# ---- mux4way_arb ----
mux4way_arb/cell_classes.png
Scale: 8 px per um.
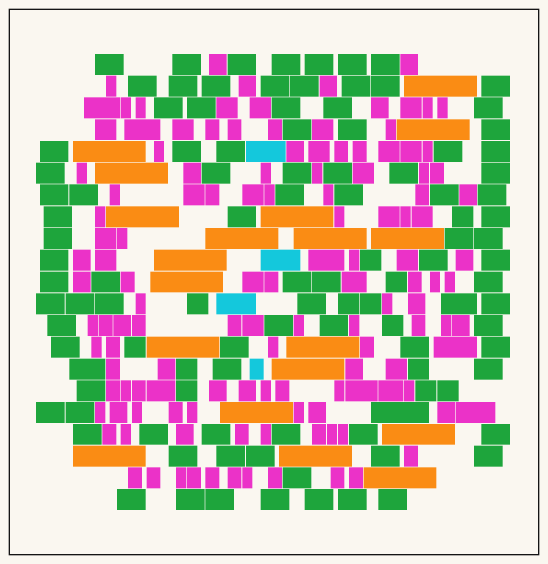
mux4way_arb/wire_density.png
Scale: 4 px per um. 13 x 14 tiles, from dark purple (low) to yellow (high), scaled to the fullest tile. Values are wire area over tile area, all layers added.
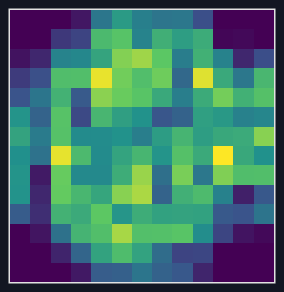
===== config.mk =====
export PLATFORM = sky130hd
export DESIGN_NAME = mux4way_arb
export DESIGN_NICKNAME = d
export VERILOG_FILES = /design/src/rtl/mux4way_arb.sv
export SDC_FILE = /design/constraint.sdc
export NUM_CORES = 1
export LEC_CHECK = 0
export CAP_MARGIN = 15
export CORE_AREA = 3 3 63 65
export CTS_BUF_LIST = sky130_fd_sc_hd__clkbuf_8
export DETAILED_ROUTE_END_ITERATION = 8
export DIE_AREA = 0 0 66 68
export PLACE_DENSITY = 0.85
export SLEW_MARGIN = 5
export SYNTH_ARGS = -nofsm -noshare
export SYNTH_HDL_FRONTEND = slang
export SYNTH_SLANG_ARGS = --single-unit

===== constraint.sdc =====
create_clock -name clk -period 2.4 [get_ports clk]
set_input_delay 0.48 -clock clk [delete_from_list [all_inputs] [get_ports clk]]
set_output_delay 0.48 -clock clk [all_outputs]
set_load 0.005 [all_outputs]

===== src/rtl/mux4way_arb.sv =====
// Four-into-one valid/ready merger with a registered output stage and a 2-bit source tag.
// Define MUX4WAY_ARB_RR_EN for round-robin arbitration; otherwise channel 0 has fixed highest priority.
module mux4way_arb #(
    parameter int WIDTH = 16
) (
    input  logic                 clk,
    input  logic                 reset,
    input  logic [3:0]           in_valid,
    input  logic [4*WIDTH-1:0]   in_data,
    output logic [3:0]           in_ready,
    output logic                 out_valid,
    output logic [WIDTH-1:0]     out_data,
    output logic [1:0]           out_sel,
    input  logic                 out_ready
);

    logic             out_valid_r;
    logic [WIDTH-1:0] out_data_r;
    logic [1:0]       out_sel_r;
    logic             load_s;
    logic [1:0]       start_s;
    logic [2:0]       grant_s;
    logic             grant_valid_s;
    logic [1:0]       grant_idx_s;
    logic [3:0]       in_ready_s;
    logic [WIDTH-1:0] grant_data_s;

    // Returns {found, index} of the first valid bit at or after start, wrapping 3 -> 0.
    // Scanning from the farthest offset down lets the nearest one overwrite the result.
    function automatic logic [2:0] pick_grant(input logic [3:0] valid, input logic [1:0] start);
        logic [2:0] result;
        logic [1:0] idx;
        result = 3'b000;
        for (int k = 3; k >= 0; k--) begin
            idx    = start + 2'(k);
            result = valid[idx] ? {1'b1, idx} : result;
        end
        return result;
    endfunction

`ifdef MUX4WAY_ARB_RR_EN
    logic [1:0] last_r;

    // Round-robin pointer: remembers the most recently served channel.
    always_ff @(posedge clk or posedge reset) begin
        if (reset) begin
            last_r <= 2'd3;
        end else if (load_s && grant_valid_s) begin
            last_r <= grant_idx_s;
        end else begin
            last_r <= last_r;
        end
    end

    assign start_s = last_r + 2'd1;
`else
    assign start_s = 2'd0;
`endif

    assign load_s        = ~out_valid_r | out_ready;
    assign grant_s       = pick_grant(in_valid, start_s);
    assign grant_valid_s = grant_s[2];
    assign grant_idx_s   = grant_s[1:0];

    // Ready goes only to the granted channel, and only when the output stage can take a word.
    always_comb begin
        in_ready_s = 4'b0000;
        if (!reset && load_s && grant_valid_s) begin
            in_ready_s[grant_idx_s] = 1'b1;
        end else begin
            in_ready_s = 4'b0000;
        end
    end

    // Data of the granted channel, feeding only the output register.
    always_comb begin
        grant_data_s = '0;
        case (grant_idx_s)
            2'd0:    grant_data_s = in_data[0*WIDTH +: WIDTH];
            2'd1:    grant_data_s = in_data[1*WIDTH +: WIDTH];
            2'd2:    grant_data_s = in_data[2*WIDTH +: WIDTH];
            2'd3:    grant_data_s = in_data[3*WIDTH +: WIDTH];
            default: grant_data_s = '0;
        endcase
    end

    // Output stage: loads on a transfer, drains to empty when nothing is granted, holds under backpressure.
    always_ff @(posedge clk or posedge reset) begin
        if (reset) begin
            out_valid_r <= 1'b0;
            out_data_r  <= '0;
            out_sel_r   <= 2'b00;
        end else if (load_s) begin
            if (grant_valid_s) begin
                out_valid_r <= 1'b1;
                out_data_r  <= grant_data_s;
                out_sel_r   <= grant_idx_s;
            end else begin
                out_valid_r <= 1'b0;
                out_data_r  <= out_data_r;
                out_sel_r   <= out_sel_r;
            end
        end else begin
            out_valid_r <= out_valid_r;
            out_data_r  <= out_data_r;
            out_sel_r   <= out_sel_r;
        end
    end

    assign in_ready  = in_ready_s;
    assign out_valid = out_valid_r;
    assign out_data  = out_data_r;
    assign out_sel   = out_sel_r;

endmodule


==> run_results.csv <==
group,metric,value,unit
outcome,status,"finished, final reports clean",
yosys,adder_share,0,%
final_timing,min_period,2274,ps
drt,remaining_drc_errors,0,
yosys,synth_flops,19,
flow_run,cap_violations,0,
final_timing,maxSlewViolCount,0,
die,dieHeight,68,um
yosys,top_area_cell,"dfrtp_1",
grt,grt_pass1_vias,1503,
clock_tree,cts_hold_buf,0,
clock_tree,clock-root-buffer,"clkbuf_8",
clock_tree,numCtsBuffers,3,
cells_and_area,lay_top_count,"clkdlybuf4s50_1",
power,p_int,0.0007240,W
clock_tree,cts.path.max_buffers,2,
cells_and_area,comb_cells,122,
power,swShare,27.62,%
setup_path,critPathKind,"input pin to primary output",
grt,grt.met3_usage,4.105,%
setup_path,path_common_cell,"clkdlybuf4s50_1",
setup_path,critPathBufInv,2,
die,fp-row-count,21,
drt,drt-met1-wl,2035,um
drt,dr.max_layer_used,"met4",
die,initCoreUtil,38.35,%
cells_and_area,buf_share,44.62,%
yosys,xor_share,0,%
worst_hold_path,hold_start,"out_data[6]",
yosys,syn-instance-count,162,
setup_path,reg2reg_slack,1070,ps
final_timing,tns,0,ps
final_timing,hold_ws,478.1,ps
cells_and_area,largest_register_ffs,16,
final_timing,clock_skew,6.623,ps
yosys,syn_avg_cell_area,8.025,um^2
yosys,synthTopCellsByArea,"dfrtp_1 37%, a21oi_1 8.5%, o22ai_1 7.7%",
drt,drt-total-wl,4481,um
setup_path,cpPeakStageDelay,500,ps
cells_and_area,flops,19,
clock_tree,htreeDepth,1,
power,p_switching,0.0002762,W
setup_path,startpoint,"in_valid[1]",
drt,vias,1528,
die,pin_count,94,
## Picture notes: mux4way_arb/cell_classes.png
| class | colour | cells | share of their area |
|---|---|---|---|
| clock drivers and dummy loads | cyan | 4 | 2.0% |
| flip-flops | orange | 19 | 21% |
| all other logic | magenta | 129 | 32% |
| other buffers and delay cells | green | 107 | 46% |

## Picture notes: mux4way_arb/wire_density.png
nearly empty tiles: 12%
emptiest ninth of the die: bottom right
mean over tiles: 0.16
tiles over half the peak: 48%
fullest tile: 0.36


# ---- data_sampler ----
### config.mk
export PLATFORM = sky130hd
export DESIGN_NAME = data_sampler
export DESIGN_NICKNAME = d
export VERILOG_FILES = /design/src/rtl/data_sampler.sv
export SDC_FILE = /design/constraint.sdc
export NUM_CORES = 1
export LEC_CHECK = 0
export CORE_MARGIN = 2
export CORE_UTILIZATION = 35
export CTS_BUF_LIST = sky130_fd_sc_hd__clkbuf_8
export CTS_CLUSTER_DIAMETER = 80
export DETAILED_ROUTE_END_ITERATION = 10
export PLACE_DENSITY_LB_ADDON = 0.15
export SLEW_MARGIN = 20
export SYNTH_ARGS = -nofsm -noshare
export SYNTH_HDL_FRONTEND = slang
export SYNTH_SLANG_ARGS = --single-unit
### constraint.sdc
create_clock -name clk -period 1.1 [get_ports clk]
set_input_delay 0.33 -clock clk [delete_from_list [all_inputs] [get_ports clk]]
set_output_delay 0.33 -clock clk [all_outputs]
set_load 0.005 [all_outputs]
### src/rtl/data_sampler.sv
// -----------------------------------------------------------------------------
// data_sampler
//
// UART receive oversampling stage. It sits directly in front of the
// deserializer. The raw serial line passes through a two-flop synchroniser.
// Three samples are then taken just before the bit midpoint and
// majority-voted into sampled_bit.
//
// The vote happens at the edge that ends the cycle edge_cnt == mid-1.
// As a result, sampled_bit is stable during the cycle edge_cnt == mid, which
// is the cycle in which the deserializer captures it. If the three samples
// disagree, noise_flag is raised so the parity and stop checkers can use it.
//
// Ports:
//   clk          system clock, rising edge
//   reset_n      asynchronous active-low reset
//   dat_samp_en  sampling enable from the RX FSM
//   RX_IN        raw serial line (asynchronous, idle high)
//   Prescale     clk cycles per bit (oversampling ratio)
//   edge_cnt     position within the current bit, 0..Prescale-1
//   sampled_bit  voted bit value (registered)
//   sample_done  one-cycle pulse, high in the cycle after a vote
//   noise_flag   last vote was not unanimous
// -----------------------------------------------------------------------------
module data_sampler #(
   parameter int Prescale_width = 6
) (
   input  logic                      clk,
   input  logic                      reset_n,
   input  logic                      dat_samp_en,
   input  logic                      RX_IN,
   input  logic [Prescale_width-1:0] Prescale,
   input  logic [Prescale_width-1:0] edge_cnt,
   output logic                      sampled_bit,
   output logic                      sample_done,
   output logic                      noise_flag
);

   // Two-flop synchroniser. It resets to the idle-high line level, so that
   // no spurious start bit is seen when reset is released.
   logic [1:0] sync_reg;
   logic       rx_s;

   always_ff @(posedge clk or negedge reset_n) begin
      if (!reset_n) begin
         sync_reg <= 2'b11;
      end else begin
         sync_reg <= {sync_reg[0], RX_IN};
      end
   end

   assign rx_s = sync_reg[1];

   // Capture points. All arithmetic is unsigned at the port width.
   // In triple mode mid >= 4, so the three points are distinct and none wraps.
   logic [Prescale_width-1:0] mid;
   logic [Prescale_width-1:0] cap0_pt;
   logic [Prescale_width-1:0] cap1_pt;
   logic [Prescale_width-1:0] vote_pt;
   logic                      triple_mode;
   logic                      single_mode;

   assign mid         = Prescale >> 1;
   assign cap0_pt     = mid - Prescale_width'(3);
   assign cap1_pt     = mid - Prescale_width'(2);
   assign vote_pt     = mid - Prescale_width'(1);
   assign triple_mode = (Prescale >= Prescale_width'(8));
   assign single_mode = (Prescale >= Prescale_width'(2)) && !triple_mode;

   // Sample and output registers
   logic s0_reg, s0_next;
   logic s1_reg, s1_next;
   logic sampled_bit_reg, sampled_bit_next;
   logic sample_done_reg, sample_done_next;
   logic noise_flag_reg, noise_flag_next;
   logic majority;

   assign majority = (s0_reg & s1_reg) | (s0_reg & rx_s) | (s1_reg & rx_s);

   always_comb begin
      s0_next          = s0_reg;
      s1_next          = s1_reg;
      sampled_bit_next = sampled_bit_reg;
      noise_flag_next  = noise_flag_reg;
      sample_done_next = 1'b0;

      if (!dat_samp_en) begin
         // Discard any partial capture so that a later vote cannot mix in
         // stale samples from an abandoned bit.
         s0_next         = 1'b1;
         s1_next         = 1'b1;
         noise_flag_next = 1'b0;
      end else if (triple_mode) begin
         if (edge_cnt == cap0_pt) begin
            s0_next = rx_s;
         end
         if (edge_cnt == cap1_pt) begin
            s1_next = rx_s;
         end
         if (edge_cnt == vote_pt) begin
            sampled_bit_next = majority;
            noise_flag_next  = !((s0_reg == s1_reg) && (s1_reg == rx_s));
            sample_done_next = 1'b1;
         end
      end else if (single_mode) begin
         // A bit is too short for three samples, so the line is taken as-is.
         if (edge_cnt == vote_pt) begin
            sampled_bit_next = rx_s;
            noise_flag_next  = 1'b0;
            sample_done_next = 1'b1;
         end
      end
   end

   always_ff @(posedge clk or negedge reset_n) begin
      if (!reset_n) begin
         s0_reg          <= 1'b1;
         s1_reg          <= 1'b1;
         sampled_bit_reg <= 1'b1;
         sample_done_reg <= 1'b0;
         noise_flag_reg  <= 1'b0;
      end else begin
         s0_reg          <= s0_next;
         s1_reg          <= s1_next;
         sampled_bit_reg <= sampled_bit_next;
         sample_done_reg <= sample_done_next;
         noise_flag_reg  <= noise_flag_next;
      end
   end

   assign sampled_bit = sampled_bit_reg;
   assign sample_done = sample_done_reg;
   assign noise_flag  = noise_flag_reg;

endmodule
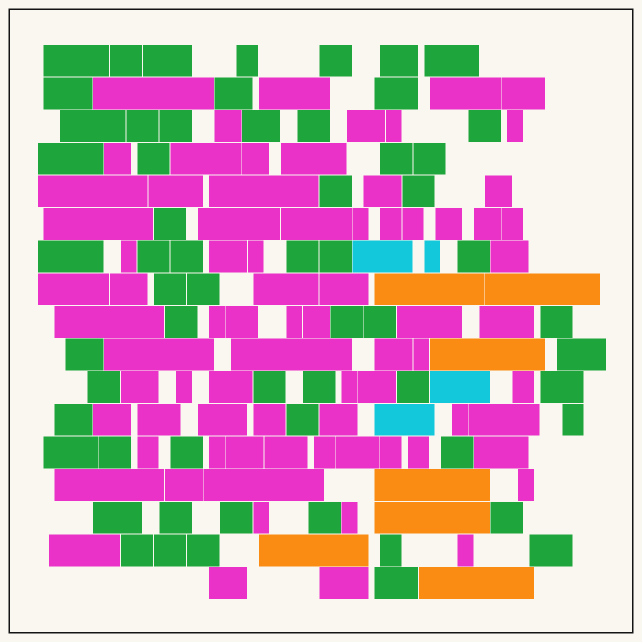
data_sampler/cell_classes.png
Scale: 12 px per um.
| class | colour | cells | share of their area |
|---|---|---|---|
| other buffers and delay cells | green | 60 | 33% |
| clock drivers and dummy loads | cyan | 4 | 2.9% |
| all other logic | magenta | 77 | 52% |
| flip-flops | orange | 7 | 12% |

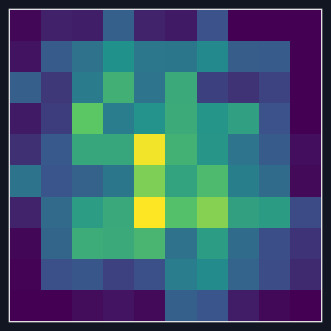
data_sampler/wire_density.png
Scale: 6 px per um. 10 x 10 tiles, from dark purple (low) to yellow (high), scaled to the fullest tile. Values are wire area over tile area, all layers added.
mean over tiles: 0.13
nearly empty tiles: 12%
densest ninth of the die: middle

==> run_results.csv <==
group,metric,value,unit
cells_and_area,post-route-util,72.13,%
setup_path,slowest_stage,"a2111oi_4",
die,pin_count,19,
drt,drt-met1-wl,986,um
grt,grt.met3_usage,0.8621,%
yosys,adder_share,14.06,%
final_timing,worst_slack,-653.9,ps
outcome,status,"finished, violations left",
power,ir_drop,0.0007433,V
grt,grt_max_degree,8,
drt,drt-total-wl,2367,um
placed_design,dp.cells,158,
flow_run,cap_violations,0,
cells_and_area,n_antenna_cell,0,
drt,viasPerCell,4.858,
drt,met2WireLength,1327,um
yosys,xor_share,15.00,%
cells_and_area,num-fill-cells,163,
cells_and_area,biggestCellCategory,"logic gates",
worst_hold_path,hold_start,"sync_reg[0]",
flow_run,warning_count,34,
power,powerClk,0.000351,W
yosys,logic_family,"simple AND/OR/NAND/NOR gates",
power,powerComb,0.000606,W
final_timing,setup_viol,6,
power,clockPowerShare,27.7,%
clock_tree,clock_latency,220,ps
outcome,violations,"setup timing",

# ---- alu_req_scheduler ----
alu_req_scheduler/wire_density.png
Scale: 4 px per um. 11 x 19 tiles, from dark purple (low) to yellow (high), scaled to the fullest tile. Values are wire area over tile area, all layers added.
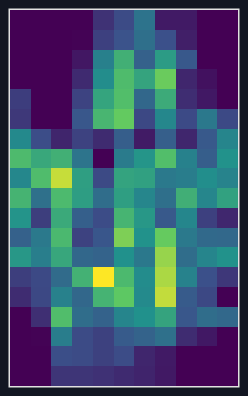
alu_req_scheduler/final_clocks.png
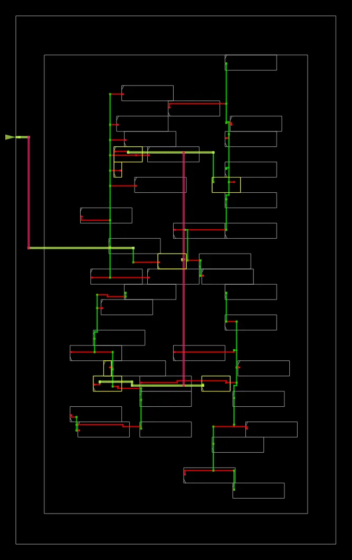
File: src/rtl/alu_pkg.sv
// Shared definitions for the ALU request scheduler: ALU function codes and
// controller state encodings.
package alu_pkg;

    localparam logic [2:0] FN_FADD   = 3'd0;
    localparam logic [2:0] FN_ADD    = 3'd1;
    localparam logic [2:0] FN_XOR_OR = 3'd2;
    localparam logic [2:0] FN_NOR_R  = 3'd3;
    localparam logic [2:0] FN_NAND_R = 3'd4;
    localparam logic [2:0] FN_SHL    = 3'd5;
    localparam logic [2:0] FN_SHR    = 3'd6;
    localparam logic [2:0] FN_MUL    = 3'd7;

    typedef enum logic [1:0] {
        ST_IDLE = 2'd0,
        ST_EXEC = 2'd1,
        ST_DONE = 2'd2
    } state_e;

endpackage

File: src/rtl/rr_arbiter2.sv
// Two-way round-robin arbiter: one-hot grant, ties go to the requester that
// did not win last; the history bit only moves when the grant is taken.
module rr_arbiter2 (
    input  logic       clk,
    input  logic       rst_n,
    input  logic [1:0] req,
    input  logic       grant_en,
    output logic [1:0] grant
);

    logic last_grant_q;
    logic last_grant_d;
    logic win;

    always_comb begin
        // NOTE: every signal written here gets a default first, so no path can infer a latch.
        win          = 1'b0;
        grant        = 2'b00;
        last_grant_d = last_grant_q;
        case (req)
            2'b01:   win = 1'b0;
            2'b10:   win = 1'b1;
            2'b11:   win = ~last_grant_q;
            default: win = 1'b0;
        endcase
        if (req != 2'b00) begin
            grant = win ? 2'b10 : 2'b01;
            if (grant_en) begin
                last_grant_d = win;
            end
        end
    end

    // Reset to 1 so requester 0 wins the first tie.
    always_ff @(posedge clk or negedge rst_n) begin
        if (!rst_n) begin
            last_grant_q <= 1'b1;
        end else begin
            // NOTE: flops use non-blocking assignment so each one samples pre-edge values.
            last_grant_q <= last_grant_d;
        end
    end

endmodule

File: src/rtl/alu_req_scheduler.sv
// Shares one external combinational ALU and an accumulator between two
// requesters: IDLE grants and latches operands, EXEC lets the ALU settle, DONE acks.
module alu_req_scheduler
    import alu_pkg::*;
#(
    parameter int OPA_W = 4,
    parameter int ACC_W = 8,
    parameter int CNT_W = 8
) (
    input  logic             clock_in,
    input  logic             reset_n,
    input  logic [1:0]       req,
    input  logic [OPA_W-1:0] req_a0,
    input  logic [OPA_W-1:0] req_a1,
    input  logic [2:0]       req_func0,
    input  logic [2:0]       req_func1,
    input  logic [1:0]       req_wb,
    output logic [1:0]       ack,
    output logic [ACC_W-1:0] rsp_data,
    output logic             busy,
    output logic [OPA_W-1:0] alu_a,
    output logic [OPA_W-1:0] alu_b,
    output logic [2:0]       alu_func,
    input  logic [ACC_W-1:0] alu_result,
    output logic [ACC_W-1:0] acc,
    output logic [CNT_W-1:0] ops_done
);

    state_e           state_q,    state_d;
    logic [OPA_W-1:0] alu_a_q,    alu_a_d;
    logic [2:0]       alu_func_q, alu_func_d;
    logic             wb_q,       wb_d;
    logic             gidx_q,     gidx_d;
    logic [ACC_W-1:0] res_q,      res_d;
    logic [ACC_W-1:0] acc_q,      acc_d;
    logic [1:0]       ack_q,      ack_d;
    logic [CNT_W-1:0] ops_q,      ops_d;
    logic [1:0]       arb_grant;

    rr_arbiter2 u_arb (
        .clk      (clock_in),
        .rst_n    (reset_n),
        .req      (req),
        .grant_en (state_q == ST_IDLE),
        .grant    (arb_grant)
    );

    always_comb begin
        state_d    = state_q;
        alu_a_d    = alu_a_q;
        alu_func_d = alu_func_q;
        wb_d       = wb_q;
        gidx_d     = gidx_q;
        res_d      = res_q;
        acc_d      = acc_q;
        ack_d      = 2'b00;
        ops_d      = ops_q;
        case (state_q)
            ST_IDLE: begin
                if (arb_grant != 2'b00) begin
                    gidx_d     = arb_grant[1];
                    alu_a_d    = arb_grant[1] ? req_a1 : req_a0;
                    alu_func_d = arb_grant[1] ? req_func1 : req_func0;
                    wb_d       = req_wb[arb_grant[1]];
                    state_d    = ST_EXEC;
                end
            end
            ST_EXEC: begin
                // Ack, result and count are staged here so they are all visible during DONE.
                res_d = alu_result;
                if (wb_q) begin
                    acc_d = alu_result;
                end
                ack_d   = gidx_q ? 2'b10 : 2'b01;
                ops_d   = ops_q + CNT_W'(1);
                state_d = ST_DONE;
            end
            ST_DONE: state_d = ST_IDLE;
            default: state_d = ST_IDLE;
        endcase
    end

    always_ff @(posedge clock_in or negedge reset_n) begin
        if (!reset_n) begin
            state_q    <= ST_IDLE;
            alu_a_q    <= '0;
            alu_func_q <= '0;
            wb_q       <= 1'b0;
            gidx_q     <= 1'b0;
            res_q      <= '0;
            acc_q      <= '0;
            ack_q      <= 2'b00;
            ops_q      <= '0;
        end else begin
            state_q    <= state_d;
            alu_a_q    <= alu_a_d;
            alu_func_q <= alu_func_d;
            wb_q       <= wb_d;
            gidx_q     <= gidx_d;
            res_q      <= res_d;
            acc_q      <= acc_d;
            ack_q      <= ack_d;
            ops_q      <= ops_d;
        end
    end

    assign ack      = ack_q;
    assign rsp_data = res_q;
    assign busy     = (state_q != ST_IDLE);
    assign alu_a    = alu_a_q;
    assign alu_b    = acc_q[OPA_W-1:0];
    assign alu_func = alu_func_q;
    assign acc      = acc_q;
    assign ops_done = ops_q;

endmodule

File: config.mk
export PLATFORM = sky130hd
export DESIGN_NAME = alu_req_scheduler
export DESIGN_NICKNAME = d
export VERILOG_FILES = /design/src/rtl/alu_pkg.sv /design/src/rtl/rr_arbiter2.sv /design/src/rtl/alu_req_scheduler.sv
export SDC_FILE = /design/constraint.sdc
export NUM_CORES = 1
export LEC_CHECK = 0
export ABC_AREA = 1
export CAP_MARGIN = 20
export CORE_AREA = 5 5 52 89
export DETAILED_ROUTE_END_ITERATION = 16
export DIE_AREA = 0 0 57 94
export PLACE_DENSITY = 0.89
export RECOVER_POWER = 50
export SETUP_SLACK_MARGIN = 0.2
export SKIP_LAST_GASP = 1
export SYNTH_ARGS = -nofsm -noshare
export SYNTH_HDL_FRONTEND = slang
export SYNTH_SLANG_ARGS = --single-unit
export TNS_END_PERCENT = 10
File: constraint.sdc
create_clock -name clock_in -period 1.8 [get_ports clock_in]
set_clock_uncertainty 0.05 [all_clocks]
set_input_delay 0.54 -clock clock_in [delete_from_list [all_inputs] [get_ports clock_in]]
set_output_delay 0.54 -clock clock_in [all_outputs]
set_load 0.03 [all_outputs]
==> run_results.csv <==
group,metric,value,unit
outcome,status,"finished, final reports clean",
power,swShare,46.24,%
final_timing,tns,0,ps
grt,grt_max_degree,24,
placed_design,hpwl,2794,um
setup_path,cp-end-kind,"primary output",
cells_and_area,layout.cells.non_filler,288,
clock_tree,cts_hold_buf,0,
yosys,ys_sh_aoi,8.609,%
grt,grt.met1_usage,13.91,%
die,dieHeight,94,um
yosys,adder_share,0.7686,%
drt,drt-total-wl,3440,um
final_timing,hold_ws,266.1,ps
yosys,top_cells_by_count,"55 x nand2_1, 37 x dfrtp_1, 13 x inv_1",
placed_design,dpl-instance-area,2303,um^2
yosys,ys_cells,173,
grt,grt.overflow.total,0,
setup_path,crit_family,"flip-flops",
setup_path,setup.worst_path.end,"busy",
cells_and_area,biggestCellCategory,"flip-flops and latches",
cells_and_area,design_area,2313,um^2
grt,use_met2,25.10,%
setup_path,rr_worst_depth,5,
drt,wire_per_inst,11.94,um
cells_and_area,nNonClkInverters,17,
yosys,synth_seq_share,58.49,%
power,powerComb,0.00219,W
yosys,simple_gate_share,21.91,%
power,p_leak,1.138,nW
final_timing,worst_slack,165.0,ps
drt,initialDrtViolationCount,12,
yosys,yosysUniqueCellTypes,22,
die,die-width,57,um
die,nWellTaps,48,
final_timing,tightestPinTransition,801.4,ps
About alu_req_scheduler/wire_density.png:
mean over tiles: 0.11
tiles over half the peak: 23%
nearly empty tiles: 20%

About alu_req_scheduler/final_clocks.png:
Num CTS Buffers: 5
Late-Pin Clk Latency: 280 ps
clock buf count: 7
P_clk: 0.000524 W
clk sinks: 38


# ---- debounce_sync ----
### src/rtl/debounce_sync_pkg.sv
// Shared definitions for the debounce_sync conditioning stage: qualifier
// state encoding, glitch counter width and a saturating increment helper.
package debounce_sync_pkg;

    // Qualifier states; q is high in ST_HIGH and ST_FALLING.
    typedef enum logic [1:0] {
        ST_LOW     = 2'd0,
        ST_RISING  = 2'd1,
        ST_HIGH    = 2'd2,
        ST_FALLING = 2'd3
    } state_t;

    localparam int GLITCH_W = 8;

    // Increment by one, holding at all-ones.
    function automatic logic [GLITCH_W-1:0] glitch_sat_inc(input logic [GLITCH_W-1:0] v);
        return (v == '1) ? v : v + GLITCH_W'(1);
    endfunction

endpackage

### src/rtl/debounce_sync_sync_chain.sv
// Multi-flop synchronizer for a single asynchronous bit. Reusable for any
// input with no timing relation to clk.
module sync_chain #(
    parameter int SYNC_STAGES = 2
) (
    input  logic clk,
    input  logic rst,
    input  logic d_in,
    output logic d_sync
);

    logic [SYNC_STAGES-1:0] r_sync;

    // Shift the raw input through the chain; only the last flop is consumed.
    always_ff @(posedge clk) begin
        // NOTE: non-blocking assignments give every flop the pre-edge value of
        // its neighbour, which is what makes this a chain rather than a wire.
        if (rst) begin
            r_sync <= '0;
        end else begin
            r_sync <= {r_sync[SYNC_STAGES-2:0], d_in};
        end
    end

    // NOTE: r_sync[0] may go metastable; nothing but the next flop reads it.
    assign d_sync = r_sync[SYNC_STAGES-1];

endmodule

### src/rtl/debounce_sync.sv
// Debouncer for a bouncy asynchronous input (button/switch). Synchronizes
// d_in, accepts a new level only after STABLE_CYCLES consecutive equal
// samples, and drives a clean registered level on q for the downstream d_ff.
// Also provides one-cycle rise/fall strobes and a saturating glitch count.
module debounce_sync
    import debounce_sync_pkg::*;
#(
    parameter int SYNC_STAGES   = 2,
    parameter int STABLE_CYCLES = 4,
    parameter int CNT_W         = $clog2(STABLE_CYCLES + 1)
) (
    input  logic                clk,
    input  logic                rst,
    input  logic                d_in,
    output logic                q,
    output logic                rise,
    output logic                fall,
    output logic [GLITCH_W-1:0] glitch_cnt
);

    localparam logic [CNT_W-1:0] CNT_ONE    = CNT_W'(1);
    localparam logic [CNT_W-1:0] CNT_TARGET = CNT_W'(STABLE_CYCLES);

    logic                w_ss;
    state_t              r_state;
    state_t              w_state_nxt;
    logic [CNT_W-1:0]    r_cnt;
    logic [CNT_W-1:0]    w_cnt_nxt;
    logic [CNT_W-1:0]    w_cnt_inc;
    logic                w_abort;
    logic                w_q_nxt;
    logic                w_rise_nxt;
    logic                w_fall_nxt;
    logic                r_q;
    logic                r_rise;
    logic                r_fall;
    logic [GLITCH_W-1:0] r_glitch;

    sync_chain #(
        .SYNC_STAGES(SYNC_STAGES)
    ) u_sync (
        .clk   (clk),
        .rst   (rst),
        .d_in  (d_in),
        .d_sync(w_ss)
    );

    // cnt never exceeds STABLE_CYCLES-1, so the increment cannot wrap.
    assign w_cnt_inc = r_cnt + CNT_ONE;

    // State register: qualifier state and stability counter.
    always_ff @(posedge clk) begin
        if (rst) begin
            r_state <= ST_LOW;
            r_cnt   <= '0;
        end else begin
            r_state <= w_state_nxt;
            r_cnt   <= w_cnt_nxt;
        end
    end

    // Next-state logic: count agreeing samples, abort on any disagreement.
    always_comb begin
        // NOTE: defaults first so every path assigns every output; no latches.
        w_state_nxt = r_state;
        w_cnt_nxt   = '0;
        w_abort     = 1'b0;
        case (r_state)
            ST_LOW: begin
                if (w_ss) begin
                    if (STABLE_CYCLES == 1) begin
                        w_state_nxt = ST_HIGH;
                    end else begin
                        w_state_nxt = ST_RISING;
                        w_cnt_nxt   = CNT_ONE;
                    end
                end
            end
            ST_RISING: begin
                if (!w_ss) begin
                    w_state_nxt = ST_LOW;
                    w_abort     = 1'b1;
                end else if (w_cnt_inc == CNT_TARGET) begin
                    w_state_nxt = ST_HIGH;
                end else begin
                    w_cnt_nxt = w_cnt_inc;
                end
            end
            ST_HIGH: begin
                if (!w_ss) begin
                    if (STABLE_CYCLES == 1) begin
                        w_state_nxt = ST_LOW;
                    end else begin
                        w_state_nxt = ST_FALLING;
                        w_cnt_nxt   = CNT_ONE;
                    end
                end
            end
            ST_FALLING: begin
                if (w_ss) begin
                    w_state_nxt = ST_HIGH;
                    w_abort     = 1'b1;
                end else if (w_cnt_inc == CNT_TARGET) begin
                    w_state_nxt = ST_LOW;
                end else begin
                    w_cnt_nxt = w_cnt_inc;
                end
            end
            default: begin
                w_state_nxt = ST_LOW;
            end
        endcase
    end

    // Output decode: level from the next state, strobes from its change.
    always_comb begin
        w_q_nxt    = (w_state_nxt == ST_HIGH) || (w_state_nxt == ST_FALLING);
        w_rise_nxt = w_q_nxt & ~r_q;
        w_fall_nxt = ~w_q_nxt & r_q;
    end

    // Output registers: q and strobes are flops so q never glitches.
    always_ff @(posedge clk) begin
        if (rst) begin
            r_q      <= 1'b0;
            r_rise   <= 1'b0;
            r_fall   <= 1'b0;
            r_glitch <= '0;
        end else begin
            r_q    <= w_q_nxt;
            r_rise <= w_rise_nxt;
            r_fall <= w_fall_nxt;
            if (w_abort) begin
                r_glitch <= glitch_sat_inc(r_glitch);
            end
        end
    end

    assign q          = r_q;
    assign rise       = r_rise;
    assign fall       = r_fall;
    assign glitch_cnt = r_glitch;

endmodule

### config.mk
export PLATFORM = sky130hd
export DESIGN_NAME = debounce_sync
export DESIGN_NICKNAME = d
export VERILOG_FILES = /design/src/rtl/debounce_sync_pkg.sv /design/src/rtl/debounce_sync_sync_chain.sv /design/src/rtl/debounce_sync.sv
export SDC_FILE = /design/constraint.sdc
export NUM_CORES = 1
export LEC_CHECK = 0
export CAP_MARGIN = 20
export CELL_PAD_IN_SITES_DETAIL_PLACEMENT = 1
export CELL_PAD_IN_SITES_GLOBAL_PLACEMENT = 1
export CORE_UTILIZATION = 26
export CTS_CLUSTER_SIZE = 30
export DETAILED_ROUTE_END_ITERATION = 16
export GPL_ROUTABILITY_DRIVEN = 0
export PLACE_DENSITY = 0.64
export SETUP_SLACK_MARGIN = 0.02
export SLEW_MARGIN = 20
export SYNTH_ARGS = -nofsm -noshare
export SYNTH_HDL_FRONTEND = slang
export SYNTH_SLANG_ARGS = --single-unit
export TNS_END_PERCENT = 1
### constraint.sdc
create_clock -name clk -period 2.65 [get_ports clk]
set_input_delay 0.53 -clock clk [delete_from_list [all_inputs] [get_ports clk]]
set_output_delay 0.53 -clock clk [all_outputs]
set_load 0.02 [all_outputs]
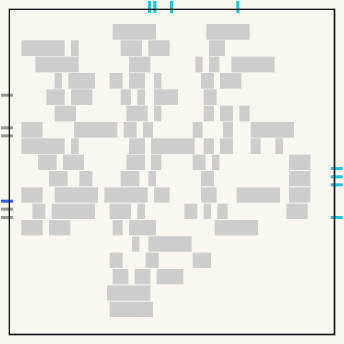
debounce_sync/pins.png
Scale: 6 px per um. Pins as bars across the die edge, other pins in grey.
| port | colour | pins | direction | edge |
|---|---|---|---|---|
| glitch_cnt | cyan | 8 | output | 4 top, 4 right |
| fall | blue | 1 | output | left |

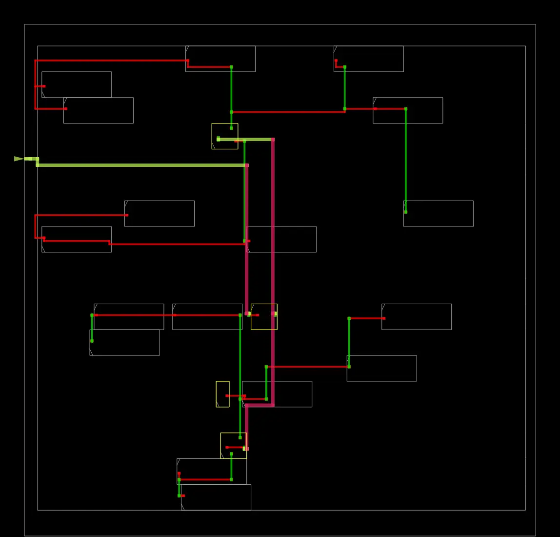
debounce_sync/final_clocks.png
Late-Pin Clk Latency: 300 ps
P_clk: 0.000145 W

==> run_results.csv <==
group,metric,value,unit
yosys,yosysChipArea,701.9,um^2
cells_and_area,clockBufferCount,4,
grt,grt_max_degree,15,
power,p_leak,0.3571,nW
drt,met3_length,73,um
die,chipArea,2912,um^2
cells_and_area,num-fill-cells,307,
die,dieHeight,53.96,um
cells_and_area,lay_top_count,"dfxtp_1",
power,swShare,22.95,%
final_timing,clock_skew,11.58,ps
outcome,status,"finished, final reports clean",
yosys,synth_nets,79,
power,cellPowerDensity,470.9,nW/um^2
drt,wire_per_inst,12.65,um
clock_tree,path_clk_slew,110,ps
grt,grt_pass1_wl,2587,um
final_timing,hold_viol_final,0,
yosys,yosys_warnings,0,
drt,viasPerCell,4.983,
cells_and_area,final_cell_mix,"17 x dfxtp_1, 13 x clkdlybuf4s50_1, 9 x nor2_1",
grt,grt.met1_usage,16.30,%
power,ir_drop,0.0002343,V
placed_design,hpwl,1084,um
final_timing,maxSlewViolCount,0,
clock_tree,clock-root-buffer,"clkbuf_4",
yosys,edf_count,0,
drt,met2WireLength,650,um
final_timing,rsz0062_at_grt,"no",
power,clockPowerShare,34.5,%
worst_hold_path,hold_depth,1,
power,p_int,0.0003237,W
drt,dr.max_layer_used,"met4",
yosys,ys_sh_aoi,10.52,%
yosys,ys_cells,73,
yosys,synth.most_common_cell,"dfxtp_1",
cells_and_area,post-route-util,35.37,%

# ---- ni_rx_fifo_sink ----
ni_rx_fifo_sink/cell_classes.png
Scale: 4 px per um.
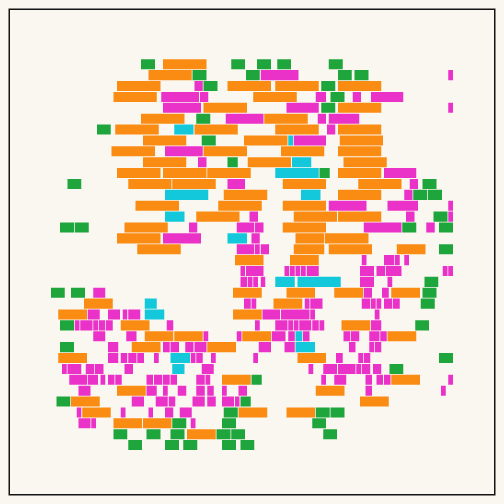
ni_rx_fifo_sink/final_clocks.png
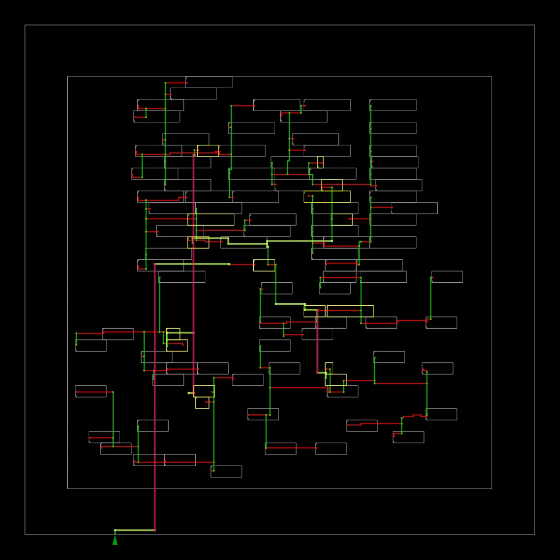
**src/rtl/ni_rx_fifo_sink_pkg.sv**
```systemverilog
// Shared flit layout, FIFO entry layout and small helper functions for the RX sink.
// Field widths follow the NoC defines; defaults below apply only when the shared header is absent.
// Pure declarations; no logic, no latency, no flow control.
`ifndef HDR_SZ
`define HDR_SZ 4
`endif
`ifndef PL_SZ
`define PL_SZ 8
`endif
`ifndef ADDR_SZ
`define ADDR_SZ 4
`endif
`ifndef NUM_NODES
`define NUM_NODES 16
`endif

package ni_rx_fifo_sink_pkg;

  localparam int HDR_W   = `HDR_SZ;
  localparam int PL_W    = `PL_SZ;
  localparam int ADDR_W  = `ADDR_SZ;
  localparam int FLIT_W  = HDR_W + PL_W + ADDR_W;
  localparam int ENTRY_W = HDR_W + PL_W;

  // Flit as it arrives from the router ejection port: {source, payload, destination}.
  typedef struct packed {
    logic [HDR_W-1:0]  src;
    logic [PL_W-1:0]   payload;
    logic [ADDR_W-1:0] dest;
  } flit_t;

  // What the FIFO keeps: destination is consumed by the filter and not stored.
  typedef struct packed {
    logic [HDR_W-1:0] src;
    logic [PL_W-1:0]  payload;
  } entry_t;

  // A node id of -1 disables filtering; otherwise destination must equal the node id.
  function automatic logic dest_match(input logic [ADDR_W-1:0] dest, input int node_id);
    return (node_id == -1) || (dest == ADDR_W'(node_id));
  endfunction

  function automatic logic [15:0] sat_inc16(input logic [15:0] v);
    return (v == 16'hFFFF) ? v : v + 16'd1;
  endfunction

  function automatic logic [7:0] sat_inc8(input logic [7:0] v);
    return (v == 8'hFF) ? v : v + 8'd1;
  endfunction

endpackage

```
**src/rtl/sync_fifo.sv**
```systemverilog
// Generic synchronous FIFO with registered storage and registered full/empty flags.
// Latency: a push at edge k is visible at the head after edge k; no same-cycle fall-through.
// Backpressure: push is ignored while full, pop is ignored while empty; flags come from next-state count.
module sync_fifo #(
  parameter int WIDTH = 8,
  parameter int DEPTH = 4
) (
  input  logic             clk,
  input  logic             reset,
  input  logic             push,
  input  logic [WIDTH-1:0] push_dat,
  input  logic             pop,
  output logic [WIDTH-1:0] head_dat,
  output logic             full,
  output logic             empty
);

  localparam int PW = $clog2(DEPTH);

  logic [WIDTH-1:0] mem [DEPTH];
  logic [PW-1:0]    wr_ptr;
  logic [PW-1:0]    rd_ptr;
  logic [PW:0]      cnt;
  logic [PW:0]      cnt_nxt;
  logic             do_push;
  logic             do_pop;

  assign do_push  = push & ~full;
  assign do_pop   = pop & ~empty;
  assign head_dat = mem[rd_ptr];

  // Next occupancy: simultaneous push and pop leaves it unchanged.
  always_comb begin
    cnt_nxt = cnt;
    case ({do_push, do_pop})
      2'b10:   cnt_nxt = cnt + 1'b1;
      2'b01:   cnt_nxt = cnt - 1'b1;
      default: cnt_nxt = cnt;
    endcase
  end

  // Pointers, occupancy and flags; flags are flopped from next-state occupancy so they never lag.
  always_ff @(posedge clk) begin
    if (reset) begin
      wr_ptr <= '0;
      rd_ptr <= '0;
      cnt    <= '0;
      full   <= 1'b0;
      empty  <= 1'b1;
    end else begin
      if (do_push) wr_ptr <= wr_ptr + 1'b1;
      if (do_pop)  rd_ptr <= rd_ptr + 1'b1;
      cnt   <= cnt_nxt;
      full  <= (cnt_nxt == (PW+1)'(DEPTH));
      empty <= (cnt_nxt == '0);
    end
  end

  // Storage write; contents need no reset because the head is only meaningful when non-empty.
  always_ff @(posedge clk) begin
    if (do_push) mem[wr_ptr] <= push_dat;
  end

endmodule

```
**src/rtl/ni_rx_fifo_sink.sv**
```systemverilog
// RX network interface: filters ejected flits by destination, buffers them, hands them to the local consumer.
// Latency: accepted flit reaches the head outputs one cycle after the accepting edge.
// Backpressure: registered busy while FIFO full; offers during busy are ignored; dropped flits never stall.
module ni_rx_fifo_sink
  import ni_rx_fifo_sink_pkg::*;
#(
  parameter int            id    = -1,
  parameter int            DEPTH = 4,
  parameter logic [PL_W-1:0] EOM = '0
) (
  input  logic              clk,
  input  logic              reset,
  input  logic [FLIT_W-1:0] data,
  input  logic              req,
  output logic              busy,
  output logic [HDR_W-1:0]  out_src,
  output logic [PL_W-1:0]   out_payload,
  output logic              out_eom,
  output logic              out_valid,
  input  logic              out_ready,
  output logic [15:0]       rx_cnt,
  output logic [7:0]        drop_cnt,
  output logic [7:0]        msg_cnt
);

  flit_t  flit;
  entry_t push_entry;
  entry_t head_raw;
  entry_t head;
  logic   offer;
  logic   keep;
  logic   push;
  logic   drop;
  logic   pop;
  logic   fifo_full;
  logic   fifo_empty;

  assign flit       = flit_t'(data);
  assign offer      = req & ~busy;
  assign keep       = dest_match(flit.dest, id);
  assign push       = offer & keep;
  assign drop       = offer & ~keep;
  assign pop        = out_valid & out_ready;
  assign push_entry = '{src: flit.src, payload: flit.payload};

  sync_fifo #(
    .WIDTH (ENTRY_W),
    .DEPTH (DEPTH)
  ) u_fifo (
    .clk      (clk),
    .reset    (reset),
    .push     (push),
    .push_dat (push_entry),
    .pop      (pop),
    .head_dat (head_raw),
    .full     (fifo_full),
    .empty    (fifo_empty)
  );

  // Head is forced to zero while empty so an idle or freshly reset port reads clean values.
  assign head        = out_valid ? head_raw : '0;
  assign busy        = fifo_full;
  assign out_valid   = ~fifo_empty;
  assign out_src     = head.src;
  assign out_payload = head.payload;
  assign out_eom     = (head.payload == EOM);

  // Saturating receive, drop and end-of-message statistics.
  always_ff @(posedge clk) begin
    if (reset) begin
      rx_cnt   <= '0;
      drop_cnt <= '0;
      msg_cnt  <= '0;
    end else begin
      if (push)           rx_cnt   <= sat_inc16(rx_cnt);
      if (drop)           drop_cnt <= sat_inc8(drop_cnt);
      if (pop && out_eom) msg_cnt  <= sat_inc8(msg_cnt);
    end
  end

endmodule

```
**config.mk**
```make
export PLATFORM = sky130hd
export DESIGN_NAME = ni_rx_fifo_sink
export DESIGN_NICKNAME = d
export VERILOG_FILES = /design/src/rtl/ni_rx_fifo_sink_pkg.sv /design/src/rtl/sync_fifo.sv /design/src/rtl/ni_rx_fifo_sink.sv
export SDC_FILE = /design/constraint.sdc
export NUM_CORES = 1
export LEC_CHECK = 0
export CAP_MARGIN = 20
export CORE_MARGIN = 10
export CORE_UTILIZATION = 35
export DETAILED_ROUTE_END_ITERATION = 10
export SYNTH_ARGS = -nofsm -noshare
export SYNTH_HDL_FRONTEND = slang
export SYNTH_SLANG_ARGS = --single-unit
export TNS_END_PERCENT = 50
```
**constraint.sdc**
```tcl
create_clock -name clk -period 3.1 [get_ports clk]
set_input_delay 0.31 -clock clk [delete_from_list [all_inputs] [get_ports clk]]
set_output_delay 0.31 -clock clk [all_outputs]
set_load 0.005 [all_outputs]
```
==> run_results.csv <==
group,metric,value,unit
outcome,status,"finished, final reports clean",
setup_path,cp-end-kind,"primary output",
setup_path,reg2reg_to,"msg_cnt[5]",
cells_and_area,post-route-util,45.37,%
cells_and_area,seq_area_share,47.89,%
final_timing,hold_viol_final,0,
placed_design,hpwl,4931,um
drt,ant_nets,0,
final_timing,period_used_share,93.57,%
drt,met3_length,379,um
flow_run,warning_count,33,
final_timing,maxSlewHeadroom,55.72,%
worst_hold_path,hp-class,"register to register",
drt,met2WireLength,3566,um
setup_path,crit_family,"buffers and inverters",
grt,grt_pass1_vias,2340,
cells_and_area,layout-drive-gt1-share,8.876,%
yosys,synthTopCellsByArea,"edfxtp_1 40%, dfxtp_1 20%, mux4_1 5.9%",
final_timing,hold_ws,501.8,ps
cells_and_area,syn_to_final_growth,25.33,%
setup_path,worst-path-stages,6,
yosys,top_cell_area_share,40.36,%
power,swShare,24.78,%
power,clockPowerShare,33.2,%
cells_and_area,design_area,4476,um^2
cells_and_area,final_cell_mix,"54 x clkdlybuf4s50_1, 48 x edfxtp_1, 34 x dfxtp_1",
drt,drt-met1-wl,3073,um
cells_and_area,biggestCellCategory,"flip-flops and latches",
clock_tree,cts_setup_buffers,0,
cells_and_area,buf_share,12.75,%
placed_design,dpl-instance-area,4225,um^2
yosys,mux_area_share,9.250,%
drt,vias,2257,
## Picture notes: ni_rx_fifo_sink/cell_classes.png
| class | colour | cells | share of their area |
|---|---|---|---|
| other buffers and delay cells | green | 58 | 13% |
| flip-flops | orange | 83 | 50% |
| clock drivers and dummy loads | cyan | 16 | 5.6% |
| all other logic | magenta | 181 | 31% |

## Picture notes: ni_rx_fifo_sink/final_clocks.png
skew final: 12.69 ps
clk sinks: 83
clock buf count: 10
flip-flops: 83


# ---- alu_ctrl_decoder_flat ----
## src/rtl/alu_ctrl_decoder_pkg.sv

```systemverilog
// alu_ctrl_pkg: shared opcodes, alu_bus bit indices, modifier encodings and FSM/latency enums.
// Latency: none (declarations and a pure helper function only).
// Backpressure: not applicable.
package alu_ctrl_pkg;

    localparam int BUS_W = 15;

    // SimpleRisc opcodes
    localparam logic [4:0] OP_ADD  = 5'd0;
    localparam logic [4:0] OP_SUB  = 5'd1;
    localparam logic [4:0] OP_MUL  = 5'd2;
    localparam logic [4:0] OP_DIV  = 5'd3;
    localparam logic [4:0] OP_MOD  = 5'd4;
    localparam logic [4:0] OP_CMP  = 5'd5;
    localparam logic [4:0] OP_AND  = 5'd6;
    localparam logic [4:0] OP_OR   = 5'd7;
    localparam logic [4:0] OP_NOT  = 5'd8;
    localparam logic [4:0] OP_MOV  = 5'd9;
    localparam logic [4:0] OP_LSL  = 5'd10;
    localparam logic [4:0] OP_LSR  = 5'd11;
    localparam logic [4:0] OP_ASR  = 5'd12;
    localparam logic [4:0] OP_NOP  = 5'd13;
    localparam logic [4:0] OP_LD   = 5'd14;
    localparam logic [4:0] OP_ST   = 5'd15;
    localparam logic [4:0] OP_BEQ  = 5'd16;
    localparam logic [4:0] OP_BGT  = 5'd17;
    localparam logic [4:0] OP_B    = 5'd18;
    localparam logic [4:0] OP_CALL = 5'd19;
    localparam logic [4:0] OP_RET  = 5'd20;

    // alu_bus one-hot bit positions
    localparam int BUS_ADD = 0;
    localparam int BUS_SUB = 1;
    localparam int BUS_MUL = 2;
    localparam int BUS_DIV = 3;
    localparam int BUS_MOD = 4;
    localparam int BUS_CMP = 5;
    localparam int BUS_AND = 6;
    localparam int BUS_OR  = 7;
    localparam int BUS_NOT = 8;
    localparam int BUS_MOV = 9;
    localparam int BUS_LSL = 10;
    localparam int BUS_LSR = 11;
    localparam int BUS_ASR = 12;
    localparam int BUS_LD  = 13;
    localparam int BUS_ST  = 14;

    // Immediate modifier encodings
    localparam logic [1:0] MOD_SEXT = 2'b00;
    localparam logic [1:0] MOD_ZEXT = 2'b01;
    localparam logic [1:0] MOD_HIGH = 2'b10;
    localparam logic [1:0] MOD_RSV  = 2'b11;

    typedef enum logic [1:0] {
        IDLE,
        EXEC,
        DONE
    } state_t;

    typedef enum logic [1:0] {
        LAT_ONE,
        LAT_MUL,
        LAT_DIV
    } lat_class_t;

    // Reserved modifier falls back to sign extension.
    function automatic logic [31:0] extend_imm(input logic [15:0] imm, input logic [1:0] modifier);
        logic [31:0] ext;
        case (modifier)
            MOD_ZEXT: ext = {16'h0000, imm};
            MOD_HIGH: ext = {imm, 16'h0000};
            default:  ext = {{16{imm[15]}}, imm};
        endcase
        return ext;
    endfunction

endpackage

```

## src/rtl/alu_ctrl_decoder_if.sv

```systemverilog
// alu_ctrl_decoder_if: instruction-in / ALU-control-out bundle between issue logic and decode stage.
// Latency: none (wires only).
// Backpressure: in_valid/in_ready on the instruction side, out_valid/out_ready on the completion side.
interface alu_ctrl_decoder_if;
    import alu_ctrl_pkg::*;

    logic             in_valid;
    logic             in_ready;
    logic [31:0]      in_instr;
    logic [BUS_W-1:0] alu_bus;
    logic             use_imm;
    logic [31:0]      imm_ext;
    logic [3:0]       rd;
    logic [3:0]       rs1;
    logic [3:0]       rs2;
    logic             out_valid;
    logic             out_ready;
    logic             illegal;

    // Producer of instructions / consumer of completions
    modport master (
        output in_valid, in_instr, out_ready,
        input  in_ready, alu_bus, use_imm, imm_ext, rd, rs1, rs2, out_valid, illegal
    );

    // The decode stage itself
    modport slave (
        input  in_valid, in_instr, out_ready,
        output in_ready, alu_bus, use_imm, imm_ext, rd, rs1, rs2, out_valid, illegal
    );

endinterface

```

## src/rtl/alu_ctrl_decoder_alu_bus_encoder.sv

```systemverilog
// alu_bus_encoder: opcode -> one-hot alu_bus, latency class and legality (trap with ALU_CTRL_ILLEGAL_TRAP_EN).
// Latency: purely combinational.
// Backpressure: none.
module alu_bus_encoder
    import alu_ctrl_pkg::*;
(
    input  logic [4:0]       opcode,
    input  logic [1:0]       modifier,
    output logic [BUS_W-1:0] alu_bus,
    output lat_class_t       lat_class,
    output logic             legal
);

    logic             known;
    logic [BUS_W-1:0] raw_bus;
    lat_class_t       raw_lat;

    // Raw opcode decode; nop and branches are known but drive no ALU op.
    always_comb begin
        raw_bus = '0;
        raw_lat = LAT_ONE;
        known   = 1'b1;
        case (opcode)
            OP_ADD: raw_bus[BUS_ADD] = 1'b1;
            OP_SUB: raw_bus[BUS_SUB] = 1'b1;
            OP_MUL: begin
                raw_bus[BUS_MUL] = 1'b1;
                raw_lat          = LAT_MUL;
            end
            OP_DIV: begin
                raw_bus[BUS_DIV] = 1'b1;
                raw_lat          = LAT_DIV;
            end
            OP_MOD: begin
                raw_bus[BUS_MOD] = 1'b1;
                raw_lat          = LAT_DIV;
            end
            OP_CMP: raw_bus[BUS_CMP] = 1'b1;
            OP_AND: raw_bus[BUS_AND] = 1'b1;
            OP_OR:  raw_bus[BUS_OR]  = 1'b1;
            OP_NOT: raw_bus[BUS_NOT] = 1'b1;
            OP_MOV: raw_bus[BUS_MOV] = 1'b1;
            OP_LSL: raw_bus[BUS_LSL] = 1'b1;
            OP_LSR: raw_bus[BUS_LSR] = 1'b1;
            OP_ASR: raw_bus[BUS_ASR] = 1'b1;
            OP_LD:  raw_bus[BUS_LD]  = 1'b1;
            OP_ST:  raw_bus[BUS_ST]  = 1'b1;
            OP_NOP, OP_BEQ, OP_BGT, OP_B, OP_CALL, OP_RET: raw_bus = '0;
            default: known = 1'b0;
        endcase
    end

`ifdef ALU_CTRL_ILLEGAL_TRAP_EN
    // Undefined opcodes and the reserved modifier trap.
    assign legal = known && (modifier != MOD_RSV);
`else
    // Without the trap, undefined opcodes already fall through as nop.
    logic unused_decode;
    assign unused_decode = ^{known, modifier};
    assign legal         = 1'b1;
`endif

    // An illegal op never reaches the ALU and completes in a single cycle.
    assign alu_bus   = legal ? raw_bus : '0;
    assign lat_class = legal ? raw_lat : LAT_ONE;

endmodule

```

## src/rtl/alu_ctrl_decoder.sv

```systemverilog
// alu_ctrl_decoder: registered decode/issue stage driving ALU controls (illegal trap with ALU_CTRL_ILLEGAL_TRAP_EN).
// Latency: controls valid the cycle after accept; out_valid lat cycles after the accept edge (MUL_LAT, DIV_LAT, else 1).
// Backpressure: holds everything stable in DONE while out_ready is low; in_ready follows out_ready in DONE.
module alu_ctrl_decoder
    import alu_ctrl_pkg::*;
#(
    parameter int MUL_LAT = 2,
    parameter int DIV_LAT = 4
) (
    input  logic              clk,
    input  logic              rst_n,
    alu_ctrl_decoder_if.slave ctrl
);

    localparam int MAX_LAT = (MUL_LAT > DIV_LAT) ? MUL_LAT : DIV_LAT;
    localparam int CNT_W   = $clog2(MAX_LAT) + 1;

    // Instruction fields
    logic [4:0]  opcode;
    logic        ibit;
    logic [3:0]  rd_f;
    logic [3:0]  rs1_f;
    logic [3:0]  rs2_f;
    logic [1:0]  modifier;
    logic [15:0] imm;

    assign opcode   = ctrl.in_instr[31:27];
    assign ibit     = ctrl.in_instr[26];
    assign rd_f     = ctrl.in_instr[25:22];
    assign rs1_f    = ctrl.in_instr[21:18];
    assign rs2_f    = ctrl.in_instr[17:14];
    assign modifier = ctrl.in_instr[17:16];
    assign imm      = ctrl.in_instr[15:0];

    logic [BUS_W-1:0] dec_bus;
    lat_class_t       dec_lat;
    logic             dec_legal;
    logic [CNT_W-1:0] lat_m1;

    alu_bus_encoder u_encoder (
        .opcode    (opcode),
        .modifier  (modifier),
        .alu_bus   (dec_bus),
        .lat_class (dec_lat),
        .legal     (dec_legal)
    );

    // Counter preload is the op latency minus one (the accept cycle itself counts).
    always_comb begin
        lat_m1 = '0;
        case (dec_lat)
            LAT_MUL: lat_m1 = CNT_W'(MUL_LAT - 1);
            LAT_DIV: lat_m1 = CNT_W'(DIV_LAT - 1);
            default: lat_m1 = '0;
        endcase
    end

    state_t           state;
    state_t           state_next;
    logic [CNT_W-1:0] cnt;
    logic [CNT_W-1:0] cnt_next;
    logic             ready;
    logic             accept;

    // Next-state, counter and in_ready; an accept overrides whatever the state alone would do.
    always_comb begin
        state_next = state;
        cnt_next   = cnt;
        ready      = 1'b0;
        case (state)
            IDLE: ready = 1'b1;
            EXEC: begin
                if (cnt <= CNT_W'(1)) begin
                    state_next = DONE;
                    cnt_next   = '0;
                end else begin
                    cnt_next = cnt - CNT_W'(1);
                end
            end
            DONE: begin
                ready = ctrl.out_ready;
                if (ctrl.out_ready) begin
                    state_next = IDLE;
                end
            end
            default: state_next = IDLE;
        endcase
        accept = ready && rst_n && ctrl.in_valid;
        if (accept) begin
            state_next = (lat_m1 == '0) ? DONE : EXEC;
            cnt_next   = lat_m1;
        end
    end

    // State and latency counter registers.
    always_ff @(posedge clk) begin
        if (!rst_n) begin
            state <= IDLE;
            cnt   <= '0;
        end else begin
            state <= state_next;
            cnt   <= cnt_next;
        end
    end

    logic [BUS_W-1:0] bus_q;
    logic             use_imm_q;
    logic [31:0]      imm_q;
    logic [3:0]       rd_q;
    logic [3:0]       rs1_q;
    logic [3:0]       rs2_q;

    // Held op fields: loaded on accept; alu_bus drops to zero when the stage goes idle.
    always_ff @(posedge clk) begin
        if (!rst_n) begin
            bus_q     <= '0;
            use_imm_q <= 1'b0;
            imm_q     <= '0;
            rd_q      <= '0;
            rs1_q     <= '0;
            rs2_q     <= '0;
        end else if (accept) begin
            bus_q     <= dec_bus;
            use_imm_q <= ibit;
            imm_q     <= extend_imm(imm, modifier);
            rd_q      <= rd_f;
            rs1_q     <= rs1_f;
            rs2_q     <= rs2_f;
        end else if (state == DONE && ctrl.out_ready) begin
            bus_q <= '0;
        end
    end

`ifdef ALU_CTRL_ILLEGAL_TRAP_EN
    logic illegal_q;

    // Trap flag travels with the held op and is replaced on the next accept.
    always_ff @(posedge clk) begin
        if (!rst_n) begin
            illegal_q <= 1'b0;
        end else if (accept) begin
            illegal_q <= !dec_legal;
        end
    end

    assign ctrl.illegal = illegal_q;
`else
    logic unused_legal;
    assign unused_legal = dec_legal;
    assign ctrl.illegal = 1'b0;
`endif

    assign ctrl.in_ready  = ready && rst_n;
    assign ctrl.out_valid = (state == DONE);
    assign ctrl.alu_bus   = bus_q;
    assign ctrl.use_imm   = use_imm_q;
    assign ctrl.imm_ext   = imm_q;
    assign ctrl.rd        = rd_q;
    assign ctrl.rs1       = rs1_q;
    assign ctrl.rs2       = rs2_q;

endmodule

```

## src/flat_wrapper.sv

```systemverilog
// flat-port wrapper written by rule: the top's interface ports become plain ports
module alu_ctrl_decoder_flat import alu_ctrl_pkg::*;
#(
    parameter int MUL_LAT = 2,
    parameter int DIV_LAT = 4
)
  (clk, rst_n, ctrl_in_valid, ctrl_in_instr, ctrl_out_ready, ctrl_in_ready, ctrl_alu_bus, ctrl_use_imm, ctrl_imm_ext, ctrl_rd, ctrl_rs1, ctrl_rs2, ctrl_out_valid, ctrl_illegal);
  alu_ctrl_decoder_if ctrl_i ();
  input  logic clk;
  input  logic rst_n;
  input wire logic [$bits(ctrl_i.in_valid)-1:0] ctrl_in_valid;
  input wire logic [$bits(ctrl_i.in_instr)-1:0] ctrl_in_instr;
  input wire logic [$bits(ctrl_i.out_ready)-1:0] ctrl_out_ready;
  output wire logic [$bits(ctrl_i.in_ready)-1:0] ctrl_in_ready;
  output wire logic [$bits(ctrl_i.alu_bus)-1:0] ctrl_alu_bus;
  output wire logic [$bits(ctrl_i.use_imm)-1:0] ctrl_use_imm;
  output wire logic [$bits(ctrl_i.imm_ext)-1:0] ctrl_imm_ext;
  output wire logic [$bits(ctrl_i.rd)-1:0] ctrl_rd;
  output wire logic [$bits(ctrl_i.rs1)-1:0] ctrl_rs1;
  output wire logic [$bits(ctrl_i.rs2)-1:0] ctrl_rs2;
  output wire logic [$bits(ctrl_i.out_valid)-1:0] ctrl_out_valid;
  output wire logic [$bits(ctrl_i.illegal)-1:0] ctrl_illegal;
  assign ctrl_i.in_valid = ctrl_in_valid;
  assign ctrl_i.in_instr = ctrl_in_instr;
  assign ctrl_i.out_ready = ctrl_out_ready;
  assign ctrl_in_ready = ctrl_i.in_ready;
  assign ctrl_alu_bus = ctrl_i.alu_bus;
  assign ctrl_use_imm = ctrl_i.use_imm;
  assign ctrl_imm_ext = ctrl_i.imm_ext;
  assign ctrl_rd = ctrl_i.rd;
  assign ctrl_rs1 = ctrl_i.rs1;
  assign ctrl_rs2 = ctrl_i.rs2;
  assign ctrl_out_valid = ctrl_i.out_valid;
  assign ctrl_illegal = ctrl_i.illegal;
  alu_ctrl_decoder #(.MUL_LAT(MUL_LAT), .DIV_LAT(DIV_LAT)) u_core (.clk(clk), .rst_n(rst_n), .ctrl(ctrl_i));
endmodule
```

## config.mk

```make
export PLATFORM = sky130hd
export DESIGN_NAME = alu_ctrl_decoder_flat
export DESIGN_NICKNAME = d
export VERILOG_FILES = /design/src/rtl/alu_ctrl_decoder_pkg.sv /design/src/rtl/alu_ctrl_decoder_if.sv /design/src/rtl/alu_ctrl_decoder_alu_bus_encoder.sv /design/src/rtl/alu_ctrl_decoder.sv /design/src/flat_wrapper.sv
export SDC_FILE = /design/constraint.sdc
export NUM_CORES = 1
export LEC_CHECK = 0
export ABC_AREA = 1
export CAP_MARGIN = 15
export CELL_PAD_IN_SITES_DETAIL_PLACEMENT = 0
export CELL_PAD_IN_SITES_GLOBAL_PLACEMENT = 1
export CORE_UTILIZATION = 33
export DETAILED_ROUTE_END_ITERATION = 10
export PLACE_DENSITY = 0.88
export SYNTH_ARGS = -nofsm -noshare
export SYNTH_HDL_FRONTEND = slang
export SYNTH_SLANG_ARGS = --single-unit
```

## constraint.sdc

```tcl
create_clock -name clk -period 3.4 [get_ports clk]
set_input_delay 0.68 -clock clk [delete_from_list [all_inputs] [get_ports clk]]
set_output_delay 0.68 -clock clk [all_outputs]
set_load 0.02 [all_outputs]
```

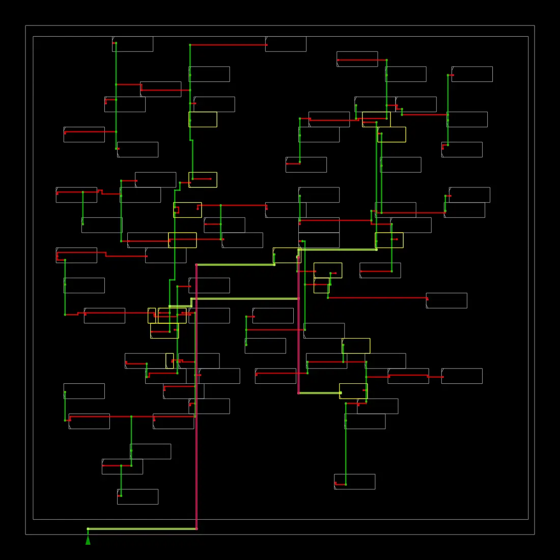
alu_ctrl_decoder_flat/final_clocks.png
flip-flops: 65
skew final: 4.284 ps
clk sinks: 65
P_clk: 0.000625 W

==> run_results.csv <==
group,metric,value,unit
outcome,status,"finished, final reports clean",
cells_and_area,layout.cells.non_filler,551,
setup_path,worst-path-stages,6,
yosys,adder_share,2.354,%
cells_and_area,regArea,1301,um^2
power,seq-power,0.000809,W
placed_design,preCtsSetupSlack,643.8,ps
cells_and_area,lay_top_count,"clkdlybuf4s50_1",
yosys,yosys_warnings,0,
drt,remaining_drc_errors,0,
power,powerComb,0.000272,W
drt,ant_nets,0,
cells_and_area,layout-drive-gt1-share,6.459,%
cells_and_area,comb_share,29.48,%
final_timing,worst_slack,651.3,ps
setup_path,crit_family,"buffers and inverters",
placed_design,io_buffers,97,
yosys,simple_gate_share,24.67,%
grt,grt_pass1_vias,2576,
power,swShare,26.02,%
die,fp-row-count,32,
clock_tree,clock_latency,330,ps
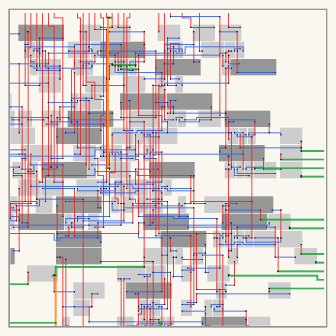
alu_ctrl_decoder_flat/zoom.png
Region (42, 42) to (92, 92) um. Cells in grey, sequential cells in the stronger grey; small squares are vias.
| layer | colour |
|---|---|
| met3 | green |
| met2 | red |
| met4 | orange |
| met1 | blue |
most frequent: clkdlybuf4s50_1 (33), nand2_1 (24), dfxtp_1 (22)
cells with their middle in the window: 136
netlist names of flops here include: u_core.ctrl.imm_ext (10), u_core.ctrl.rs1 (4), u_core.ctrl.rd (3)
sequential cells in the window: 22


# ---- mips_16_scan_ctrl ----
mips_16_scan_ctrl/pins.png
Scale: 4 px per um. Pins as bars across the die edge, other pins in grey.
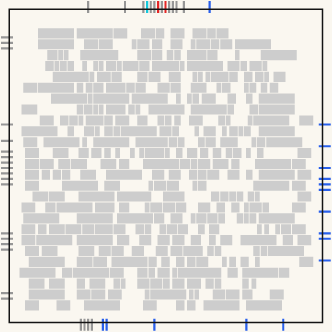
===== src/rtl/mips_16_scan_ctrl.sv =====
// Scan sequencer for the two mips_16 core scan chains: streams 2-bit stimulus in,
// responses out, and gates the core clock around shift/capture.
module mips_16_scan_ctrl #(
  parameter int CHAIN_LEN   = 64,
  parameter int NUM_CAPTURE = 1,
  parameter int CNT_W       = 16
) (
  input  logic             clk,
  input  logic             rst,
  input  logic             start,
  input  logic [CNT_W-1:0] num_patterns,
  input  logic             in_valid,
  input  logic [1:0]       in_data,
  output logic             in_ready,
  output logic             out_valid,
  output logic [1:0]       out_data,
  input  logic             out_ready,
  output logic             test_se,
  output logic             test_si1,
  output logic             test_si2,
  input  logic             test_so1,
  input  logic             test_so2,
  output logic             core_clk_en,
  output logic             busy,
  output logic             done,
  output logic [CNT_W-1:0] pat_cnt
);

  localparam int SC_W  = (CHAIN_LEN > 1) ? $clog2(CHAIN_LEN) : 1;
  localparam int CAP_W = 2;

  typedef enum logic [2:0] {
    S_IDLE   = 3'd0,
    S_PRE    = 3'd1,
    S_SHIFT  = 3'd2,
    S_SETTLE = 3'd3,
    S_CAPT   = 3'd4,
    S_DONE   = 3'd5
  } state_t;

  state_t             state_q, state_d;
  logic               flush_q, flush_d;
  logic               unload_q, unload_d;
  logic [SC_W-1:0]    shift_cnt_q, shift_cnt_d;
  logic [CAP_W-1:0]   cap_cnt_q, cap_cnt_d;
  logic [CNT_W-1:0]   pat_cnt_q, pat_cnt_d;
  logic [CNT_W-1:0]   num_q, num_d;
  logic               test_se_q, test_se_d;
  logic               busy_q, busy_d;
  logic               done_q, done_d;
  logic               clk_en_q, clk_en_d;
  logic               in_shift_s;
  logic               go_s;

  assign in_shift_s = (state_q == S_SHIFT);
  assign go_s       = (in_valid | flush_q) & (out_ready | ~unload_q);

  // In SHIFT the core clock tracks the handshake so a stall freezes the chains.
  assign core_clk_en = in_shift_s ? go_s : clk_en_q;
  assign in_ready    = in_shift_s & go_s & ~flush_q;
  assign out_valid   = in_shift_s & (in_valid | flush_q) & unload_q;
  assign out_data    = {test_so2, test_so1};
  assign test_si1    = (in_shift_s & ~flush_q) ? in_data[0] : 1'b0;
  assign test_si2    = (in_shift_s & ~flush_q) ? in_data[1] : 1'b0;
  assign test_se     = test_se_q;
  assign busy        = busy_q;
  assign done        = done_q;
  assign pat_cnt     = pat_cnt_q;

  always_comb begin
    state_d     = state_q;
    flush_d     = flush_q;
    unload_d    = unload_q;
    shift_cnt_d = shift_cnt_q;
    cap_cnt_d   = cap_cnt_q;
    pat_cnt_d   = pat_cnt_q;
    num_d       = num_q;
    case (state_q)
      S_IDLE: begin
        if (start) begin
          pat_cnt_d = '0;
          if (num_patterns != '0) begin
            state_d  = S_PRE;
            num_d    = num_patterns;
            unload_d = 1'b0;
            flush_d  = 1'b0;
          end else begin
            state_d = S_DONE;
          end
        end else begin
          state_d = S_IDLE;
        end
      end
      S_PRE: begin
        state_d     = S_SHIFT;
        shift_cnt_d = '0;
      end
      S_SHIFT: begin
        if (go_s) begin
          if (shift_cnt_q == SC_W'(CHAIN_LEN - 1)) begin
            state_d = flush_q ? S_DONE : S_SETTLE;
          end else begin
            shift_cnt_d = shift_cnt_q + SC_W'(1);
          end
        end else begin
          state_d = S_SHIFT;
        end
      end
      S_SETTLE: begin
        state_d   = S_CAPT;
        cap_cnt_d = '0;
      end
      S_CAPT: begin
        if (cap_cnt_q == CAP_W'(NUM_CAPTURE - 1)) begin
          pat_cnt_d = pat_cnt_q + CNT_W'(1);
          unload_d  = 1'b1;
          flush_d   = ((pat_cnt_q + CNT_W'(1)) == num_q);
          state_d   = S_PRE;
        end else begin
          cap_cnt_d = cap_cnt_q + CAP_W'(1);
        end
      end
      S_DONE:  state_d = S_IDLE;
      default: state_d = S_IDLE;
    endcase
  end

  // Outputs are decoded from the next state so they are registered yet align with it.
  always_comb begin
    test_se_d = 1'b0;
    clk_en_d  = 1'b1;
    busy_d    = (state_d != S_IDLE);
    done_d    = (state_d == S_DONE);
    case (state_d)
      S_PRE:    begin test_se_d = 1'b1; clk_en_d = 1'b0; end
      S_SHIFT:  begin test_se_d = 1'b1; clk_en_d = 1'b0; end
      S_SETTLE: begin test_se_d = 1'b0; clk_en_d = 1'b0; end
      default:  begin test_se_d = 1'b0; clk_en_d = 1'b1; end
    endcase
  end

  always_ff @(posedge clk or posedge rst) begin
    if (rst) begin
      state_q     <= S_IDLE;
      flush_q     <= 1'b0;
      unload_q    <= 1'b0;
      shift_cnt_q <= '0;
      cap_cnt_q   <= '0;
      pat_cnt_q   <= '0;
      num_q       <= '0;
      test_se_q   <= 1'b0;
      busy_q      <= 1'b0;
      done_q      <= 1'b0;
      clk_en_q    <= 1'b1;
    end else begin
      state_q     <= state_d;
      flush_q     <= flush_d;
      unload_q    <= unload_d;
      shift_cnt_q <= shift_cnt_d;
      cap_cnt_q   <= cap_cnt_d;
      pat_cnt_q   <= pat_cnt_d;
      num_q       <= num_d;
      test_se_q   <= test_se_d;
      busy_q      <= busy_d;
      done_q      <= done_d;
      clk_en_q    <= clk_en_d;
    end
  end

endmodule


===== config.mk =====
export PLATFORM = sky130hd
export DESIGN_NAME = mips_16_scan_ctrl
export DESIGN_NICKNAME = d
export VERILOG_FILES = /design/src/rtl/mips_16_scan_ctrl.sv
export SDC_FILE = /design/constraint.sdc
export NUM_CORES = 1
export LEC_CHECK = 0
export CAP_MARGIN = 20
export CORE_MARGIN = 2
export CORE_UTILIZATION = 53
export CTS_CLUSTER_SIZE = 10
export DETAILED_ROUTE_END_ITERATION = 10
export PLACE_DENSITY_LB_ADDON = 0.12
export SLEW_MARGIN = 15
export SYNTH_ARGS = -nofsm -noshare
export SYNTH_HDL_FRONTEND = slang
export SYNTH_SLANG_ARGS = --single-unit

===== constraint.sdc =====
create_clock -name clk -period 2.5 [get_ports clk]
set_input_delay 0.625 -clock clk [delete_from_list [all_inputs] [get_ports clk]]
set_output_delay 0.625 -clock clk [all_outputs]
set_load 0.01 [all_outputs]

==> run_results.csv <==
group,metric,value,unit
outcome,status,"finished, final reports clean",
cells_and_area,nNonClkInverters,10,
cells_and_area,post-route-util,69.54,%
cells_and_area,seq_area_share,33.91,%
die,nWellTaps,70,
die,chipArea,6072,um^2
grt,grt.met1_usage,37.17,%
clock_tree,htreeDepth,2,
final_timing,clock_skew,7.977,ps
power,p_switching,0.001113,W
setup_path,critPathKind,"input pin to primary output",
power,swShare,35.25,%
cells_and_area,num-fill-cells,456,
clock_tree,numCtsBuffers,5,
final_timing,maxSlewHeadroom,61.06,%
die,die-width,77.93,um
cells_and_area,comb_share,41.89,%
final_timing,hold_viol_final,0,
yosys,async_reset_ff_share,100.0,%
drt,ant_nets,0,
cells_and_area,syn_to_final_growth,24.97,%
clock_tree,path_clk_slew,80,ps
setup_path,setup.worst_path.end,"core_clk_en",
setup_path,r2r-start,"pat_cnt[0]",
worst_hold_path,worstHoldEndpoint,"shift_cnt_q[0]",
power,powerClk,0.000596,W
cells_and_area,layout-drive-gt1-share,15.83,%
yosys,yosysUniqueCellTypes,52,
grt,antenna_found_initial,0,
yosys,adder_share,1.296,%
power,clockPowerShare,18.9,%
cells_and_area,biggestCellCategory,"logic gates",
die,core,5205,um^2
drt,remaining_drc_errors,0,
cells_and_area,layout.area.comb,1516,um^2
yosys,ys_dominant_reg_cell,"dfrtp_1",
final_timing,clock.fmax,411.7,MHz
grt,grt_pass1_wl,11810,um
final_timing,setup_viol,0,
setup_path,critPathMaxFanout,2,
setup_path,cp-end-kind,"primary output",
cells_and_area,n_all_buffers,70,
cells_and_area,lay_top_count,"dfrtp_1",
placed_design,gp_congestion,0.8608,
yosys,synth_nets,331,
## Picture notes: mips_16_scan_ctrl/pins.png
| port | colour | pins | direction | edge |
|---|---|---|---|---|
| in_data | red | 2 | input | top |
| pat_cnt | blue | 16 | output | 10 right, 5 bottom, 1 top |
| out_ready | cyan | 1 | input | top |
all pins by edge: 18 left, 14 top, 10 right, 9 bottom


# ---- updown_counter_param ----
updown_counter_param/met3.png
Scale: 10 px per um. Cells faint in the background.
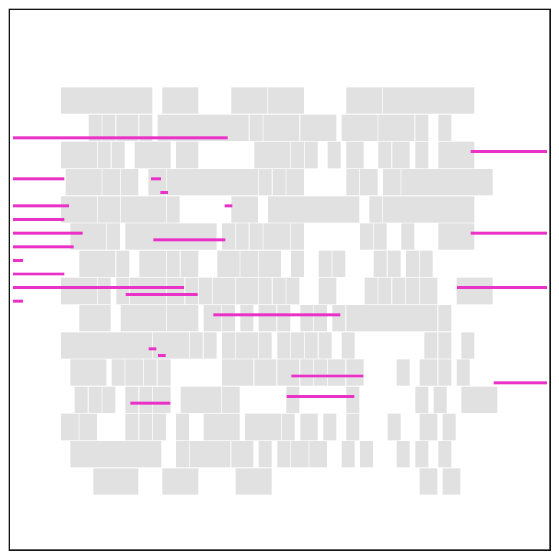
### config.mk
export PLATFORM = sky130hd
export DESIGN_NAME = updown_counter_param
export DESIGN_NICKNAME = d
export VERILOG_FILES = /design/src/rtl/counter_pkg.sv /design/src/rtl/count_prescaler.sv /design/src/rtl/updown_counter_param.sv
export SDC_FILE = /design/constraint.sdc
export NUM_CORES = 1
export LEC_CHECK = 0
export ABC_AREA = 1
export CORE_MARGIN = 5
export CORE_UTILIZATION = 51
export DETAILED_ROUTE_END_ITERATION = 7
export MAX_ROUTING_LAYER = met4
export PLACE_DENSITY = 0.85
export SYNTH_ARGS = -nofsm -noshare
export SYNTH_HDL_FRONTEND = slang
export SYNTH_HIERARCHICAL = 1
export SYNTH_SLANG_ARGS = --single-unit
### constraint.sdc
create_clock -name clk -period 3.2 [get_ports clk]
set_input_delay 0.64 -clock clk [delete_from_list [all_inputs] [get_ports clk]]
set_output_delay 0.64 -clock clk [all_outputs]
set_load 0.05 [all_outputs]
### src/rtl/counter_pkg.sv
// Shared constants and helpers for the parametrised up/down counter.
// Holds the boundary-mode encodings and a constant-safe clog2 for sizing.
package counter_pkg;

    // Boundary behaviour encodings for the SATURATE parameter.
    localparam int COUNT_WRAP = 0;
    localparam int COUNT_SAT  = 1;

    // Ceiling log2, usable in constant expressions.
    // clog2(1) = 0, clog2(2) = 1, clog2(3) = 2, clog2(4) = 2.
    function automatic int clog2(input int n);
        int r;
        r = 0;
        for (int v = n - 1; v > 0; v = v >> 1) begin
            r = r + 1;
        end
        return r;
    endfunction

endpackage

### src/rtl/count_prescaler.sv
// Prescaler: emits one tick every PRESCALE enabled cycles.
// Ports: clk, reset_n (async low), restart (sync zero), enable, tick.
module count_prescaler
    import counter_pkg::*;
#(
    parameter int PRESCALE = 1
) (
    input  logic clk,
    input  logic reset_n,
    input  logic restart,
    input  logic enable,
    output logic tick
);

    generate
        if (PRESCALE == 1) begin : g_bypass
            // No divider: every enabled cycle is a step.
            logic unused_ok;
            assign unused_ok = &{1'b0, clk, reset_n, restart};
            assign tick      = enable;
        end else begin : g_div
            localparam int PW = clog2(PRESCALE);
            localparam logic [PW-1:0] LAST = PW'(PRESCALE - 1);

            logic [PW-1:0] div_q;
            logic [PW-1:0] div_d;
            logic          last_hit;

            assign last_hit = enable && (div_q == LAST);

            // restart beats everything; disabled cycles hold.
            always_comb begin
                div_d = div_q;
                if (restart) begin
                    div_d = '0;
                end else if (last_hit) begin
                    div_d = '0;
                end else if (enable) begin
                    div_d = div_q + 1'b1;
                end
            end

            always_ff @(posedge clk or negedge reset_n) begin
                if (!reset_n) begin
                    div_q <= '0;
                end else begin
                    div_q <= div_d;
                end
            end

            assign tick = last_hit;
        end
    endgenerate

endmodule

### src/rtl/updown_counter_param.sv
// Up/down counter, range 0..MAX_VAL, wrap or saturate, with prescaler.
// Ports: clk, reset_n, clear, load, load_val, enable, up_down, flag_clr
//        -> count, tc, at_max, at_min, ovf, unf.
module updown_counter_param
    import counter_pkg::*;
#(
    parameter int WIDTH    = 8,
    parameter int MAX_VAL  = 2**WIDTH - 1,
    parameter int SATURATE = COUNT_WRAP,
    parameter int PRESCALE = 1
) (
    input  logic             clk,
    input  logic             reset_n,
    input  logic             clear,
    input  logic             load,
    input  logic [WIDTH-1:0] load_val,
    input  logic             enable,
    input  logic             up_down,
    input  logic             flag_clr,
    output logic [WIDTH-1:0] count,
    output logic             tc,
    output logic             at_max,
    output logic             at_min,
    output logic             ovf,
    output logic             unf
);

    localparam logic [WIDTH-1:0] MAXV = WIDTH'(MAX_VAL);
    localparam bit SAT = (SATURATE == COUNT_SAT);

    logic [WIDTH-1:0] count_q;
    logic [WIDTH-1:0] count_d;
    logic             tc_q;
    logic             tc_d;
    logic             ovf_q;
    logic             ovf_d;
    logic             unf_q;
    logic             unf_d;

    logic             tick;
    logic             step;
    logic             ovf_set;
    logic             unf_set;
    logic [WIDTH-1:0] load_clamped;

    count_prescaler #(
        .PRESCALE(PRESCALE)
    ) u_prescaler (
        .clk    (clk),
        .reset_n(reset_n),
        .restart(clear | load),
        .enable (enable),
        .tick   (tick)
    );

    // clear and load both outrank a step.
    assign step = tick && !clear && !load;

    assign load_clamped = (load_val > MAXV) ? MAXV : load_val;

    assign at_max = (count_q == MAXV);
    assign at_min = (count_q == '0);

    // Boundaries use explicit compares; MAX_VAL may sit below 2**WIDTH-1.
    always_comb begin
        count_d = count_q;
        tc_d    = 1'b0;
        ovf_set = 1'b0;
        unf_set = 1'b0;
        if (clear) begin
            count_d = '0;
        end else if (load) begin
            count_d = load_clamped;
        end else if (step) begin
            if (up_down) begin
                if (at_max) begin
                    ovf_set = 1'b1;
                    tc_d    = 1'b1;
                    count_d = SAT ? MAXV : '0;
                end else begin
                    count_d = count_q + 1'b1;
                end
            end else begin
                if (at_min) begin
                    unf_set = 1'b1;
                    tc_d    = 1'b1;
                    count_d = SAT ? '0 : MAXV;
                end else begin
                    count_d = count_q - 1'b1;
                end
            end
        end
    end

    // A new event on the same edge as flag_clr keeps the flag set.
    assign ovf_d = ovf_set | (ovf_q & ~flag_clr);
    assign unf_d = unf_set | (unf_q & ~flag_clr);

    always_ff @(posedge clk or negedge reset_n) begin
        if (!reset_n) begin
            count_q <= '0;
            tc_q    <= 1'b0;
            ovf_q   <= 1'b0;
            unf_q   <= 1'b0;
        end else begin
            count_q <= count_d;
            tc_q    <= tc_d;
            ovf_q   <= ovf_d;
            unf_q   <= unf_d;
        end
    end

    assign count = count_q;
    assign tc    = tc_q;
    assign ovf   = ovf_q;
    assign unf   = unf_q;

endmodule

==> run_results.csv <==
group,metric,value,unit
outcome,status,"finished, final reports clean",
setup_path,rr_worst_depth,10,
cells_and_area,comb_share,46.06,%
drt,ant_nets,0,
cells_and_area,syn_to_final_growth,29.10,%
power,clockPowerShare,21.7,%
final_timing,hold_viol_final,0,
flow_run,warning_count,28,
die,initCoreUtil,55.23,%
placed_design,io_buffers,27,
placed_design,gp_congestion,0.8846,
cells_and_area,n_all_buffers,27,
power,p_switching,0.0001965,W
yosys,top_cells_by_count,"61 x nand2_1, 19 x inv_1, 15 x nor2_1",
cells_and_area,largest_register_ffs,8,
setup_path,slowest_stage,"clkdlybuf4s50_1",
yosys,synth_flops,11,
power,cellPowerDensity,366.3,nW/um^2
yosys,synth.most_common_cell,"nand2_1",
die,core,1783,um^2
yosys,adder_share,3.812,%
yosys,yosys_warnings,6,
setup_path,critPathRequiredTime,2560,ps
grt,use_met2,36.49,%
yosys,async_reset_ff_share,100.0,%
setup_path,critPathKind,"register to primary output",
final_timing,worst_slack,403.1,ps
worst_hold_path,hp-class,"register to register",
clock_tree,path_clk_slew,80,ps
cells_and_area,nNonClkInverters,22,
About updown_counter_param/met3.png:
nets with wire on the layer: 22
longest straight run: 21.2 um
wire length on this layer: 145 um
share of all routed wire: 5.5%


# ---- mod_updown_counter ----
<file path="src/rtl/mod_updown_counter.sv">
// -----------------------------------------------------------------------------
// mod_updown_counter
//
// Purpose:
//   Parameterised up/down counter over the range 0..MAX_VAL. On reaching a
//   boundary it either wraps to the opposite end (SATURATE=0) or holds
//   (SATURATE=1). Every boundary hit produces a one-cycle wrap pulse and sets
//   a sticky overflow flag. Per-edge action priority is clr > load > en.
//
// Parameters:
//   WIDTH    - counter width in bits (2..32)
//   MAX_VAL  - highest count value (1..2^WIDTH-1)
//   SATURATE - 0: wrap at the boundary, 1: hold at the boundary
//
// Ports:
//   clk        in   clock, rising edge
//   reset      in   asynchronous reset, active-high
//   clr        in   synchronous clear (count, wrap, ovf_sticky -> 0)
//   load       in   synchronous load of min(load_val, MAX_VAL)
//   load_val   in   value to load, WIDTH bits
//   en         in   count enable
//   up         in   direction, 1 = increment, 0 = decrement
//   count      out  registered count value
//   tc         out  terminal count, combinational from count and up
//   wrap       out  registered one-cycle boundary-event pulse
//   ovf_sticky out  registered sticky boundary-event flag
// -----------------------------------------------------------------------------
module mod_updown_counter #(
  parameter int              WIDTH    = 8,
  parameter longint unsigned MAX_VAL  = 255,
  parameter bit              SATURATE = 1'b0
) (
  input  logic             clk,
  input  logic             reset,
  input  logic             clr,
  input  logic             load,
  input  logic [WIDTH-1:0] load_val,
  input  logic             en,
  input  logic             up,
  output logic [WIDTH-1:0] count,
  output logic             tc,
  output logic             wrap,
  output logic             ovf_sticky
);

  // MAX_VAL is carried as a 64-bit parameter so 2^32-1 is representable;
  // all arithmetic below is done at WIDTH bits.
  localparam logic [WIDTH-1:0] C_MAX = WIDTH'(MAX_VAL);
  localparam logic [WIDTH-1:0] C_ONE = WIDTH'(1);

  logic [WIDTH-1:0] r_count;
  logic             r_wrap;
  logic             r_ovf;

  logic             w_at_max;
  logic             w_at_zero;
  logic             w_tc;
  logic             w_event;
  logic [WIDTH-1:0] w_count_nxt;
  logic             w_wrap_nxt;
  logic             w_ovf_nxt;

  // Clamp a loaded value into the legal range.
  function automatic logic [WIDTH-1:0] f_clamp_load(input logic [WIDTH-1:0] v);
    return (v > C_MAX) ? C_MAX : v;
  endfunction

  // Increment with boundary handling. The comparison is done before the
  // add so MAX_VAL = 2^WIDTH-1 never needs a carry bit.
  function automatic logic [WIDTH-1:0] f_step_up(input logic [WIDTH-1:0] c);
    if (c >= C_MAX) begin
      return SATURATE ? C_MAX : '0;
    end
    return c + C_ONE;
  endfunction

  // Decrement with boundary handling; an out-of-range value (never reached
  // in normal operation) is pulled back to MAX_VAL.
  function automatic logic [WIDTH-1:0] f_step_down(input logic [WIDTH-1:0] c);
    if (c == '0) begin
      return SATURATE ? '0 : C_MAX;
    end
    if (c > C_MAX) begin
      return C_MAX;
    end
    return c - C_ONE;
  endfunction

  assign w_at_max  = (r_count >= C_MAX);
  assign w_at_zero = (r_count == '0);

  // Terminal count looks only at the current direction, not at en, so a
  // direction change is reflected immediately.
  assign w_tc    = up ? w_at_max : w_at_zero;
  assign w_event = en & w_tc;

  always_comb begin
    w_count_nxt = r_count;
    w_wrap_nxt  = 1'b0;
    w_ovf_nxt   = r_ovf;
    if (clr) begin
      w_count_nxt = '0;
      w_ovf_nxt   = 1'b0;
    end else if (load) begin
      w_count_nxt = f_clamp_load(load_val);
    end else if (en) begin
      w_count_nxt = up ? f_step_up(r_count) : f_step_down(r_count);
      w_wrap_nxt  = w_event;
      if (w_event) begin
        w_ovf_nxt = 1'b1;
      end
    end
  end

  always_ff @(posedge clk or posedge reset) begin
    if (reset) begin
      r_count <= '0;
      r_wrap  <= 1'b0;
      r_ovf   <= 1'b0;
    end else begin
      r_count <= w_count_nxt;
      r_wrap  <= w_wrap_nxt;
      r_ovf   <= w_ovf_nxt;
    end
  end

  assign count      = r_count;
  assign tc         = w_tc;
  assign wrap       = r_wrap;
  assign ovf_sticky = r_ovf;

endmodule

</file>
<file path="config.mk">
export PLATFORM = sky130hd
export DESIGN_NAME = mod_updown_counter
export DESIGN_NICKNAME = d
export VERILOG_FILES = /design/src/rtl/mod_updown_counter.sv
export SDC_FILE = /design/constraint.sdc
export NUM_CORES = 1
export LEC_CHECK = 0
export CELL_PAD_IN_SITES_DETAIL_PLACEMENT = 0
export CELL_PAD_IN_SITES_GLOBAL_PLACEMENT = 2
export CORE_UTILIZATION = 30
export CTS_BUF_LIST = sky130_fd_sc_hd__clkbuf_4
export DETAILED_ROUTE_END_ITERATION = 8
export PLACE_DENSITY = 0.92
export SLEW_MARGIN = 10
export SYNTH_ARGS = -nofsm -noshare
export SYNTH_HDL_FRONTEND = slang
export SYNTH_SLANG_ARGS = --single-unit
</file>
<file path="constraint.sdc">
create_clock -name clk -period 4 [get_ports clk]
set_input_delay 1.2 -clock clk [delete_from_list [all_inputs] [get_ports clk]]
set_output_delay 1.2 -clock clk [all_outputs]
set_load 0.05 [all_outputs]
</file>
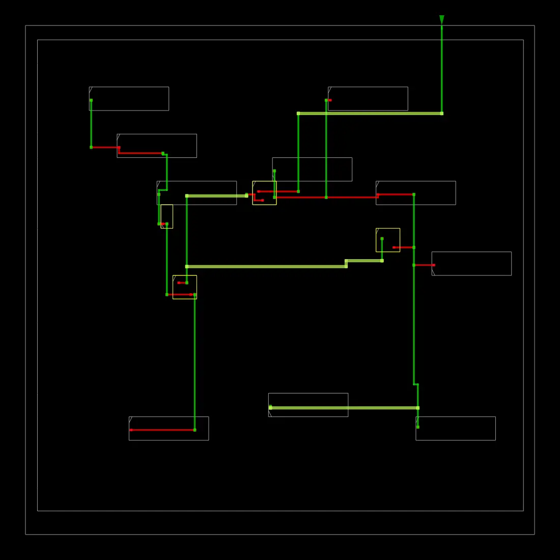
mod_updown_counter/final_clocks.png
flip-flops: 10
clock buf count: 3
P_clk: 0.0000803 W

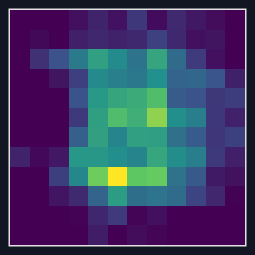
mod_updown_counter/wire_density.png
Scale: 4 px per um. 12 x 12 tiles, from dark purple (low) to yellow (high), scaled to the fullest tile. Values are wire area over tile area, all layers added.
fullest tile: 0.61
nearly empty tiles: 31%
densest ninth of the die: middle
mean over tiles: 0.13

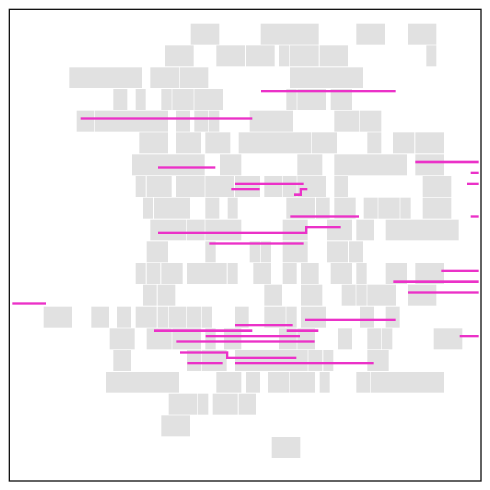
mod_updown_counter/met3.png
Scale: 8 px per um. Cells faint in the background.
wire length on this layer: 239 um
main direction: horizontal

==> run_results.csv <==
group,metric,value,unit
cells_and_area,layout.area.comb,639.4,um^2
cells_and_area,comb_cells,96,
yosys,yosysUniqueCellTypes,46,
cells_and_area,num-fill-cells,346,
cells_and_area,post-route-util,41.97,%
cells_and_area,design_area,1281,um^2
outcome,status,"finished, final reports clean",
grt,grt_pass1_wl,4574,um
grt,grt.overflow.total,0,
final_timing,hold_ws,514.5,ps
die,die-width,58.78,um
power,cellPowerDensity,273.2,nW/um^2
die,dieHeight,58.78,um
final_timing,tightestPinTransition,504.7,ps
yosys,ys_dominant_reg_cell,"dfrtp_1",
setup_path,r2r-start,"count[1]",
yosys,syn-instance-count,124,
placed_design,preCtsSetupSlack,204.1,ps
cells_and_area,layout.cells.non_filler,189,
final_timing,hold_viol_final,0,
grt,use_met2,28.57,%
clock_tree,clock_latency,290,ps
yosys,ys_cells,124,
drt,drt-met1-wl,1183,um

# ---- floor_request_queue ----
floor_request_queue/cell_classes.png
Scale: 12 px per um.
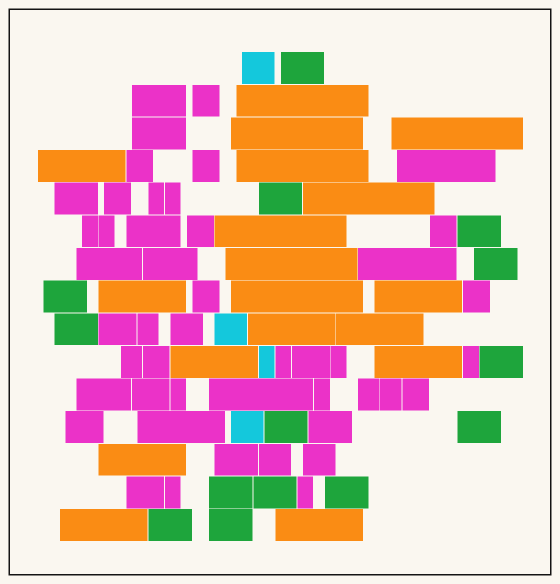
floor_request_queue/wire_density.png
Scale: 6 px per um. 9 x 9 tiles, from dark purple (low) to yellow (high), scaled to the fullest tile. Values are wire area over tile area, all layers added.
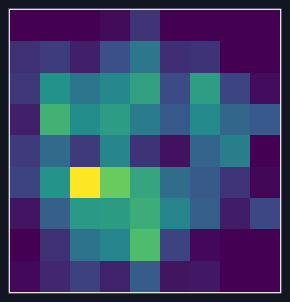
floor_request_queue/final_clocks.png
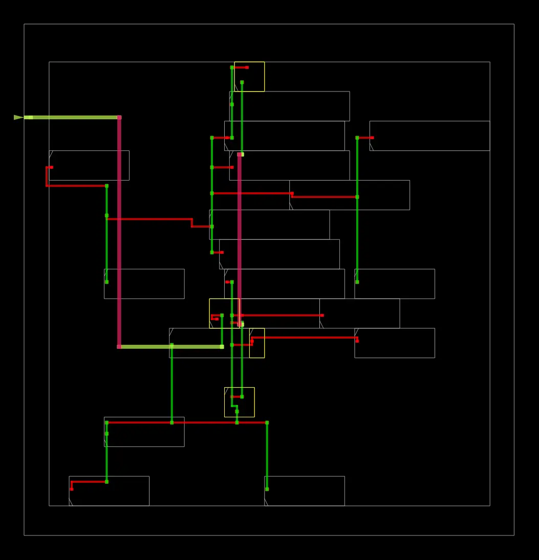
<file path="src/rtl/floor_request_queue.sv">
// Four-entry FIFO of elevator floor requests feeding the floor comparator.
// Optional macro QUEUE_DEDUP_EN drops requests for floors already queued.
module floor_request_queue (
    input  logic       clk,
    input  logic       reset,
    input  logic       reqValid,
    input  logic [1:0] reqFloor,
    input  logic       popReq,
    output logic [1:0] pos0Mem,
    output logic       pos0Valid,
    output logic [2:0] count,
    output logic       full,
    output logic       empty,
    output logic       reqDrop
);

    logic [1:0] mem [4];
    logic [1:0] rd_ptr;
    logic [1:0] wr_ptr;
    logic [2:0] cnt;
    logic       drop_q;

    logic do_pop;
    logic dup;
    logic accept;

    assign do_pop = popReq && (cnt != 3'd0);

`ifdef QUEUE_DEDUP_EN
    // Compare only against entries that survive this cycle's pop.
    always_comb begin
        dup = 1'b0;
        for (int i = 0; i < 4; i++) begin
            if ((3'(i) < cnt) && !(i == 0 && do_pop) &&
                (mem[rd_ptr + 2'(i)] == reqFloor))
                dup = 1'b1;
        end
    end
`else
    assign dup = 1'b0;
`endif

    assign accept = reqValid && !dup && ((cnt != 3'd4) || do_pop);

    always_ff @(posedge clk) begin
        if (reset) begin
            rd_ptr <= 2'd0;
            wr_ptr <= 2'd0;
            cnt    <= 3'd0;
            drop_q <= 1'b0;
        end else begin
            drop_q <= reqValid && !accept;
            if (accept) begin
                mem[wr_ptr] <= reqFloor;
                wr_ptr      <= wr_ptr + 2'd1;
            end
            if (do_pop)
                rd_ptr <= rd_ptr + 2'd1;
            if (accept && !do_pop)
                cnt <= cnt + 3'd1;
            else if (do_pop && !accept)
                cnt <= cnt - 3'd1;
        end
    end

    assign count     = cnt;
    assign empty     = (cnt == 3'd0);
    assign full      = (cnt == 3'd4);
    assign pos0Valid = !empty;
    assign pos0Mem   = empty ? 2'b00 : mem[rd_ptr];
    assign reqDrop   = drop_q;

endmodule

</file>
<file path="config.mk">
export PLATFORM = sky130hd
export DESIGN_NAME = floor_request_queue
export DESIGN_NICKNAME = d
export VERILOG_FILES = /design/src/rtl/floor_request_queue.sv
export SDC_FILE = /design/constraint.sdc
export NUM_CORES = 1
export LEC_CHECK = 0
export CAP_MARGIN = 10
export CORE_AREA = 2 2 43 45
export CTS_CLUSTER_DIAMETER = 50
export CTS_CLUSTER_SIZE = 20
export DETAILED_ROUTE_END_ITERATION = 8
export DIE_AREA = 0 0 45 47
export GPL_ROUTABILITY_DRIVEN = 0
export HOLD_SLACK_MARGIN = 0.12
export PLACE_DENSITY = 0.77
export SLEW_MARGIN = 20
export SYNTH_ARGS = -nofsm -noshare
export SYNTH_HDL_FRONTEND = slang
export SYNTH_SLANG_ARGS = --single-unit
</file>
<file path="constraint.sdc">
create_clock -name clk -period 4.6 [get_ports clk]
set_clock_uncertainty 0.1 [all_clocks]
set_input_delay 0.92 -clock clk [delete_from_list [all_inputs] [get_ports clk]]
set_output_delay 0.92 -clock clk [all_outputs]
set_load 0.005 [all_outputs]
</file>
==> run_results.csv <==
group,metric,value,unit
yosys,top_cell_area_share,28.92,%
yosys,top_area_cell,"edfxtp_1",
grt,grt.met3_usage,2.308,%
clock_tree,clock-root-buffer,"clkbuf_4",
outcome,status,"finished, final reports clean",
yosys,simple_gate_share,18.67,%
cells_and_area,comb_share,36.62,%
drt,wire_per_inst,12.28,um
cells_and_area,n_antenna_cell,0,
drt,drtPass1Iterations,2,
cells_and_area,final-clk-cell-share,2.589,%
power,powerComb,0.000223,W
cells_and_area,final_cell_mix,"14 x clkdlybuf4s50_1, 10 x dfxtp_1, 8 x edfxtp_1",
grt,antenna_found_initial,0,
yosys,synth.most_common_cell,"dfxtp_1",
cells_and_area,regArea,440.4,um^2
cells_and_area,layout-drive-gt1-share,10.98,%
grt,track_usage,13.18,%
cells_and_area,clockBufferCount,3,
final_timing,min_period,2863,ps
drt,remaining_drc_errors,0,
Notes on floor_request_queue/cell_classes.png above:
| class | colour | cells | share of their area |
|---|---|---|---|
| other buffers and delay cells | green | 14 | 14% |
| flip-flops | orange | 18 | 44% |
| all other logic | magenta | 46 | 39% |
| clock drivers and dummy loads | cyan | 4 | 2.6% |

Notes on floor_request_queue/wire_density.png above:
tiles over half the peak: 16%
nearly empty tiles: 20%
fullest tile: 0.37

Notes on floor_request_queue/final_clocks.png above:
Num CTS Buffers: 3
P_clk: 0.0000796 W
flip-flops: 18
clk sinks: 18
Late-Pin Clk Latency: 290 ps


# ---- friscv_icache_linefill ----
`src/rtl/friscv_icache_linefill.sv`:
```
// rtl/friscv_icache_linefill.sv - instruction-cache line-fill and FENCE.i erase controller
module friscv_icache_linefill #(
    parameter int AXI_ADDR_W    = 32,
    parameter int AXI_ID_W      = 8,
    parameter int AXI_DATA_W    = 32,
    parameter int CACHE_BLOCK_W = 128,
    parameter int CACHE_DEPTH   = 512,
    parameter int MAX_OSTDREQ   = 4
) (
    input  logic                     aclk,
    input  logic                     srst,
    input  logic                     flush_req,
    output logic                     flush_ack,
    output logic                     flush,
    input  logic                     ctrl_arvalid,
    output logic                     ctrl_arready,
    input  logic [AXI_ADDR_W-1:0]    ctrl_araddr,
    input  logic [2:0]               ctrl_arprot,
    input  logic [AXI_ID_W-1:0]      ctrl_arid,
    output logic                     mem_arvalid,
    input  logic                     mem_arready,
    output logic [AXI_ADDR_W-1:0]    mem_araddr,
    output logic [7:0]               mem_arlen,
    output logic [2:0]               mem_arsize,
    output logic [1:0]               mem_arburst,
    output logic [1:0]               mem_arlock,
    output logic [3:0]               mem_arcache,
    output logic [2:0]               mem_arprot,
    output logic [3:0]               mem_arqos,
    output logic [3:0]               mem_arregion,
    output logic [AXI_ID_W-1:0]      mem_arid,
    input  logic                     mem_rvalid,
    output logic                     mem_rready,
    input  logic [AXI_ID_W-1:0]      mem_rid,
    input  logic [1:0]               mem_rresp,
    input  logic [AXI_DATA_W-1:0]    mem_rdata,
    input  logic                     mem_rlast,
    output logic                     cache_wen,
    output logic [AXI_ADDR_W-1:0]    cache_waddr,
    output logic [CACHE_BLOCK_W-1:0] cache_wdata,
    output logic                     fill_err,
    output logic [AXI_ADDR_W-1:0]    fill_err_addr
);

    localparam int NBEAT  = CACHE_BLOCK_W / AXI_DATA_W;
    localparam int LB     = $clog2(CACHE_BLOCK_W / 8);
    localparam int ARSIZE = $clog2(AXI_DATA_W / 8);
    localparam int CNT_W  = (NBEAT > 1) ? $clog2(NBEAT) : 1;
    localparam int PTR_W  = (MAX_OSTDREQ > 1) ? $clog2(MAX_OSTDREQ) : 1;
    localparam int IDX_W  = (CACHE_DEPTH > 1) ? $clog2(CACHE_DEPTH) : 1;
    localparam logic [CNT_W-1:0] LAST_BEAT = CNT_W'(NBEAT - 1);
    localparam logic [IDX_W-1:0] LAST_IDX  = IDX_W'(CACHE_DEPTH - 1);
    localparam logic [PTR_W:0]   FIFO_CAP  = (PTR_W + 1)'(MAX_OSTDREQ);

    typedef enum logic [1:0] {IDLE, DRAIN, FLUSH, ACK} state_t;

    state_t                   state_q, state_d;
    logic [IDX_W-1:0]         idx_q, idx_d;
    logic [CNT_W-1:0]         cnt_q, cnt_d;
    logic                     err_q, err_d;
    logic [CACHE_BLOCK_W-1:0] line_q, line_d, line_merged;
    logic [PTR_W-1:0]         wr_ptr_q, wr_ptr_d, rd_ptr_q, rd_ptr_d;
    logic [PTR_W:0]           count_q, count_d;
    logic [AXI_ADDR_W-1:0]    fifo_mem [MAX_OSTDREQ];
    logic                     fill_done_q, fill_done_d;
    logic                     cache_wen_q, cache_wen_d;
    logic [AXI_ADDR_W-1:0]    cache_waddr_q, cache_waddr_d;
    logic [CACHE_BLOCK_W-1:0] cache_wdata_q, cache_wdata_d;
    logic                     fill_err_q, fill_err_d;
    logic [AXI_ADDR_W-1:0]    fill_err_addr_q, fill_err_addr_d;
    logic                     flush_q, flush_d;
    logic                     flush_ack_q, flush_ack_d;

    logic                  ar_gate, push, pop, r_hs, beat_last, line_done, line_bad;
    logic                  fifo_full, fifo_empty;
    logic [AXI_ADDR_W-1:0] fifo_head;
    logic                  unused_sig;

    assign fifo_full  = (count_q == FIFO_CAP);
    assign fifo_empty = (count_q == '0);
    assign fifo_head  = fifo_mem[rd_ptr_q];

    assign ar_gate      = !srst && (state_q == IDLE) && !flush_req && !fifo_full;
    assign mem_arvalid  = ctrl_arvalid & ar_gate;
    assign ctrl_arready = mem_arready & ar_gate;
    assign mem_araddr   = {ctrl_araddr[AXI_ADDR_W-1:LB], {LB{1'b0}}};
    assign mem_arlen    = 8'(NBEAT - 1);
    assign mem_arsize   = 3'(ARSIZE);
    assign mem_arburst  = 2'b01;
    assign mem_arlock   = 2'b00;
    assign mem_arcache  = 4'b0000;
    assign mem_arqos    = 4'b0000;
    assign mem_arregion = 4'b0000;
    assign mem_arprot   = ctrl_arprot;
    assign mem_arid     = ctrl_arid;
    assign push         = mem_arvalid & mem_arready;

    // Responses arrive in request order, so the ID carries no information here.
    assign unused_sig = ^{mem_rid, ctrl_araddr[LB-1:0]};

    assign mem_rready = !srst;
    assign r_hs       = mem_rvalid & mem_rready;
    assign beat_last  = (cnt_q == LAST_BEAT);
    assign line_done  = r_hs & (beat_last | mem_rlast);
    assign line_bad   = err_q | (mem_rresp != 2'b00) | (mem_rlast != beat_last);
    assign pop        = line_done & !fifo_empty;

    always_comb begin
        line_merged = line_q;
        if (r_hs) begin
            line_merged[int'(cnt_q) * AXI_DATA_W +: AXI_DATA_W] = mem_rdata;
        end
    end

    always_comb begin
        state_d         = state_q;
        idx_d           = idx_q;
        cnt_d           = cnt_q;
        err_d           = err_q;
        line_d          = line_q;
        wr_ptr_d        = wr_ptr_q + PTR_W'(push);
        rd_ptr_d        = rd_ptr_q + PTR_W'(pop);
        count_d         = count_q;
        fill_done_d     = 1'b0;
        cache_wen_d     = 1'b0;
        cache_waddr_d   = cache_waddr_q;
        cache_wdata_d   = cache_wdata_q;
        fill_err_d      = 1'b0;
        fill_err_addr_d = fill_err_addr_q;
        flush_d         = 1'b0;
        flush_ack_d     = 1'b0;

        case ({push, pop})
            2'b10:   count_d = count_q + (PTR_W + 1)'(1);
            2'b01:   count_d = count_q - (PTR_W + 1)'(1);
            default: count_d = count_q;
        endcase

        if (r_hs) begin
            if (line_done) begin
                cnt_d  = '0;
                err_d  = 1'b0;
                line_d = '0;
            end else begin
                cnt_d  = cnt_q + CNT_W'(1);
                err_d  = err_q | (mem_rresp != 2'b00);
                line_d = line_merged;
            end
        end

        if (pop) begin
            fill_done_d = 1'b1;
            if (line_bad) begin
                fill_err_d      = 1'b1;
                fill_err_addr_d = fifo_head;
            end else begin
                cache_wen_d   = 1'b1;
                cache_waddr_d = fifo_head;
                cache_wdata_d = line_merged;
            end
        end

        // DRAIN keeps fills and erase writes from ever sharing a cycle.
        case (state_q)
            IDLE: begin
                if (flush_req) state_d = DRAIN;
            end
            DRAIN: begin
                if (fifo_empty && !fill_done_q) begin
                    state_d = FLUSH;
                    idx_d   = '0;
                end
            end
            FLUSH: begin
                flush_d       = 1'b1;
                cache_wen_d   = 1'b1;
                cache_waddr_d = AXI_ADDR_W'(idx_q) << LB;
                cache_wdata_d = '0;
                idx_d         = idx_q + IDX_W'(1);
                if (idx_q == LAST_IDX) state_d = ACK;
            end
            ACK: begin
                if (flush_req) flush_ack_d = 1'b1;
                else           state_d     = IDLE;
            end
            default: state_d = IDLE;
        endcase
    end

    always_ff @(posedge aclk) begin
        if (srst) begin
            state_q         <= IDLE;
            idx_q           <= '0;
            cnt_q           <= '0;
            err_q           <= 1'b0;
            line_q          <= '0;
            wr_ptr_q        <= '0;
            rd_ptr_q        <= '0;
            count_q         <= '0;
            fill_done_q     <= 1'b0;
            cache_wen_q     <= 1'b0;
            cache_waddr_q   <= '0;
            cache_wdata_q   <= '0;
            fill_err_q      <= 1'b0;
            fill_err_addr_q <= '0;
            flush_q         <= 1'b0;
            flush_ack_q     <= 1'b0;
        end else begin
            state_q         <= state_d;
            idx_q           <= idx_d;
            cnt_q           <= cnt_d;
            err_q           <= err_d;
            line_q          <= line_d;
            wr_ptr_q        <= wr_ptr_d;
            rd_ptr_q        <= rd_ptr_d;
            count_q         <= count_d;
            fill_done_q     <= fill_done_d;
            cache_wen_q     <= cache_wen_d;
            cache_waddr_q   <= cache_waddr_d;
            cache_wdata_q   <= cache_wdata_d;
            fill_err_q      <= fill_err_d;
            fill_err_addr_q <= fill_err_addr_d;
            flush_q         <= flush_d;
            flush_ack_q     <= flush_ack_d;
        end
    end

    always_ff @(posedge aclk) begin
        if (push) fifo_mem[wr_ptr_q] <= mem_araddr;
    end

    assign cache_wen     = cache_wen_q;
    assign cache_waddr   = cache_waddr_q;
    assign cache_wdata   = cache_wdata_q;
    assign fill_err      = fill_err_q;
    assign fill_err_addr = fill_err_addr_q;
    assign flush         = flush_q;
    assign flush_ack     = flush_ack_q;

endmodule

```
`config.mk`:
```
export PLATFORM = sky130hd
export DESIGN_NAME = friscv_icache_linefill
export DESIGN_NICKNAME = d
export VERILOG_FILES = /design/src/rtl/friscv_icache_linefill.sv
export SDC_FILE = /design/constraint.sdc
export NUM_CORES = 1
export LEC_CHECK = 0
export CORE_MARGIN = 2
export CORE_UTILIZATION = 45
export CTS_CLUSTER_DIAMETER = 30
export DETAILED_ROUTE_END_ITERATION = 8
export HOLD_SLACK_MARGIN = 0.05
export PLACE_DENSITY = 0.83
export SYNTH_ARGS = -nofsm -noshare
export SYNTH_HDL_FRONTEND = slang
export SYNTH_SLANG_ARGS = --single-unit
```
`constraint.sdc`:
```
create_clock -name aclk -period 8 [get_ports aclk]
set_input_delay 1.6 -clock aclk [delete_from_list [all_inputs] [get_ports aclk]]
set_output_delay 1.6 -clock aclk [all_outputs]
set_load 0.03 [all_outputs]
```
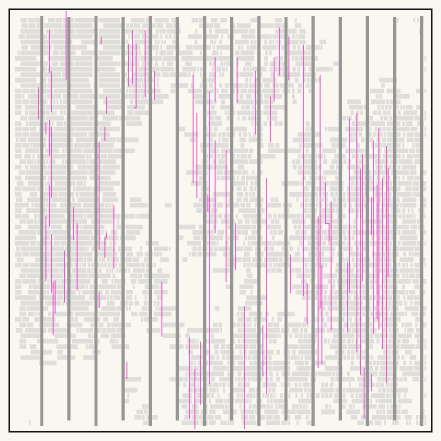
friscv_icache_linefill/met4.png
Scale: 2 px per um. Supply wires on this layer in grey. Cells faint in the background.
longest straight run: 146 um
share of all routed wire: 5.0%
main direction: vertical
wire length on this layer: 2,960 um
nets with wire on the layer: 58

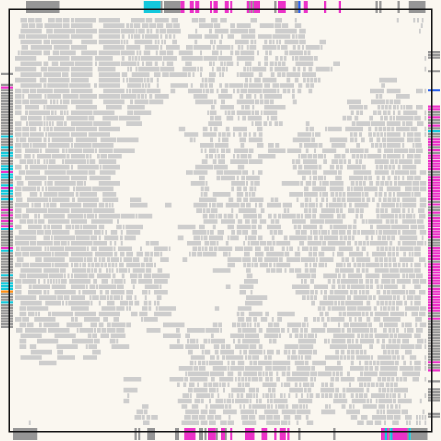
friscv_icache_linefill/pins.png
Scale: 2 px per um. Pins as bars across the die edge, other pins in grey.
| port | colour | pins | direction | edge |
|---|---|---|---|---|
| cache_wdata | magenta | 128 | output | 58 right, 37 bottom, 25 top, 8 left |
| fill_err_addr | cyan | 32 | output | 19 left, 9 top, 3 bottom, 1 right |
| mem_rready | orange | 1 | output | left |
| mem_arlock | blue | 2 | output | 1 right, 1 top |
all pins by edge: 111 right, 91 left, 80 top, 79 bottom

==> run_results.csv <==
group,metric,value,unit
outcome,status,"finished, final reports clean",
flow_run,warning_count,53,
setup_path,critPathBufInv,2,
clock_tree,htreeDepth,3,
setup_path,rr_worst_depth,8,
die,core,42040,um^2
final_timing,maxSlewHeadroom,21.72,%
yosys,syn_area,19180,um^2
clock_tree,cts.path.max_buffers,3,
grt,track_usage,25.87,%
placed_design,gp_congestion,0.8364,
final_timing,tightestPinTransition,1174,ps
drt,drtPass1Iterations,7,
cells_and_area,layout.cells.non_filler,2860,
yosys,yosysChipArea,19180,um^2
final_timing,period_used_share,63.81,%
die,dieHeight,210.5,um
setup_path,path_common_cell,"clkdlybuf4s50_1",
setup_path,critPathMaxFanout,3,

# ---- mem_access_ctrl ----
mem_access_ctrl/final_clocks.png
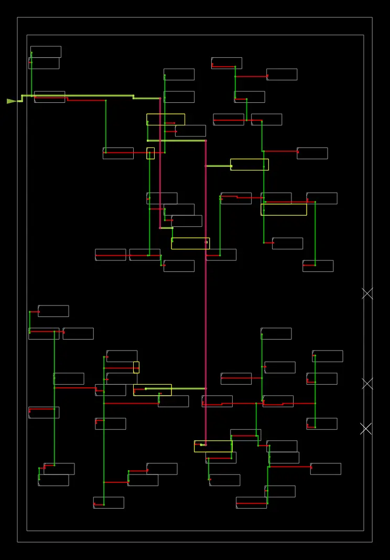
mem_access_ctrl/pins.png
Scale: 3 px per um. Pins as bars across the die edge, other pins in grey.
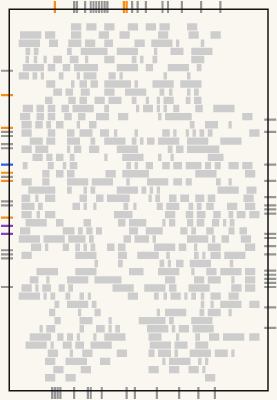
mem_access_ctrl/met4.png
Scale: 3 px per um. Supply wires on this layer in grey. Cells faint in the background.
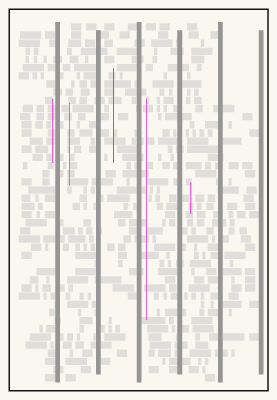
==> src/rtl/mem_access_ctrl.sv <==
// Load/store initiator for the data-memory port: LOAD, STORE, SWAP and INC over
// valid/ready request/response channels, timed to a negedge-sampling memory.
module mem_access_ctrl #(
    parameter int ADDR_W = 8,
    parameter int DATA_W = 8
) (
    input  logic              i_clk,
    input  logic              i_rst,
    input  logic              i_req_valid,
    output logic              o_req_ready,
    input  logic [1:0]        i_req_op,
    input  logic [ADDR_W-1:0] i_req_base,
    input  logic [ADDR_W-1:0] i_req_offset,
    input  logic [DATA_W-1:0] i_req_wdata,
    output logic              o_resp_valid,
    input  logic              i_resp_ready,
    output logic [DATA_W-1:0] o_resp_rdata,
    output logic              o_busy,
    output logic [7:0]        o_op_count,
    output logic [ADDR_W-1:0] o_mem_addr,
    output logic              o_mem_wr_en,
    output logic [DATA_W-1:0] o_mem_wdata,
    input  logic [DATA_W-1:0] i_mem_rdata
);

    // state | meaning
    // IDLE  | waiting for a request, req_ready high
    // RD    | one read cycle at the effective address
    // WR    | one write cycle at the effective address
    // RESP  | response presented until resp_ready is sampled high
    typedef enum logic [1:0] {S_IDLE, S_RD, S_WR, S_RESP} state_t;

    localparam logic [1:0] OP_LOAD  = 2'b00;
    localparam logic [1:0] OP_STORE = 2'b01;
    localparam logic [1:0] OP_SWAP  = 2'b10;
    localparam logic [1:0] OP_INC   = 2'b11;

    state_t            r_state, w_state_nxt;
    logic [1:0]        r_op, w_op_nxt;
    logic [DATA_W-1:0] r_wdata, w_wdata_nxt;
    logic [DATA_W-1:0] r_old, w_old_nxt;
    logic              r_req_ready, w_req_ready_nxt;
    logic              r_resp_valid, w_resp_valid_nxt;
    logic [DATA_W-1:0] r_resp_rdata, w_resp_rdata_nxt;
    logic              r_busy, w_busy_nxt;
    logic [7:0]        r_op_count, w_op_count_nxt;
    logic [ADDR_W-1:0] r_mem_addr, w_mem_addr_nxt;
    logic              r_mem_wr_en, w_mem_wr_en_nxt;
    logic [DATA_W-1:0] r_mem_wdata, w_mem_wdata_nxt;
    logic [ADDR_W-1:0] w_ea;
    logic              w_accept;

    assign w_ea     = i_req_base + i_req_offset;
    assign w_accept = (r_state == S_IDLE) && i_req_valid && r_req_ready;

    always_comb begin
        w_state_nxt      = r_state;
        w_op_nxt         = r_op;
        w_wdata_nxt      = r_wdata;
        w_old_nxt        = r_old;
        w_resp_valid_nxt = r_resp_valid;
        w_resp_rdata_nxt = r_resp_rdata;
        w_op_count_nxt   = r_op_count;
        w_mem_addr_nxt   = r_mem_addr;
        w_mem_wr_en_nxt  = 1'b0;
        w_mem_wdata_nxt  = r_mem_wdata;

        case (r_state)
            S_IDLE: begin
                if (w_accept) begin
                    w_op_nxt       = i_req_op;
                    w_wdata_nxt    = i_req_wdata;
                    w_mem_addr_nxt = w_ea;
                    if (i_req_op == OP_STORE) begin
                        w_state_nxt     = S_WR;
                        w_mem_wr_en_nxt = 1'b1;
                        w_mem_wdata_nxt = i_req_wdata;
                    end else begin
                        w_state_nxt = S_RD;
                    end
                end
            end
            S_RD: begin
                // Read data arrived at the mid-cycle negedge; old_q is only
                // registered here, so INC adds to the live read data.
                w_old_nxt = i_mem_rdata;
                case (r_op)
                    OP_SWAP: begin
                        w_state_nxt     = S_WR;
                        w_mem_wr_en_nxt = 1'b1;
                        w_mem_wdata_nxt = r_wdata;
                    end
                    OP_INC: begin
                        w_state_nxt     = S_WR;
                        w_mem_wr_en_nxt = 1'b1;
                        w_mem_wdata_nxt = i_mem_rdata + 1'b1;
                    end
                    default: begin
                        w_state_nxt      = S_RESP;
                        w_resp_valid_nxt = 1'b1;
                        w_resp_rdata_nxt = i_mem_rdata;
                    end
                endcase
            end
            S_WR: begin
                w_state_nxt      = S_RESP;
                w_resp_valid_nxt = 1'b1;
                w_resp_rdata_nxt = (r_op == OP_STORE) ? i_mem_rdata : r_old;
            end
            S_RESP: begin
                if (i_resp_ready) begin
                    w_state_nxt      = S_IDLE;
                    w_resp_valid_nxt = 1'b0;
                    w_op_count_nxt   = r_op_count + 8'd1;
                end
            end
            default: w_state_nxt = S_IDLE;
        endcase

        w_req_ready_nxt = (w_state_nxt == S_IDLE);
        w_busy_nxt      = (w_state_nxt != S_IDLE);
    end

    always_ff @(posedge i_clk) begin
        if (i_rst) begin
            r_state      <= S_IDLE;
            r_op         <= OP_LOAD;
            r_wdata      <= '0;
            r_old        <= '0;
            r_req_ready  <= 1'b1;
            r_resp_valid <= 1'b0;
            r_resp_rdata <= '0;
            r_busy       <= 1'b0;
            r_op_count   <= '0;
            r_mem_addr   <= '0;
            r_mem_wr_en  <= 1'b0;
            r_mem_wdata  <= '0;
        end else begin
            r_state      <= w_state_nxt;
            r_op         <= w_op_nxt;
            r_wdata      <= w_wdata_nxt;
            r_old        <= w_old_nxt;
            r_req_ready  <= w_req_ready_nxt;
            r_resp_valid <= w_resp_valid_nxt;
            r_resp_rdata <= w_resp_rdata_nxt;
            r_busy       <= w_busy_nxt;
            r_op_count   <= w_op_count_nxt;
            r_mem_addr   <= w_mem_addr_nxt;
            r_mem_wr_en  <= w_mem_wr_en_nxt;
            r_mem_wdata  <= w_mem_wdata_nxt;
        end
    end

    assign o_req_ready  = r_req_ready;
    assign o_resp_valid = r_resp_valid;
    assign o_resp_rdata = r_resp_rdata;
    assign o_busy       = r_busy;
    assign o_op_count   = r_op_count;
    assign o_mem_addr   = r_mem_addr;
    assign o_mem_wr_en  = r_mem_wr_en;
    assign o_mem_wdata  = r_mem_wdata;

endmodule

==> config.mk <==
export PLATFORM = sky130hd
export DESIGN_NAME = mem_access_ctrl
export DESIGN_NICKNAME = d
export VERILOG_FILES = /design/src/rtl/mem_access_ctrl.sv
export SDC_FILE = /design/constraint.sdc
export NUM_CORES = 1
export LEC_CHECK = 0
export CELL_PAD_IN_SITES_DETAIL_PLACEMENT = 1
export CELL_PAD_IN_SITES_GLOBAL_PLACEMENT = 1
export CORE_ASPECT_RATIO = 1.5
export CORE_MARGIN = 2
export CORE_UTILIZATION = 29
export CTS_CLUSTER_SIZE = 20
export DETAILED_ROUTE_END_ITERATION = 10
export PLACE_DENSITY = 0.62
export SYNTH_ARGS = -nofsm -noshare
export SYNTH_HDL_FRONTEND = slang
export SYNTH_SLANG_ARGS = --single-unit
export TNS_END_PERCENT = 10
==> constraint.sdc <==
create_clock -name i_clk -period 1.7 [get_ports i_clk]
set_input_delay 0.255 -clock i_clk [delete_from_list [all_inputs] [get_ports i_clk]]
set_output_delay 0.255 -clock i_clk [all_outputs]
set_load 0.01 [all_outputs]
==> run_results.csv <==
group,metric,value,unit
outcome,status,"finished, violations left",
outcome,violations,"DRC",
die,pin_count,74,
grt,grt_max_degree,34,
grt,grt_pass1_wl,13770,um
setup_path,slowest_stage,"clkdlybuf4s50_1",
setup_path,cp-end-kind,"register",
power,clockPowerShare,27.9,%
flow_run,warning_count,28,
clock_tree,path_clk_slew,70,ps
grt,grt.overflow.total,0,
cells_and_area,final-clk-cell-share,3.937,%
setup_path,startpoint,"i_req_base[3]",
cells_and_area,comb_cells,246,
cells_and_area,num-fill-cells,1124,
cells_and_area,post-route-util,42.72,%
drt,remaining_drc_errors,4,
power,seq-power,0.00160,W
worst_hold_path,hold_start,"i_req_base[0]",
setup_path,critPathMaxFanout,4,
drt,ant_nets,0,
placed_design,hpwl,6248,um
final_timing,hold_ws,395.5,ps
drt,dr.max_layer_used,"met4",
worst_hold_path,worstHoldEndpoint,"o_mem_addr[0]",
power,finalPower,0.004197,W
cells_and_area,final_cell_mix,"69 x clkdlybuf4s50_1, 56 x nand2_1, 56 x dfxtp_1",
cells_and_area,n_antenna_cell,0,
cells_and_area,seq_area_share,26.93,%
grt,use_met2,28.63,%
final_timing,min_period,1633,ps
cells_and_area,layout.area.comb,1672,um^2
setup_path,crit_chain,"clkdlybuf4s50_1 > ha_4 > o21a_1 > nand2_1 > a221o_1 > a311oi_1",
clock_tree,cts_hold_buf,0,
yosys,mux_area_share,3.097,%
die,nWellTaps,115,
Notes on mem_access_ctrl/final_clocks.png above:
clk sinks: 56
Late-Pin Clk Latency: 300 ps

Notes on mem_access_ctrl/pins.png above:
| port | colour | pins | direction | edge |
|---|---|---|---|---|
| o_mem_addr | orange | 8 | output | 5 left, 3 top |
| i_req_op | purple | 2 | input | left |
| i_rst | blue | 1 | input | left |
all pins by edge: 21 top, 20 left, 19 right, 14 bottom

Notes on mem_access_ctrl/met4.png above:
wire length on this layer: 163 um
share of all routed wire: 2.0%
nets with wire on the layer: 5
main direction: vertical
longest straight run: 73.4 um


# ---- instr_fetch_unit ----
instr_fetch_unit/pins.png
Scale: 2 px per um. Pins as bars across the die edge, other pins in grey.
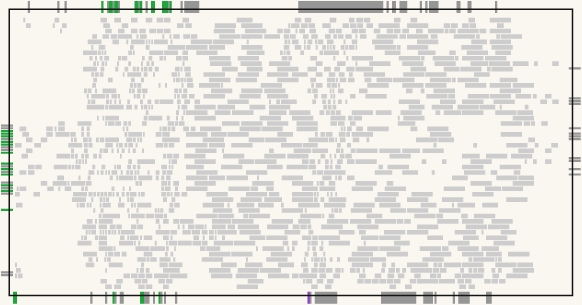
instr_fetch_unit/met4.png
Scale: 2 px per um. Supply wires on this layer in grey. Cells faint in the background.
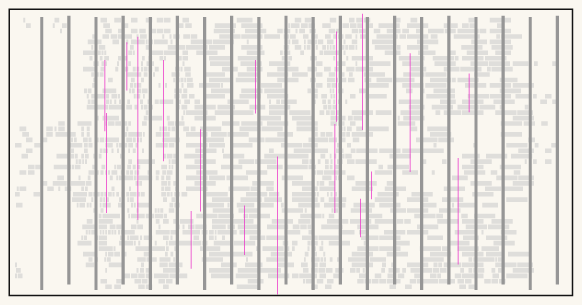
--- src/rtl/instr_fetch_unit.sv ---
// Instruction fetch unit: credit-limited fetch requests, in-order response
// queue of {instr, pc}, redirect flush with stale-response dropping.
// Ports: clk_i/rst_i (sync, active-high); redirect_i/redirect_pc_i;
// imem_req_o/imem_addr_o/imem_gnt_i/imem_rvalid_i/imem_rdata_i (memory);
// instr_valid_o/instr_o/instr_pc_o/instr_pc4_o/instr_ready_i (to the CPU).
module instr_fetch_unit #(
  parameter logic [31:0] RESET_PC = 32'h0000_0000,
  parameter int          DEPTH    = 4
) (
  input  logic        clk_i,
  input  logic        rst_i,
  input  logic        redirect_i,
  input  logic [31:0] redirect_pc_i,
  output logic        imem_req_o,
  output logic [31:0] imem_addr_o,
  input  logic        imem_gnt_i,
  input  logic        imem_rvalid_i,
  input  logic [31:0] imem_rdata_i,
  output logic        instr_valid_o,
  output logic [31:0] instr_o,
  output logic [31:0] instr_pc_o,
  output logic [31:0] instr_pc4_o,
  input  logic        instr_ready_i
);

  localparam int AW = (DEPTH > 1) ? $clog2(DEPTH) : 1;
  localparam int CW = $clog2(DEPTH + 1);

  typedef logic [AW-1:0] ptr_t;
  typedef logic [CW-1:0] cnt_t;

  logic [31:0] pc_q, pc_d;
  logic [31:0] instr_q [DEPTH];
  logic [31:0] instr_d [DEPTH];
  logic [31:0] ipc_q [DEPTH];
  logic [31:0] ipc_d [DEPTH];
  ptr_t        rptr_q, rptr_d;
  ptr_t        wptr_q, wptr_d;
  cnt_t        cnt_q, cnt_d;
  cnt_t        outst_q, outst_d;
  cnt_t        drop_q, drop_d;

  logic        grant;
  logic        rsp;
  logic        push;
  logic        pop;
  logic [CW:0] used;
  cnt_t        live;
  logic [31:0] rsp_pc;
  logic        unused_bits;

  assign unused_bits = ^redirect_pc_i[1:0];

  assign used = {1'b0, cnt_q} + {1'b0, outst_q};

  assign imem_req_o = !rst_i && !redirect_i
                      && (used < (CW+1)'(DEPTH));
  assign imem_addr_o = pc_q;

  assign instr_valid_o = (cnt_q != '0);
  assign instr_o       = instr_valid_o ? instr_q[rptr_q] : '0;
  assign instr_pc_o    = instr_valid_o ? ipc_q[rptr_q] : '0;
  assign instr_pc4_o   = instr_pc_o + 32'd4;

  // Live (non-dropped) grants are always the most recent ones and are
  // consecutive words ending just below the fetch PC, so the oldest live
  // grant's address is recovered without storing in-flight addresses.
  assign live   = outst_q - drop_q;
  assign rsp_pc = pc_q - (32'(live) << 2);

  always_comb begin
    grant = imem_req_o && imem_gnt_i;
    rsp   = imem_rvalid_i && (outst_q != '0);
    push  = rsp && (drop_q == '0) && !redirect_i;
    pop   = instr_valid_o && instr_ready_i && !redirect_i;

    pc_d    = pc_q;
    instr_d = instr_q;
    ipc_d   = ipc_q;
    rptr_d  = rptr_q;
    wptr_d  = wptr_q;
    cnt_d   = cnt_q;
    drop_d  = drop_q;
    outst_d = outst_q + cnt_t'(grant) - cnt_t'(rsp);

    if (grant) begin
      pc_d = pc_q + 32'd4;
    end
    if (rsp && (drop_q != '0)) begin
      drop_d = drop_q - cnt_t'(1);
    end
    if (push) begin
      instr_d[wptr_q] = imem_rdata_i;
      ipc_d[wptr_q]   = rsp_pc;
      wptr_d          = wptr_q + ptr_t'(1);
    end
    if (pop) begin
      rptr_d = rptr_q + ptr_t'(1);
    end
    cnt_d = cnt_q + cnt_t'(push) - cnt_t'(pop);

    // No grant can coincide with a redirect, so outst_d here already
    // reflects this cycle's response; every remaining grant is stale.
    if (redirect_i) begin
      pc_d   = {redirect_pc_i[31:2], 2'b00};
      cnt_d  = '0;
      rptr_d = wptr_q;
      drop_d = outst_d;
    end
  end

  always_ff @(posedge clk_i) begin
    if (rst_i) begin
      pc_q    <= RESET_PC;
      rptr_q  <= '0;
      wptr_q  <= '0;
      cnt_q   <= '0;
      outst_q <= '0;
      drop_q  <= '0;
    end else begin
      pc_q    <= pc_d;
      rptr_q  <= rptr_d;
      wptr_q  <= wptr_d;
      cnt_q   <= cnt_d;
      outst_q <= outst_d;
      drop_q  <= drop_d;
    end
  end

  always_ff @(posedge clk_i) begin
    instr_q <= instr_d;
    ipc_q   <= ipc_d;
  end

endmodule

--- config.mk ---
export PLATFORM = sky130hd
export DESIGN_NAME = instr_fetch_unit
export DESIGN_NICKNAME = d
export VERILOG_FILES = /design/src/rtl/instr_fetch_unit.sv
export SDC_FILE = /design/constraint.sdc
export NUM_CORES = 1
export LEC_CHECK = 0
export CAP_MARGIN = 20
export CORE_ASPECT_RATIO = 0.5
export CORE_MARGIN = 2
export CORE_UTILIZATION = 35
export CTS_CLUSTER_SIZE = 12
export DETAILED_ROUTE_END_ITERATION = 12
export GPL_TIMING_DRIVEN = 0
export PLACE_DENSITY = 0.54
export SYNTH_ARGS = -nofsm -noshare
export SYNTH_HDL_FRONTEND = slang
export SYNTH_SLANG_ARGS = --single-unit
--- constraint.sdc ---
create_clock -name clk_i -period 4.2 [get_ports clk_i]
set_input_delay 0.63 -clock clk_i [delete_from_list [all_inputs] [get_ports clk_i]]
set_output_delay 0.63 -clock clk_i [all_outputs]
set_load 0.005 [all_outputs]
==> run_results.csv <==
group,metric,value,unit
outcome,status,"finished, final reports clean",
grt,grt_pass1_vias,8791,
die,die-width,280.9,um
setup_path,cp-end-kind,"primary output",
cells_and_area,flops,291,
clock_tree,cts_tree,"done",
setup_path,cpPeakStageDelay,530,ps
yosys,top_cell_area_share,55.52,%
clock_tree,numCtsBuffers,29,
clock_tree,cts_hold_buf,0,
final_timing,min_period,4030,ps
drt,initialDrtViolationCount,615,
yosys,async_reset_ff_share,0,%
cells_and_area,final_nets,1290,
die,nWellTaps,520,
grt,track_usage,17.46,%
clock_tree,cts_setup_buffers,5,
power,p_switching,0.002073,W
drt,remaining_drc_errors,0,
yosys,yosys_warnings,0,
worst_hold_path,hold_depth,2,
cells_and_area,regArea,8314,um^2
drt,drt-met1-wl,15440,um
drt,drtPass1Iterations,7,
power,finalPower,0.007575,W
placed_design,gp_congestion,0.8676,
power,ir_drop,0.0003038,V
yosys,syn_avg_cell_area,13.97,um^2
final_timing,worst_slack,170.1,ps
yosys,top_cells_by_count,"248 x edfxtp_1, 68 x nand2_1, 60 x mux4_2",
worst_hold_path,hp-class,"input pin to register",
final_timing,hold_viol_final,0,
cells_and_area,clockBufferCount,41,
setup_path,critPathMaxFanout,9,
setup_path,setup.worst_path.end,"instr_pc4_o[23]",
cells_and_area,n_all_buffers,268,
placed_design,preCtsSetupSlack,-1039,ps
yosys,ys_sh_aoi,4.561,%
worst_hold_path,hold_start,"rst_i",
yosys,logic_family,"simple AND/OR/NAND/NOR gates",
yosys,yosysUniqueCellTypes,57,
die,core,37600,um^2
## Picture notes: instr_fetch_unit/pins.png
| port | colour | pins | direction | edge |
|---|---|---|---|---|
| instr_ready_i | purple | 1 | input | bottom |
| redirect_pc_i | green | 32 | input | 14 top, 12 left, 6 bottom |
all pins by edge: 97 top, 67 bottom, 24 left, 12 right

## Picture notes: instr_fetch_unit/met4.png
share of all routed wire: 2.1%
nets with wire on the layer: 9
wire length on this layer: 750 um
main direction: vertical
longest straight run: 91.1 um



==> gallery <==
Cells coloured by class.
(a)
Scale: 10 px per um.
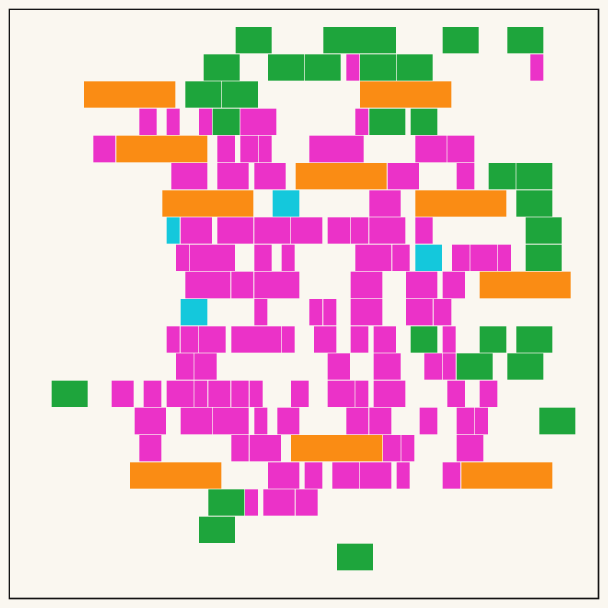
(b)
Scale: 6 px per um.
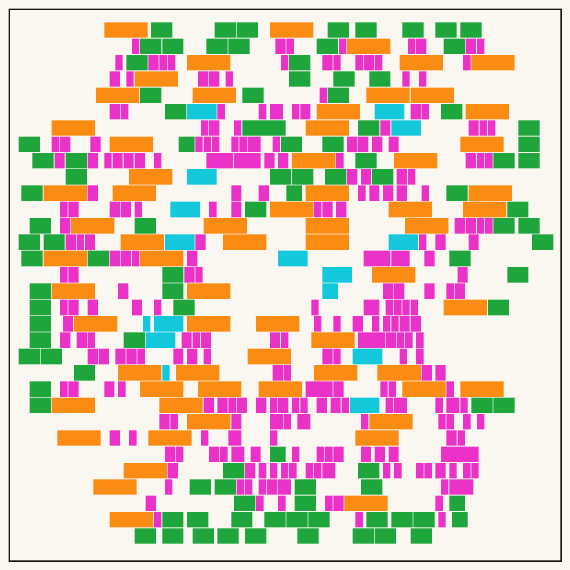
(c)
Scale: 8 px per um.
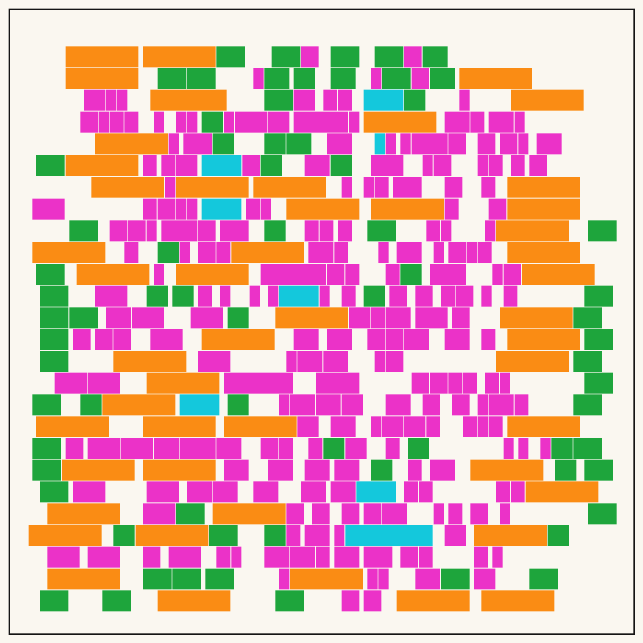
(d)
Scale: 12 px per um.
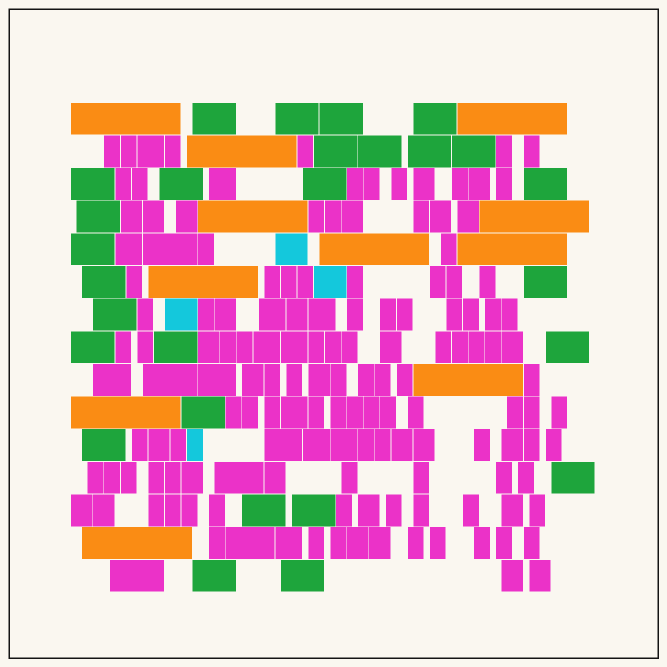
(e)
Scale: 12 px per um.
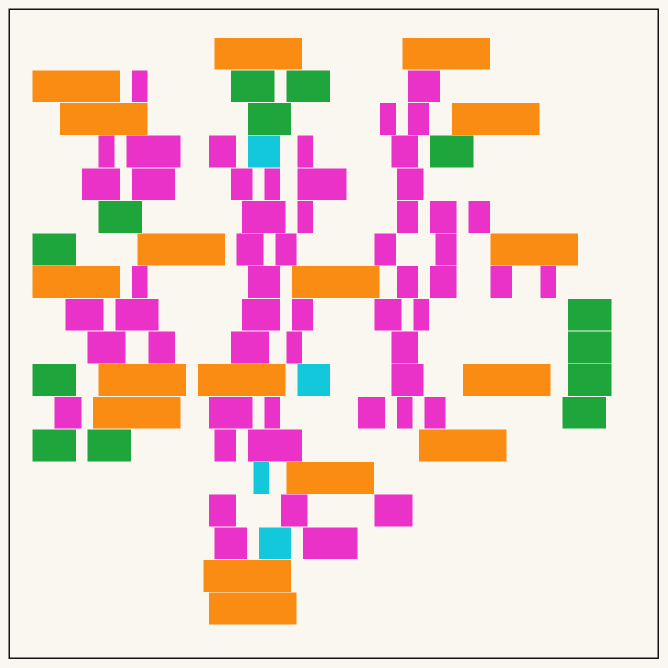
(f)
Scale: 8 px per um.
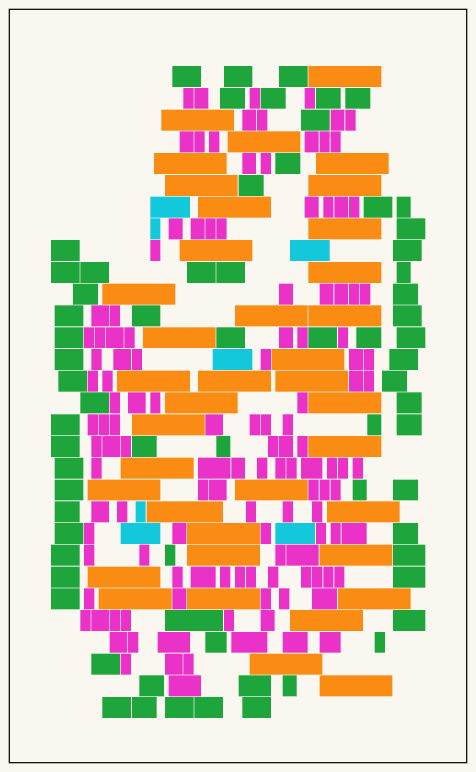
Of these, largest die: (b)
Of these, most sequential cells: (b)
alu_req_scheduler: (f)
mod_updown_counter: (a)
debounce_sync: (e)
updown_counter_param: (d)
alu_ctrl_decoder_flat: (b)
mips_16_scan_ctrl: (c)


## Gallery

Signal wires on met3.
image #1
Scale: 4 px per um. Cells faint in the background.
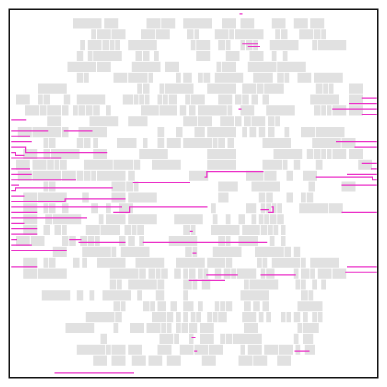
image #2
Scale: 4 px per um. Cells faint in the background.
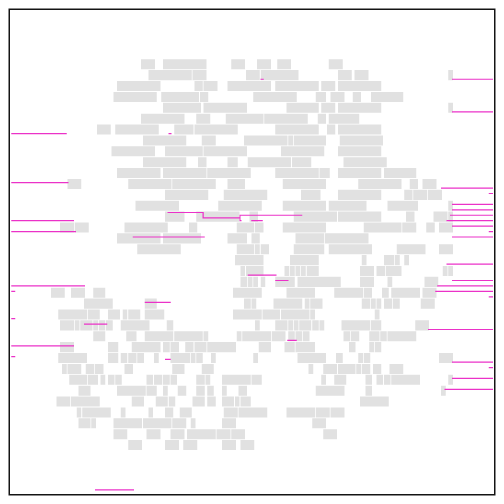
- largest die: image #2
image #1 -> alu_ctrl_decoder_flat
image #2 -> ni_rx_fifo_sink

Key to image #2:
main direction: horizontal
share of all routed wire: 5.3%
nets with wire on the layer: 34
longest straight run: 18.2 um

No activity file was given, so power comes from the tool's default toggle rates.
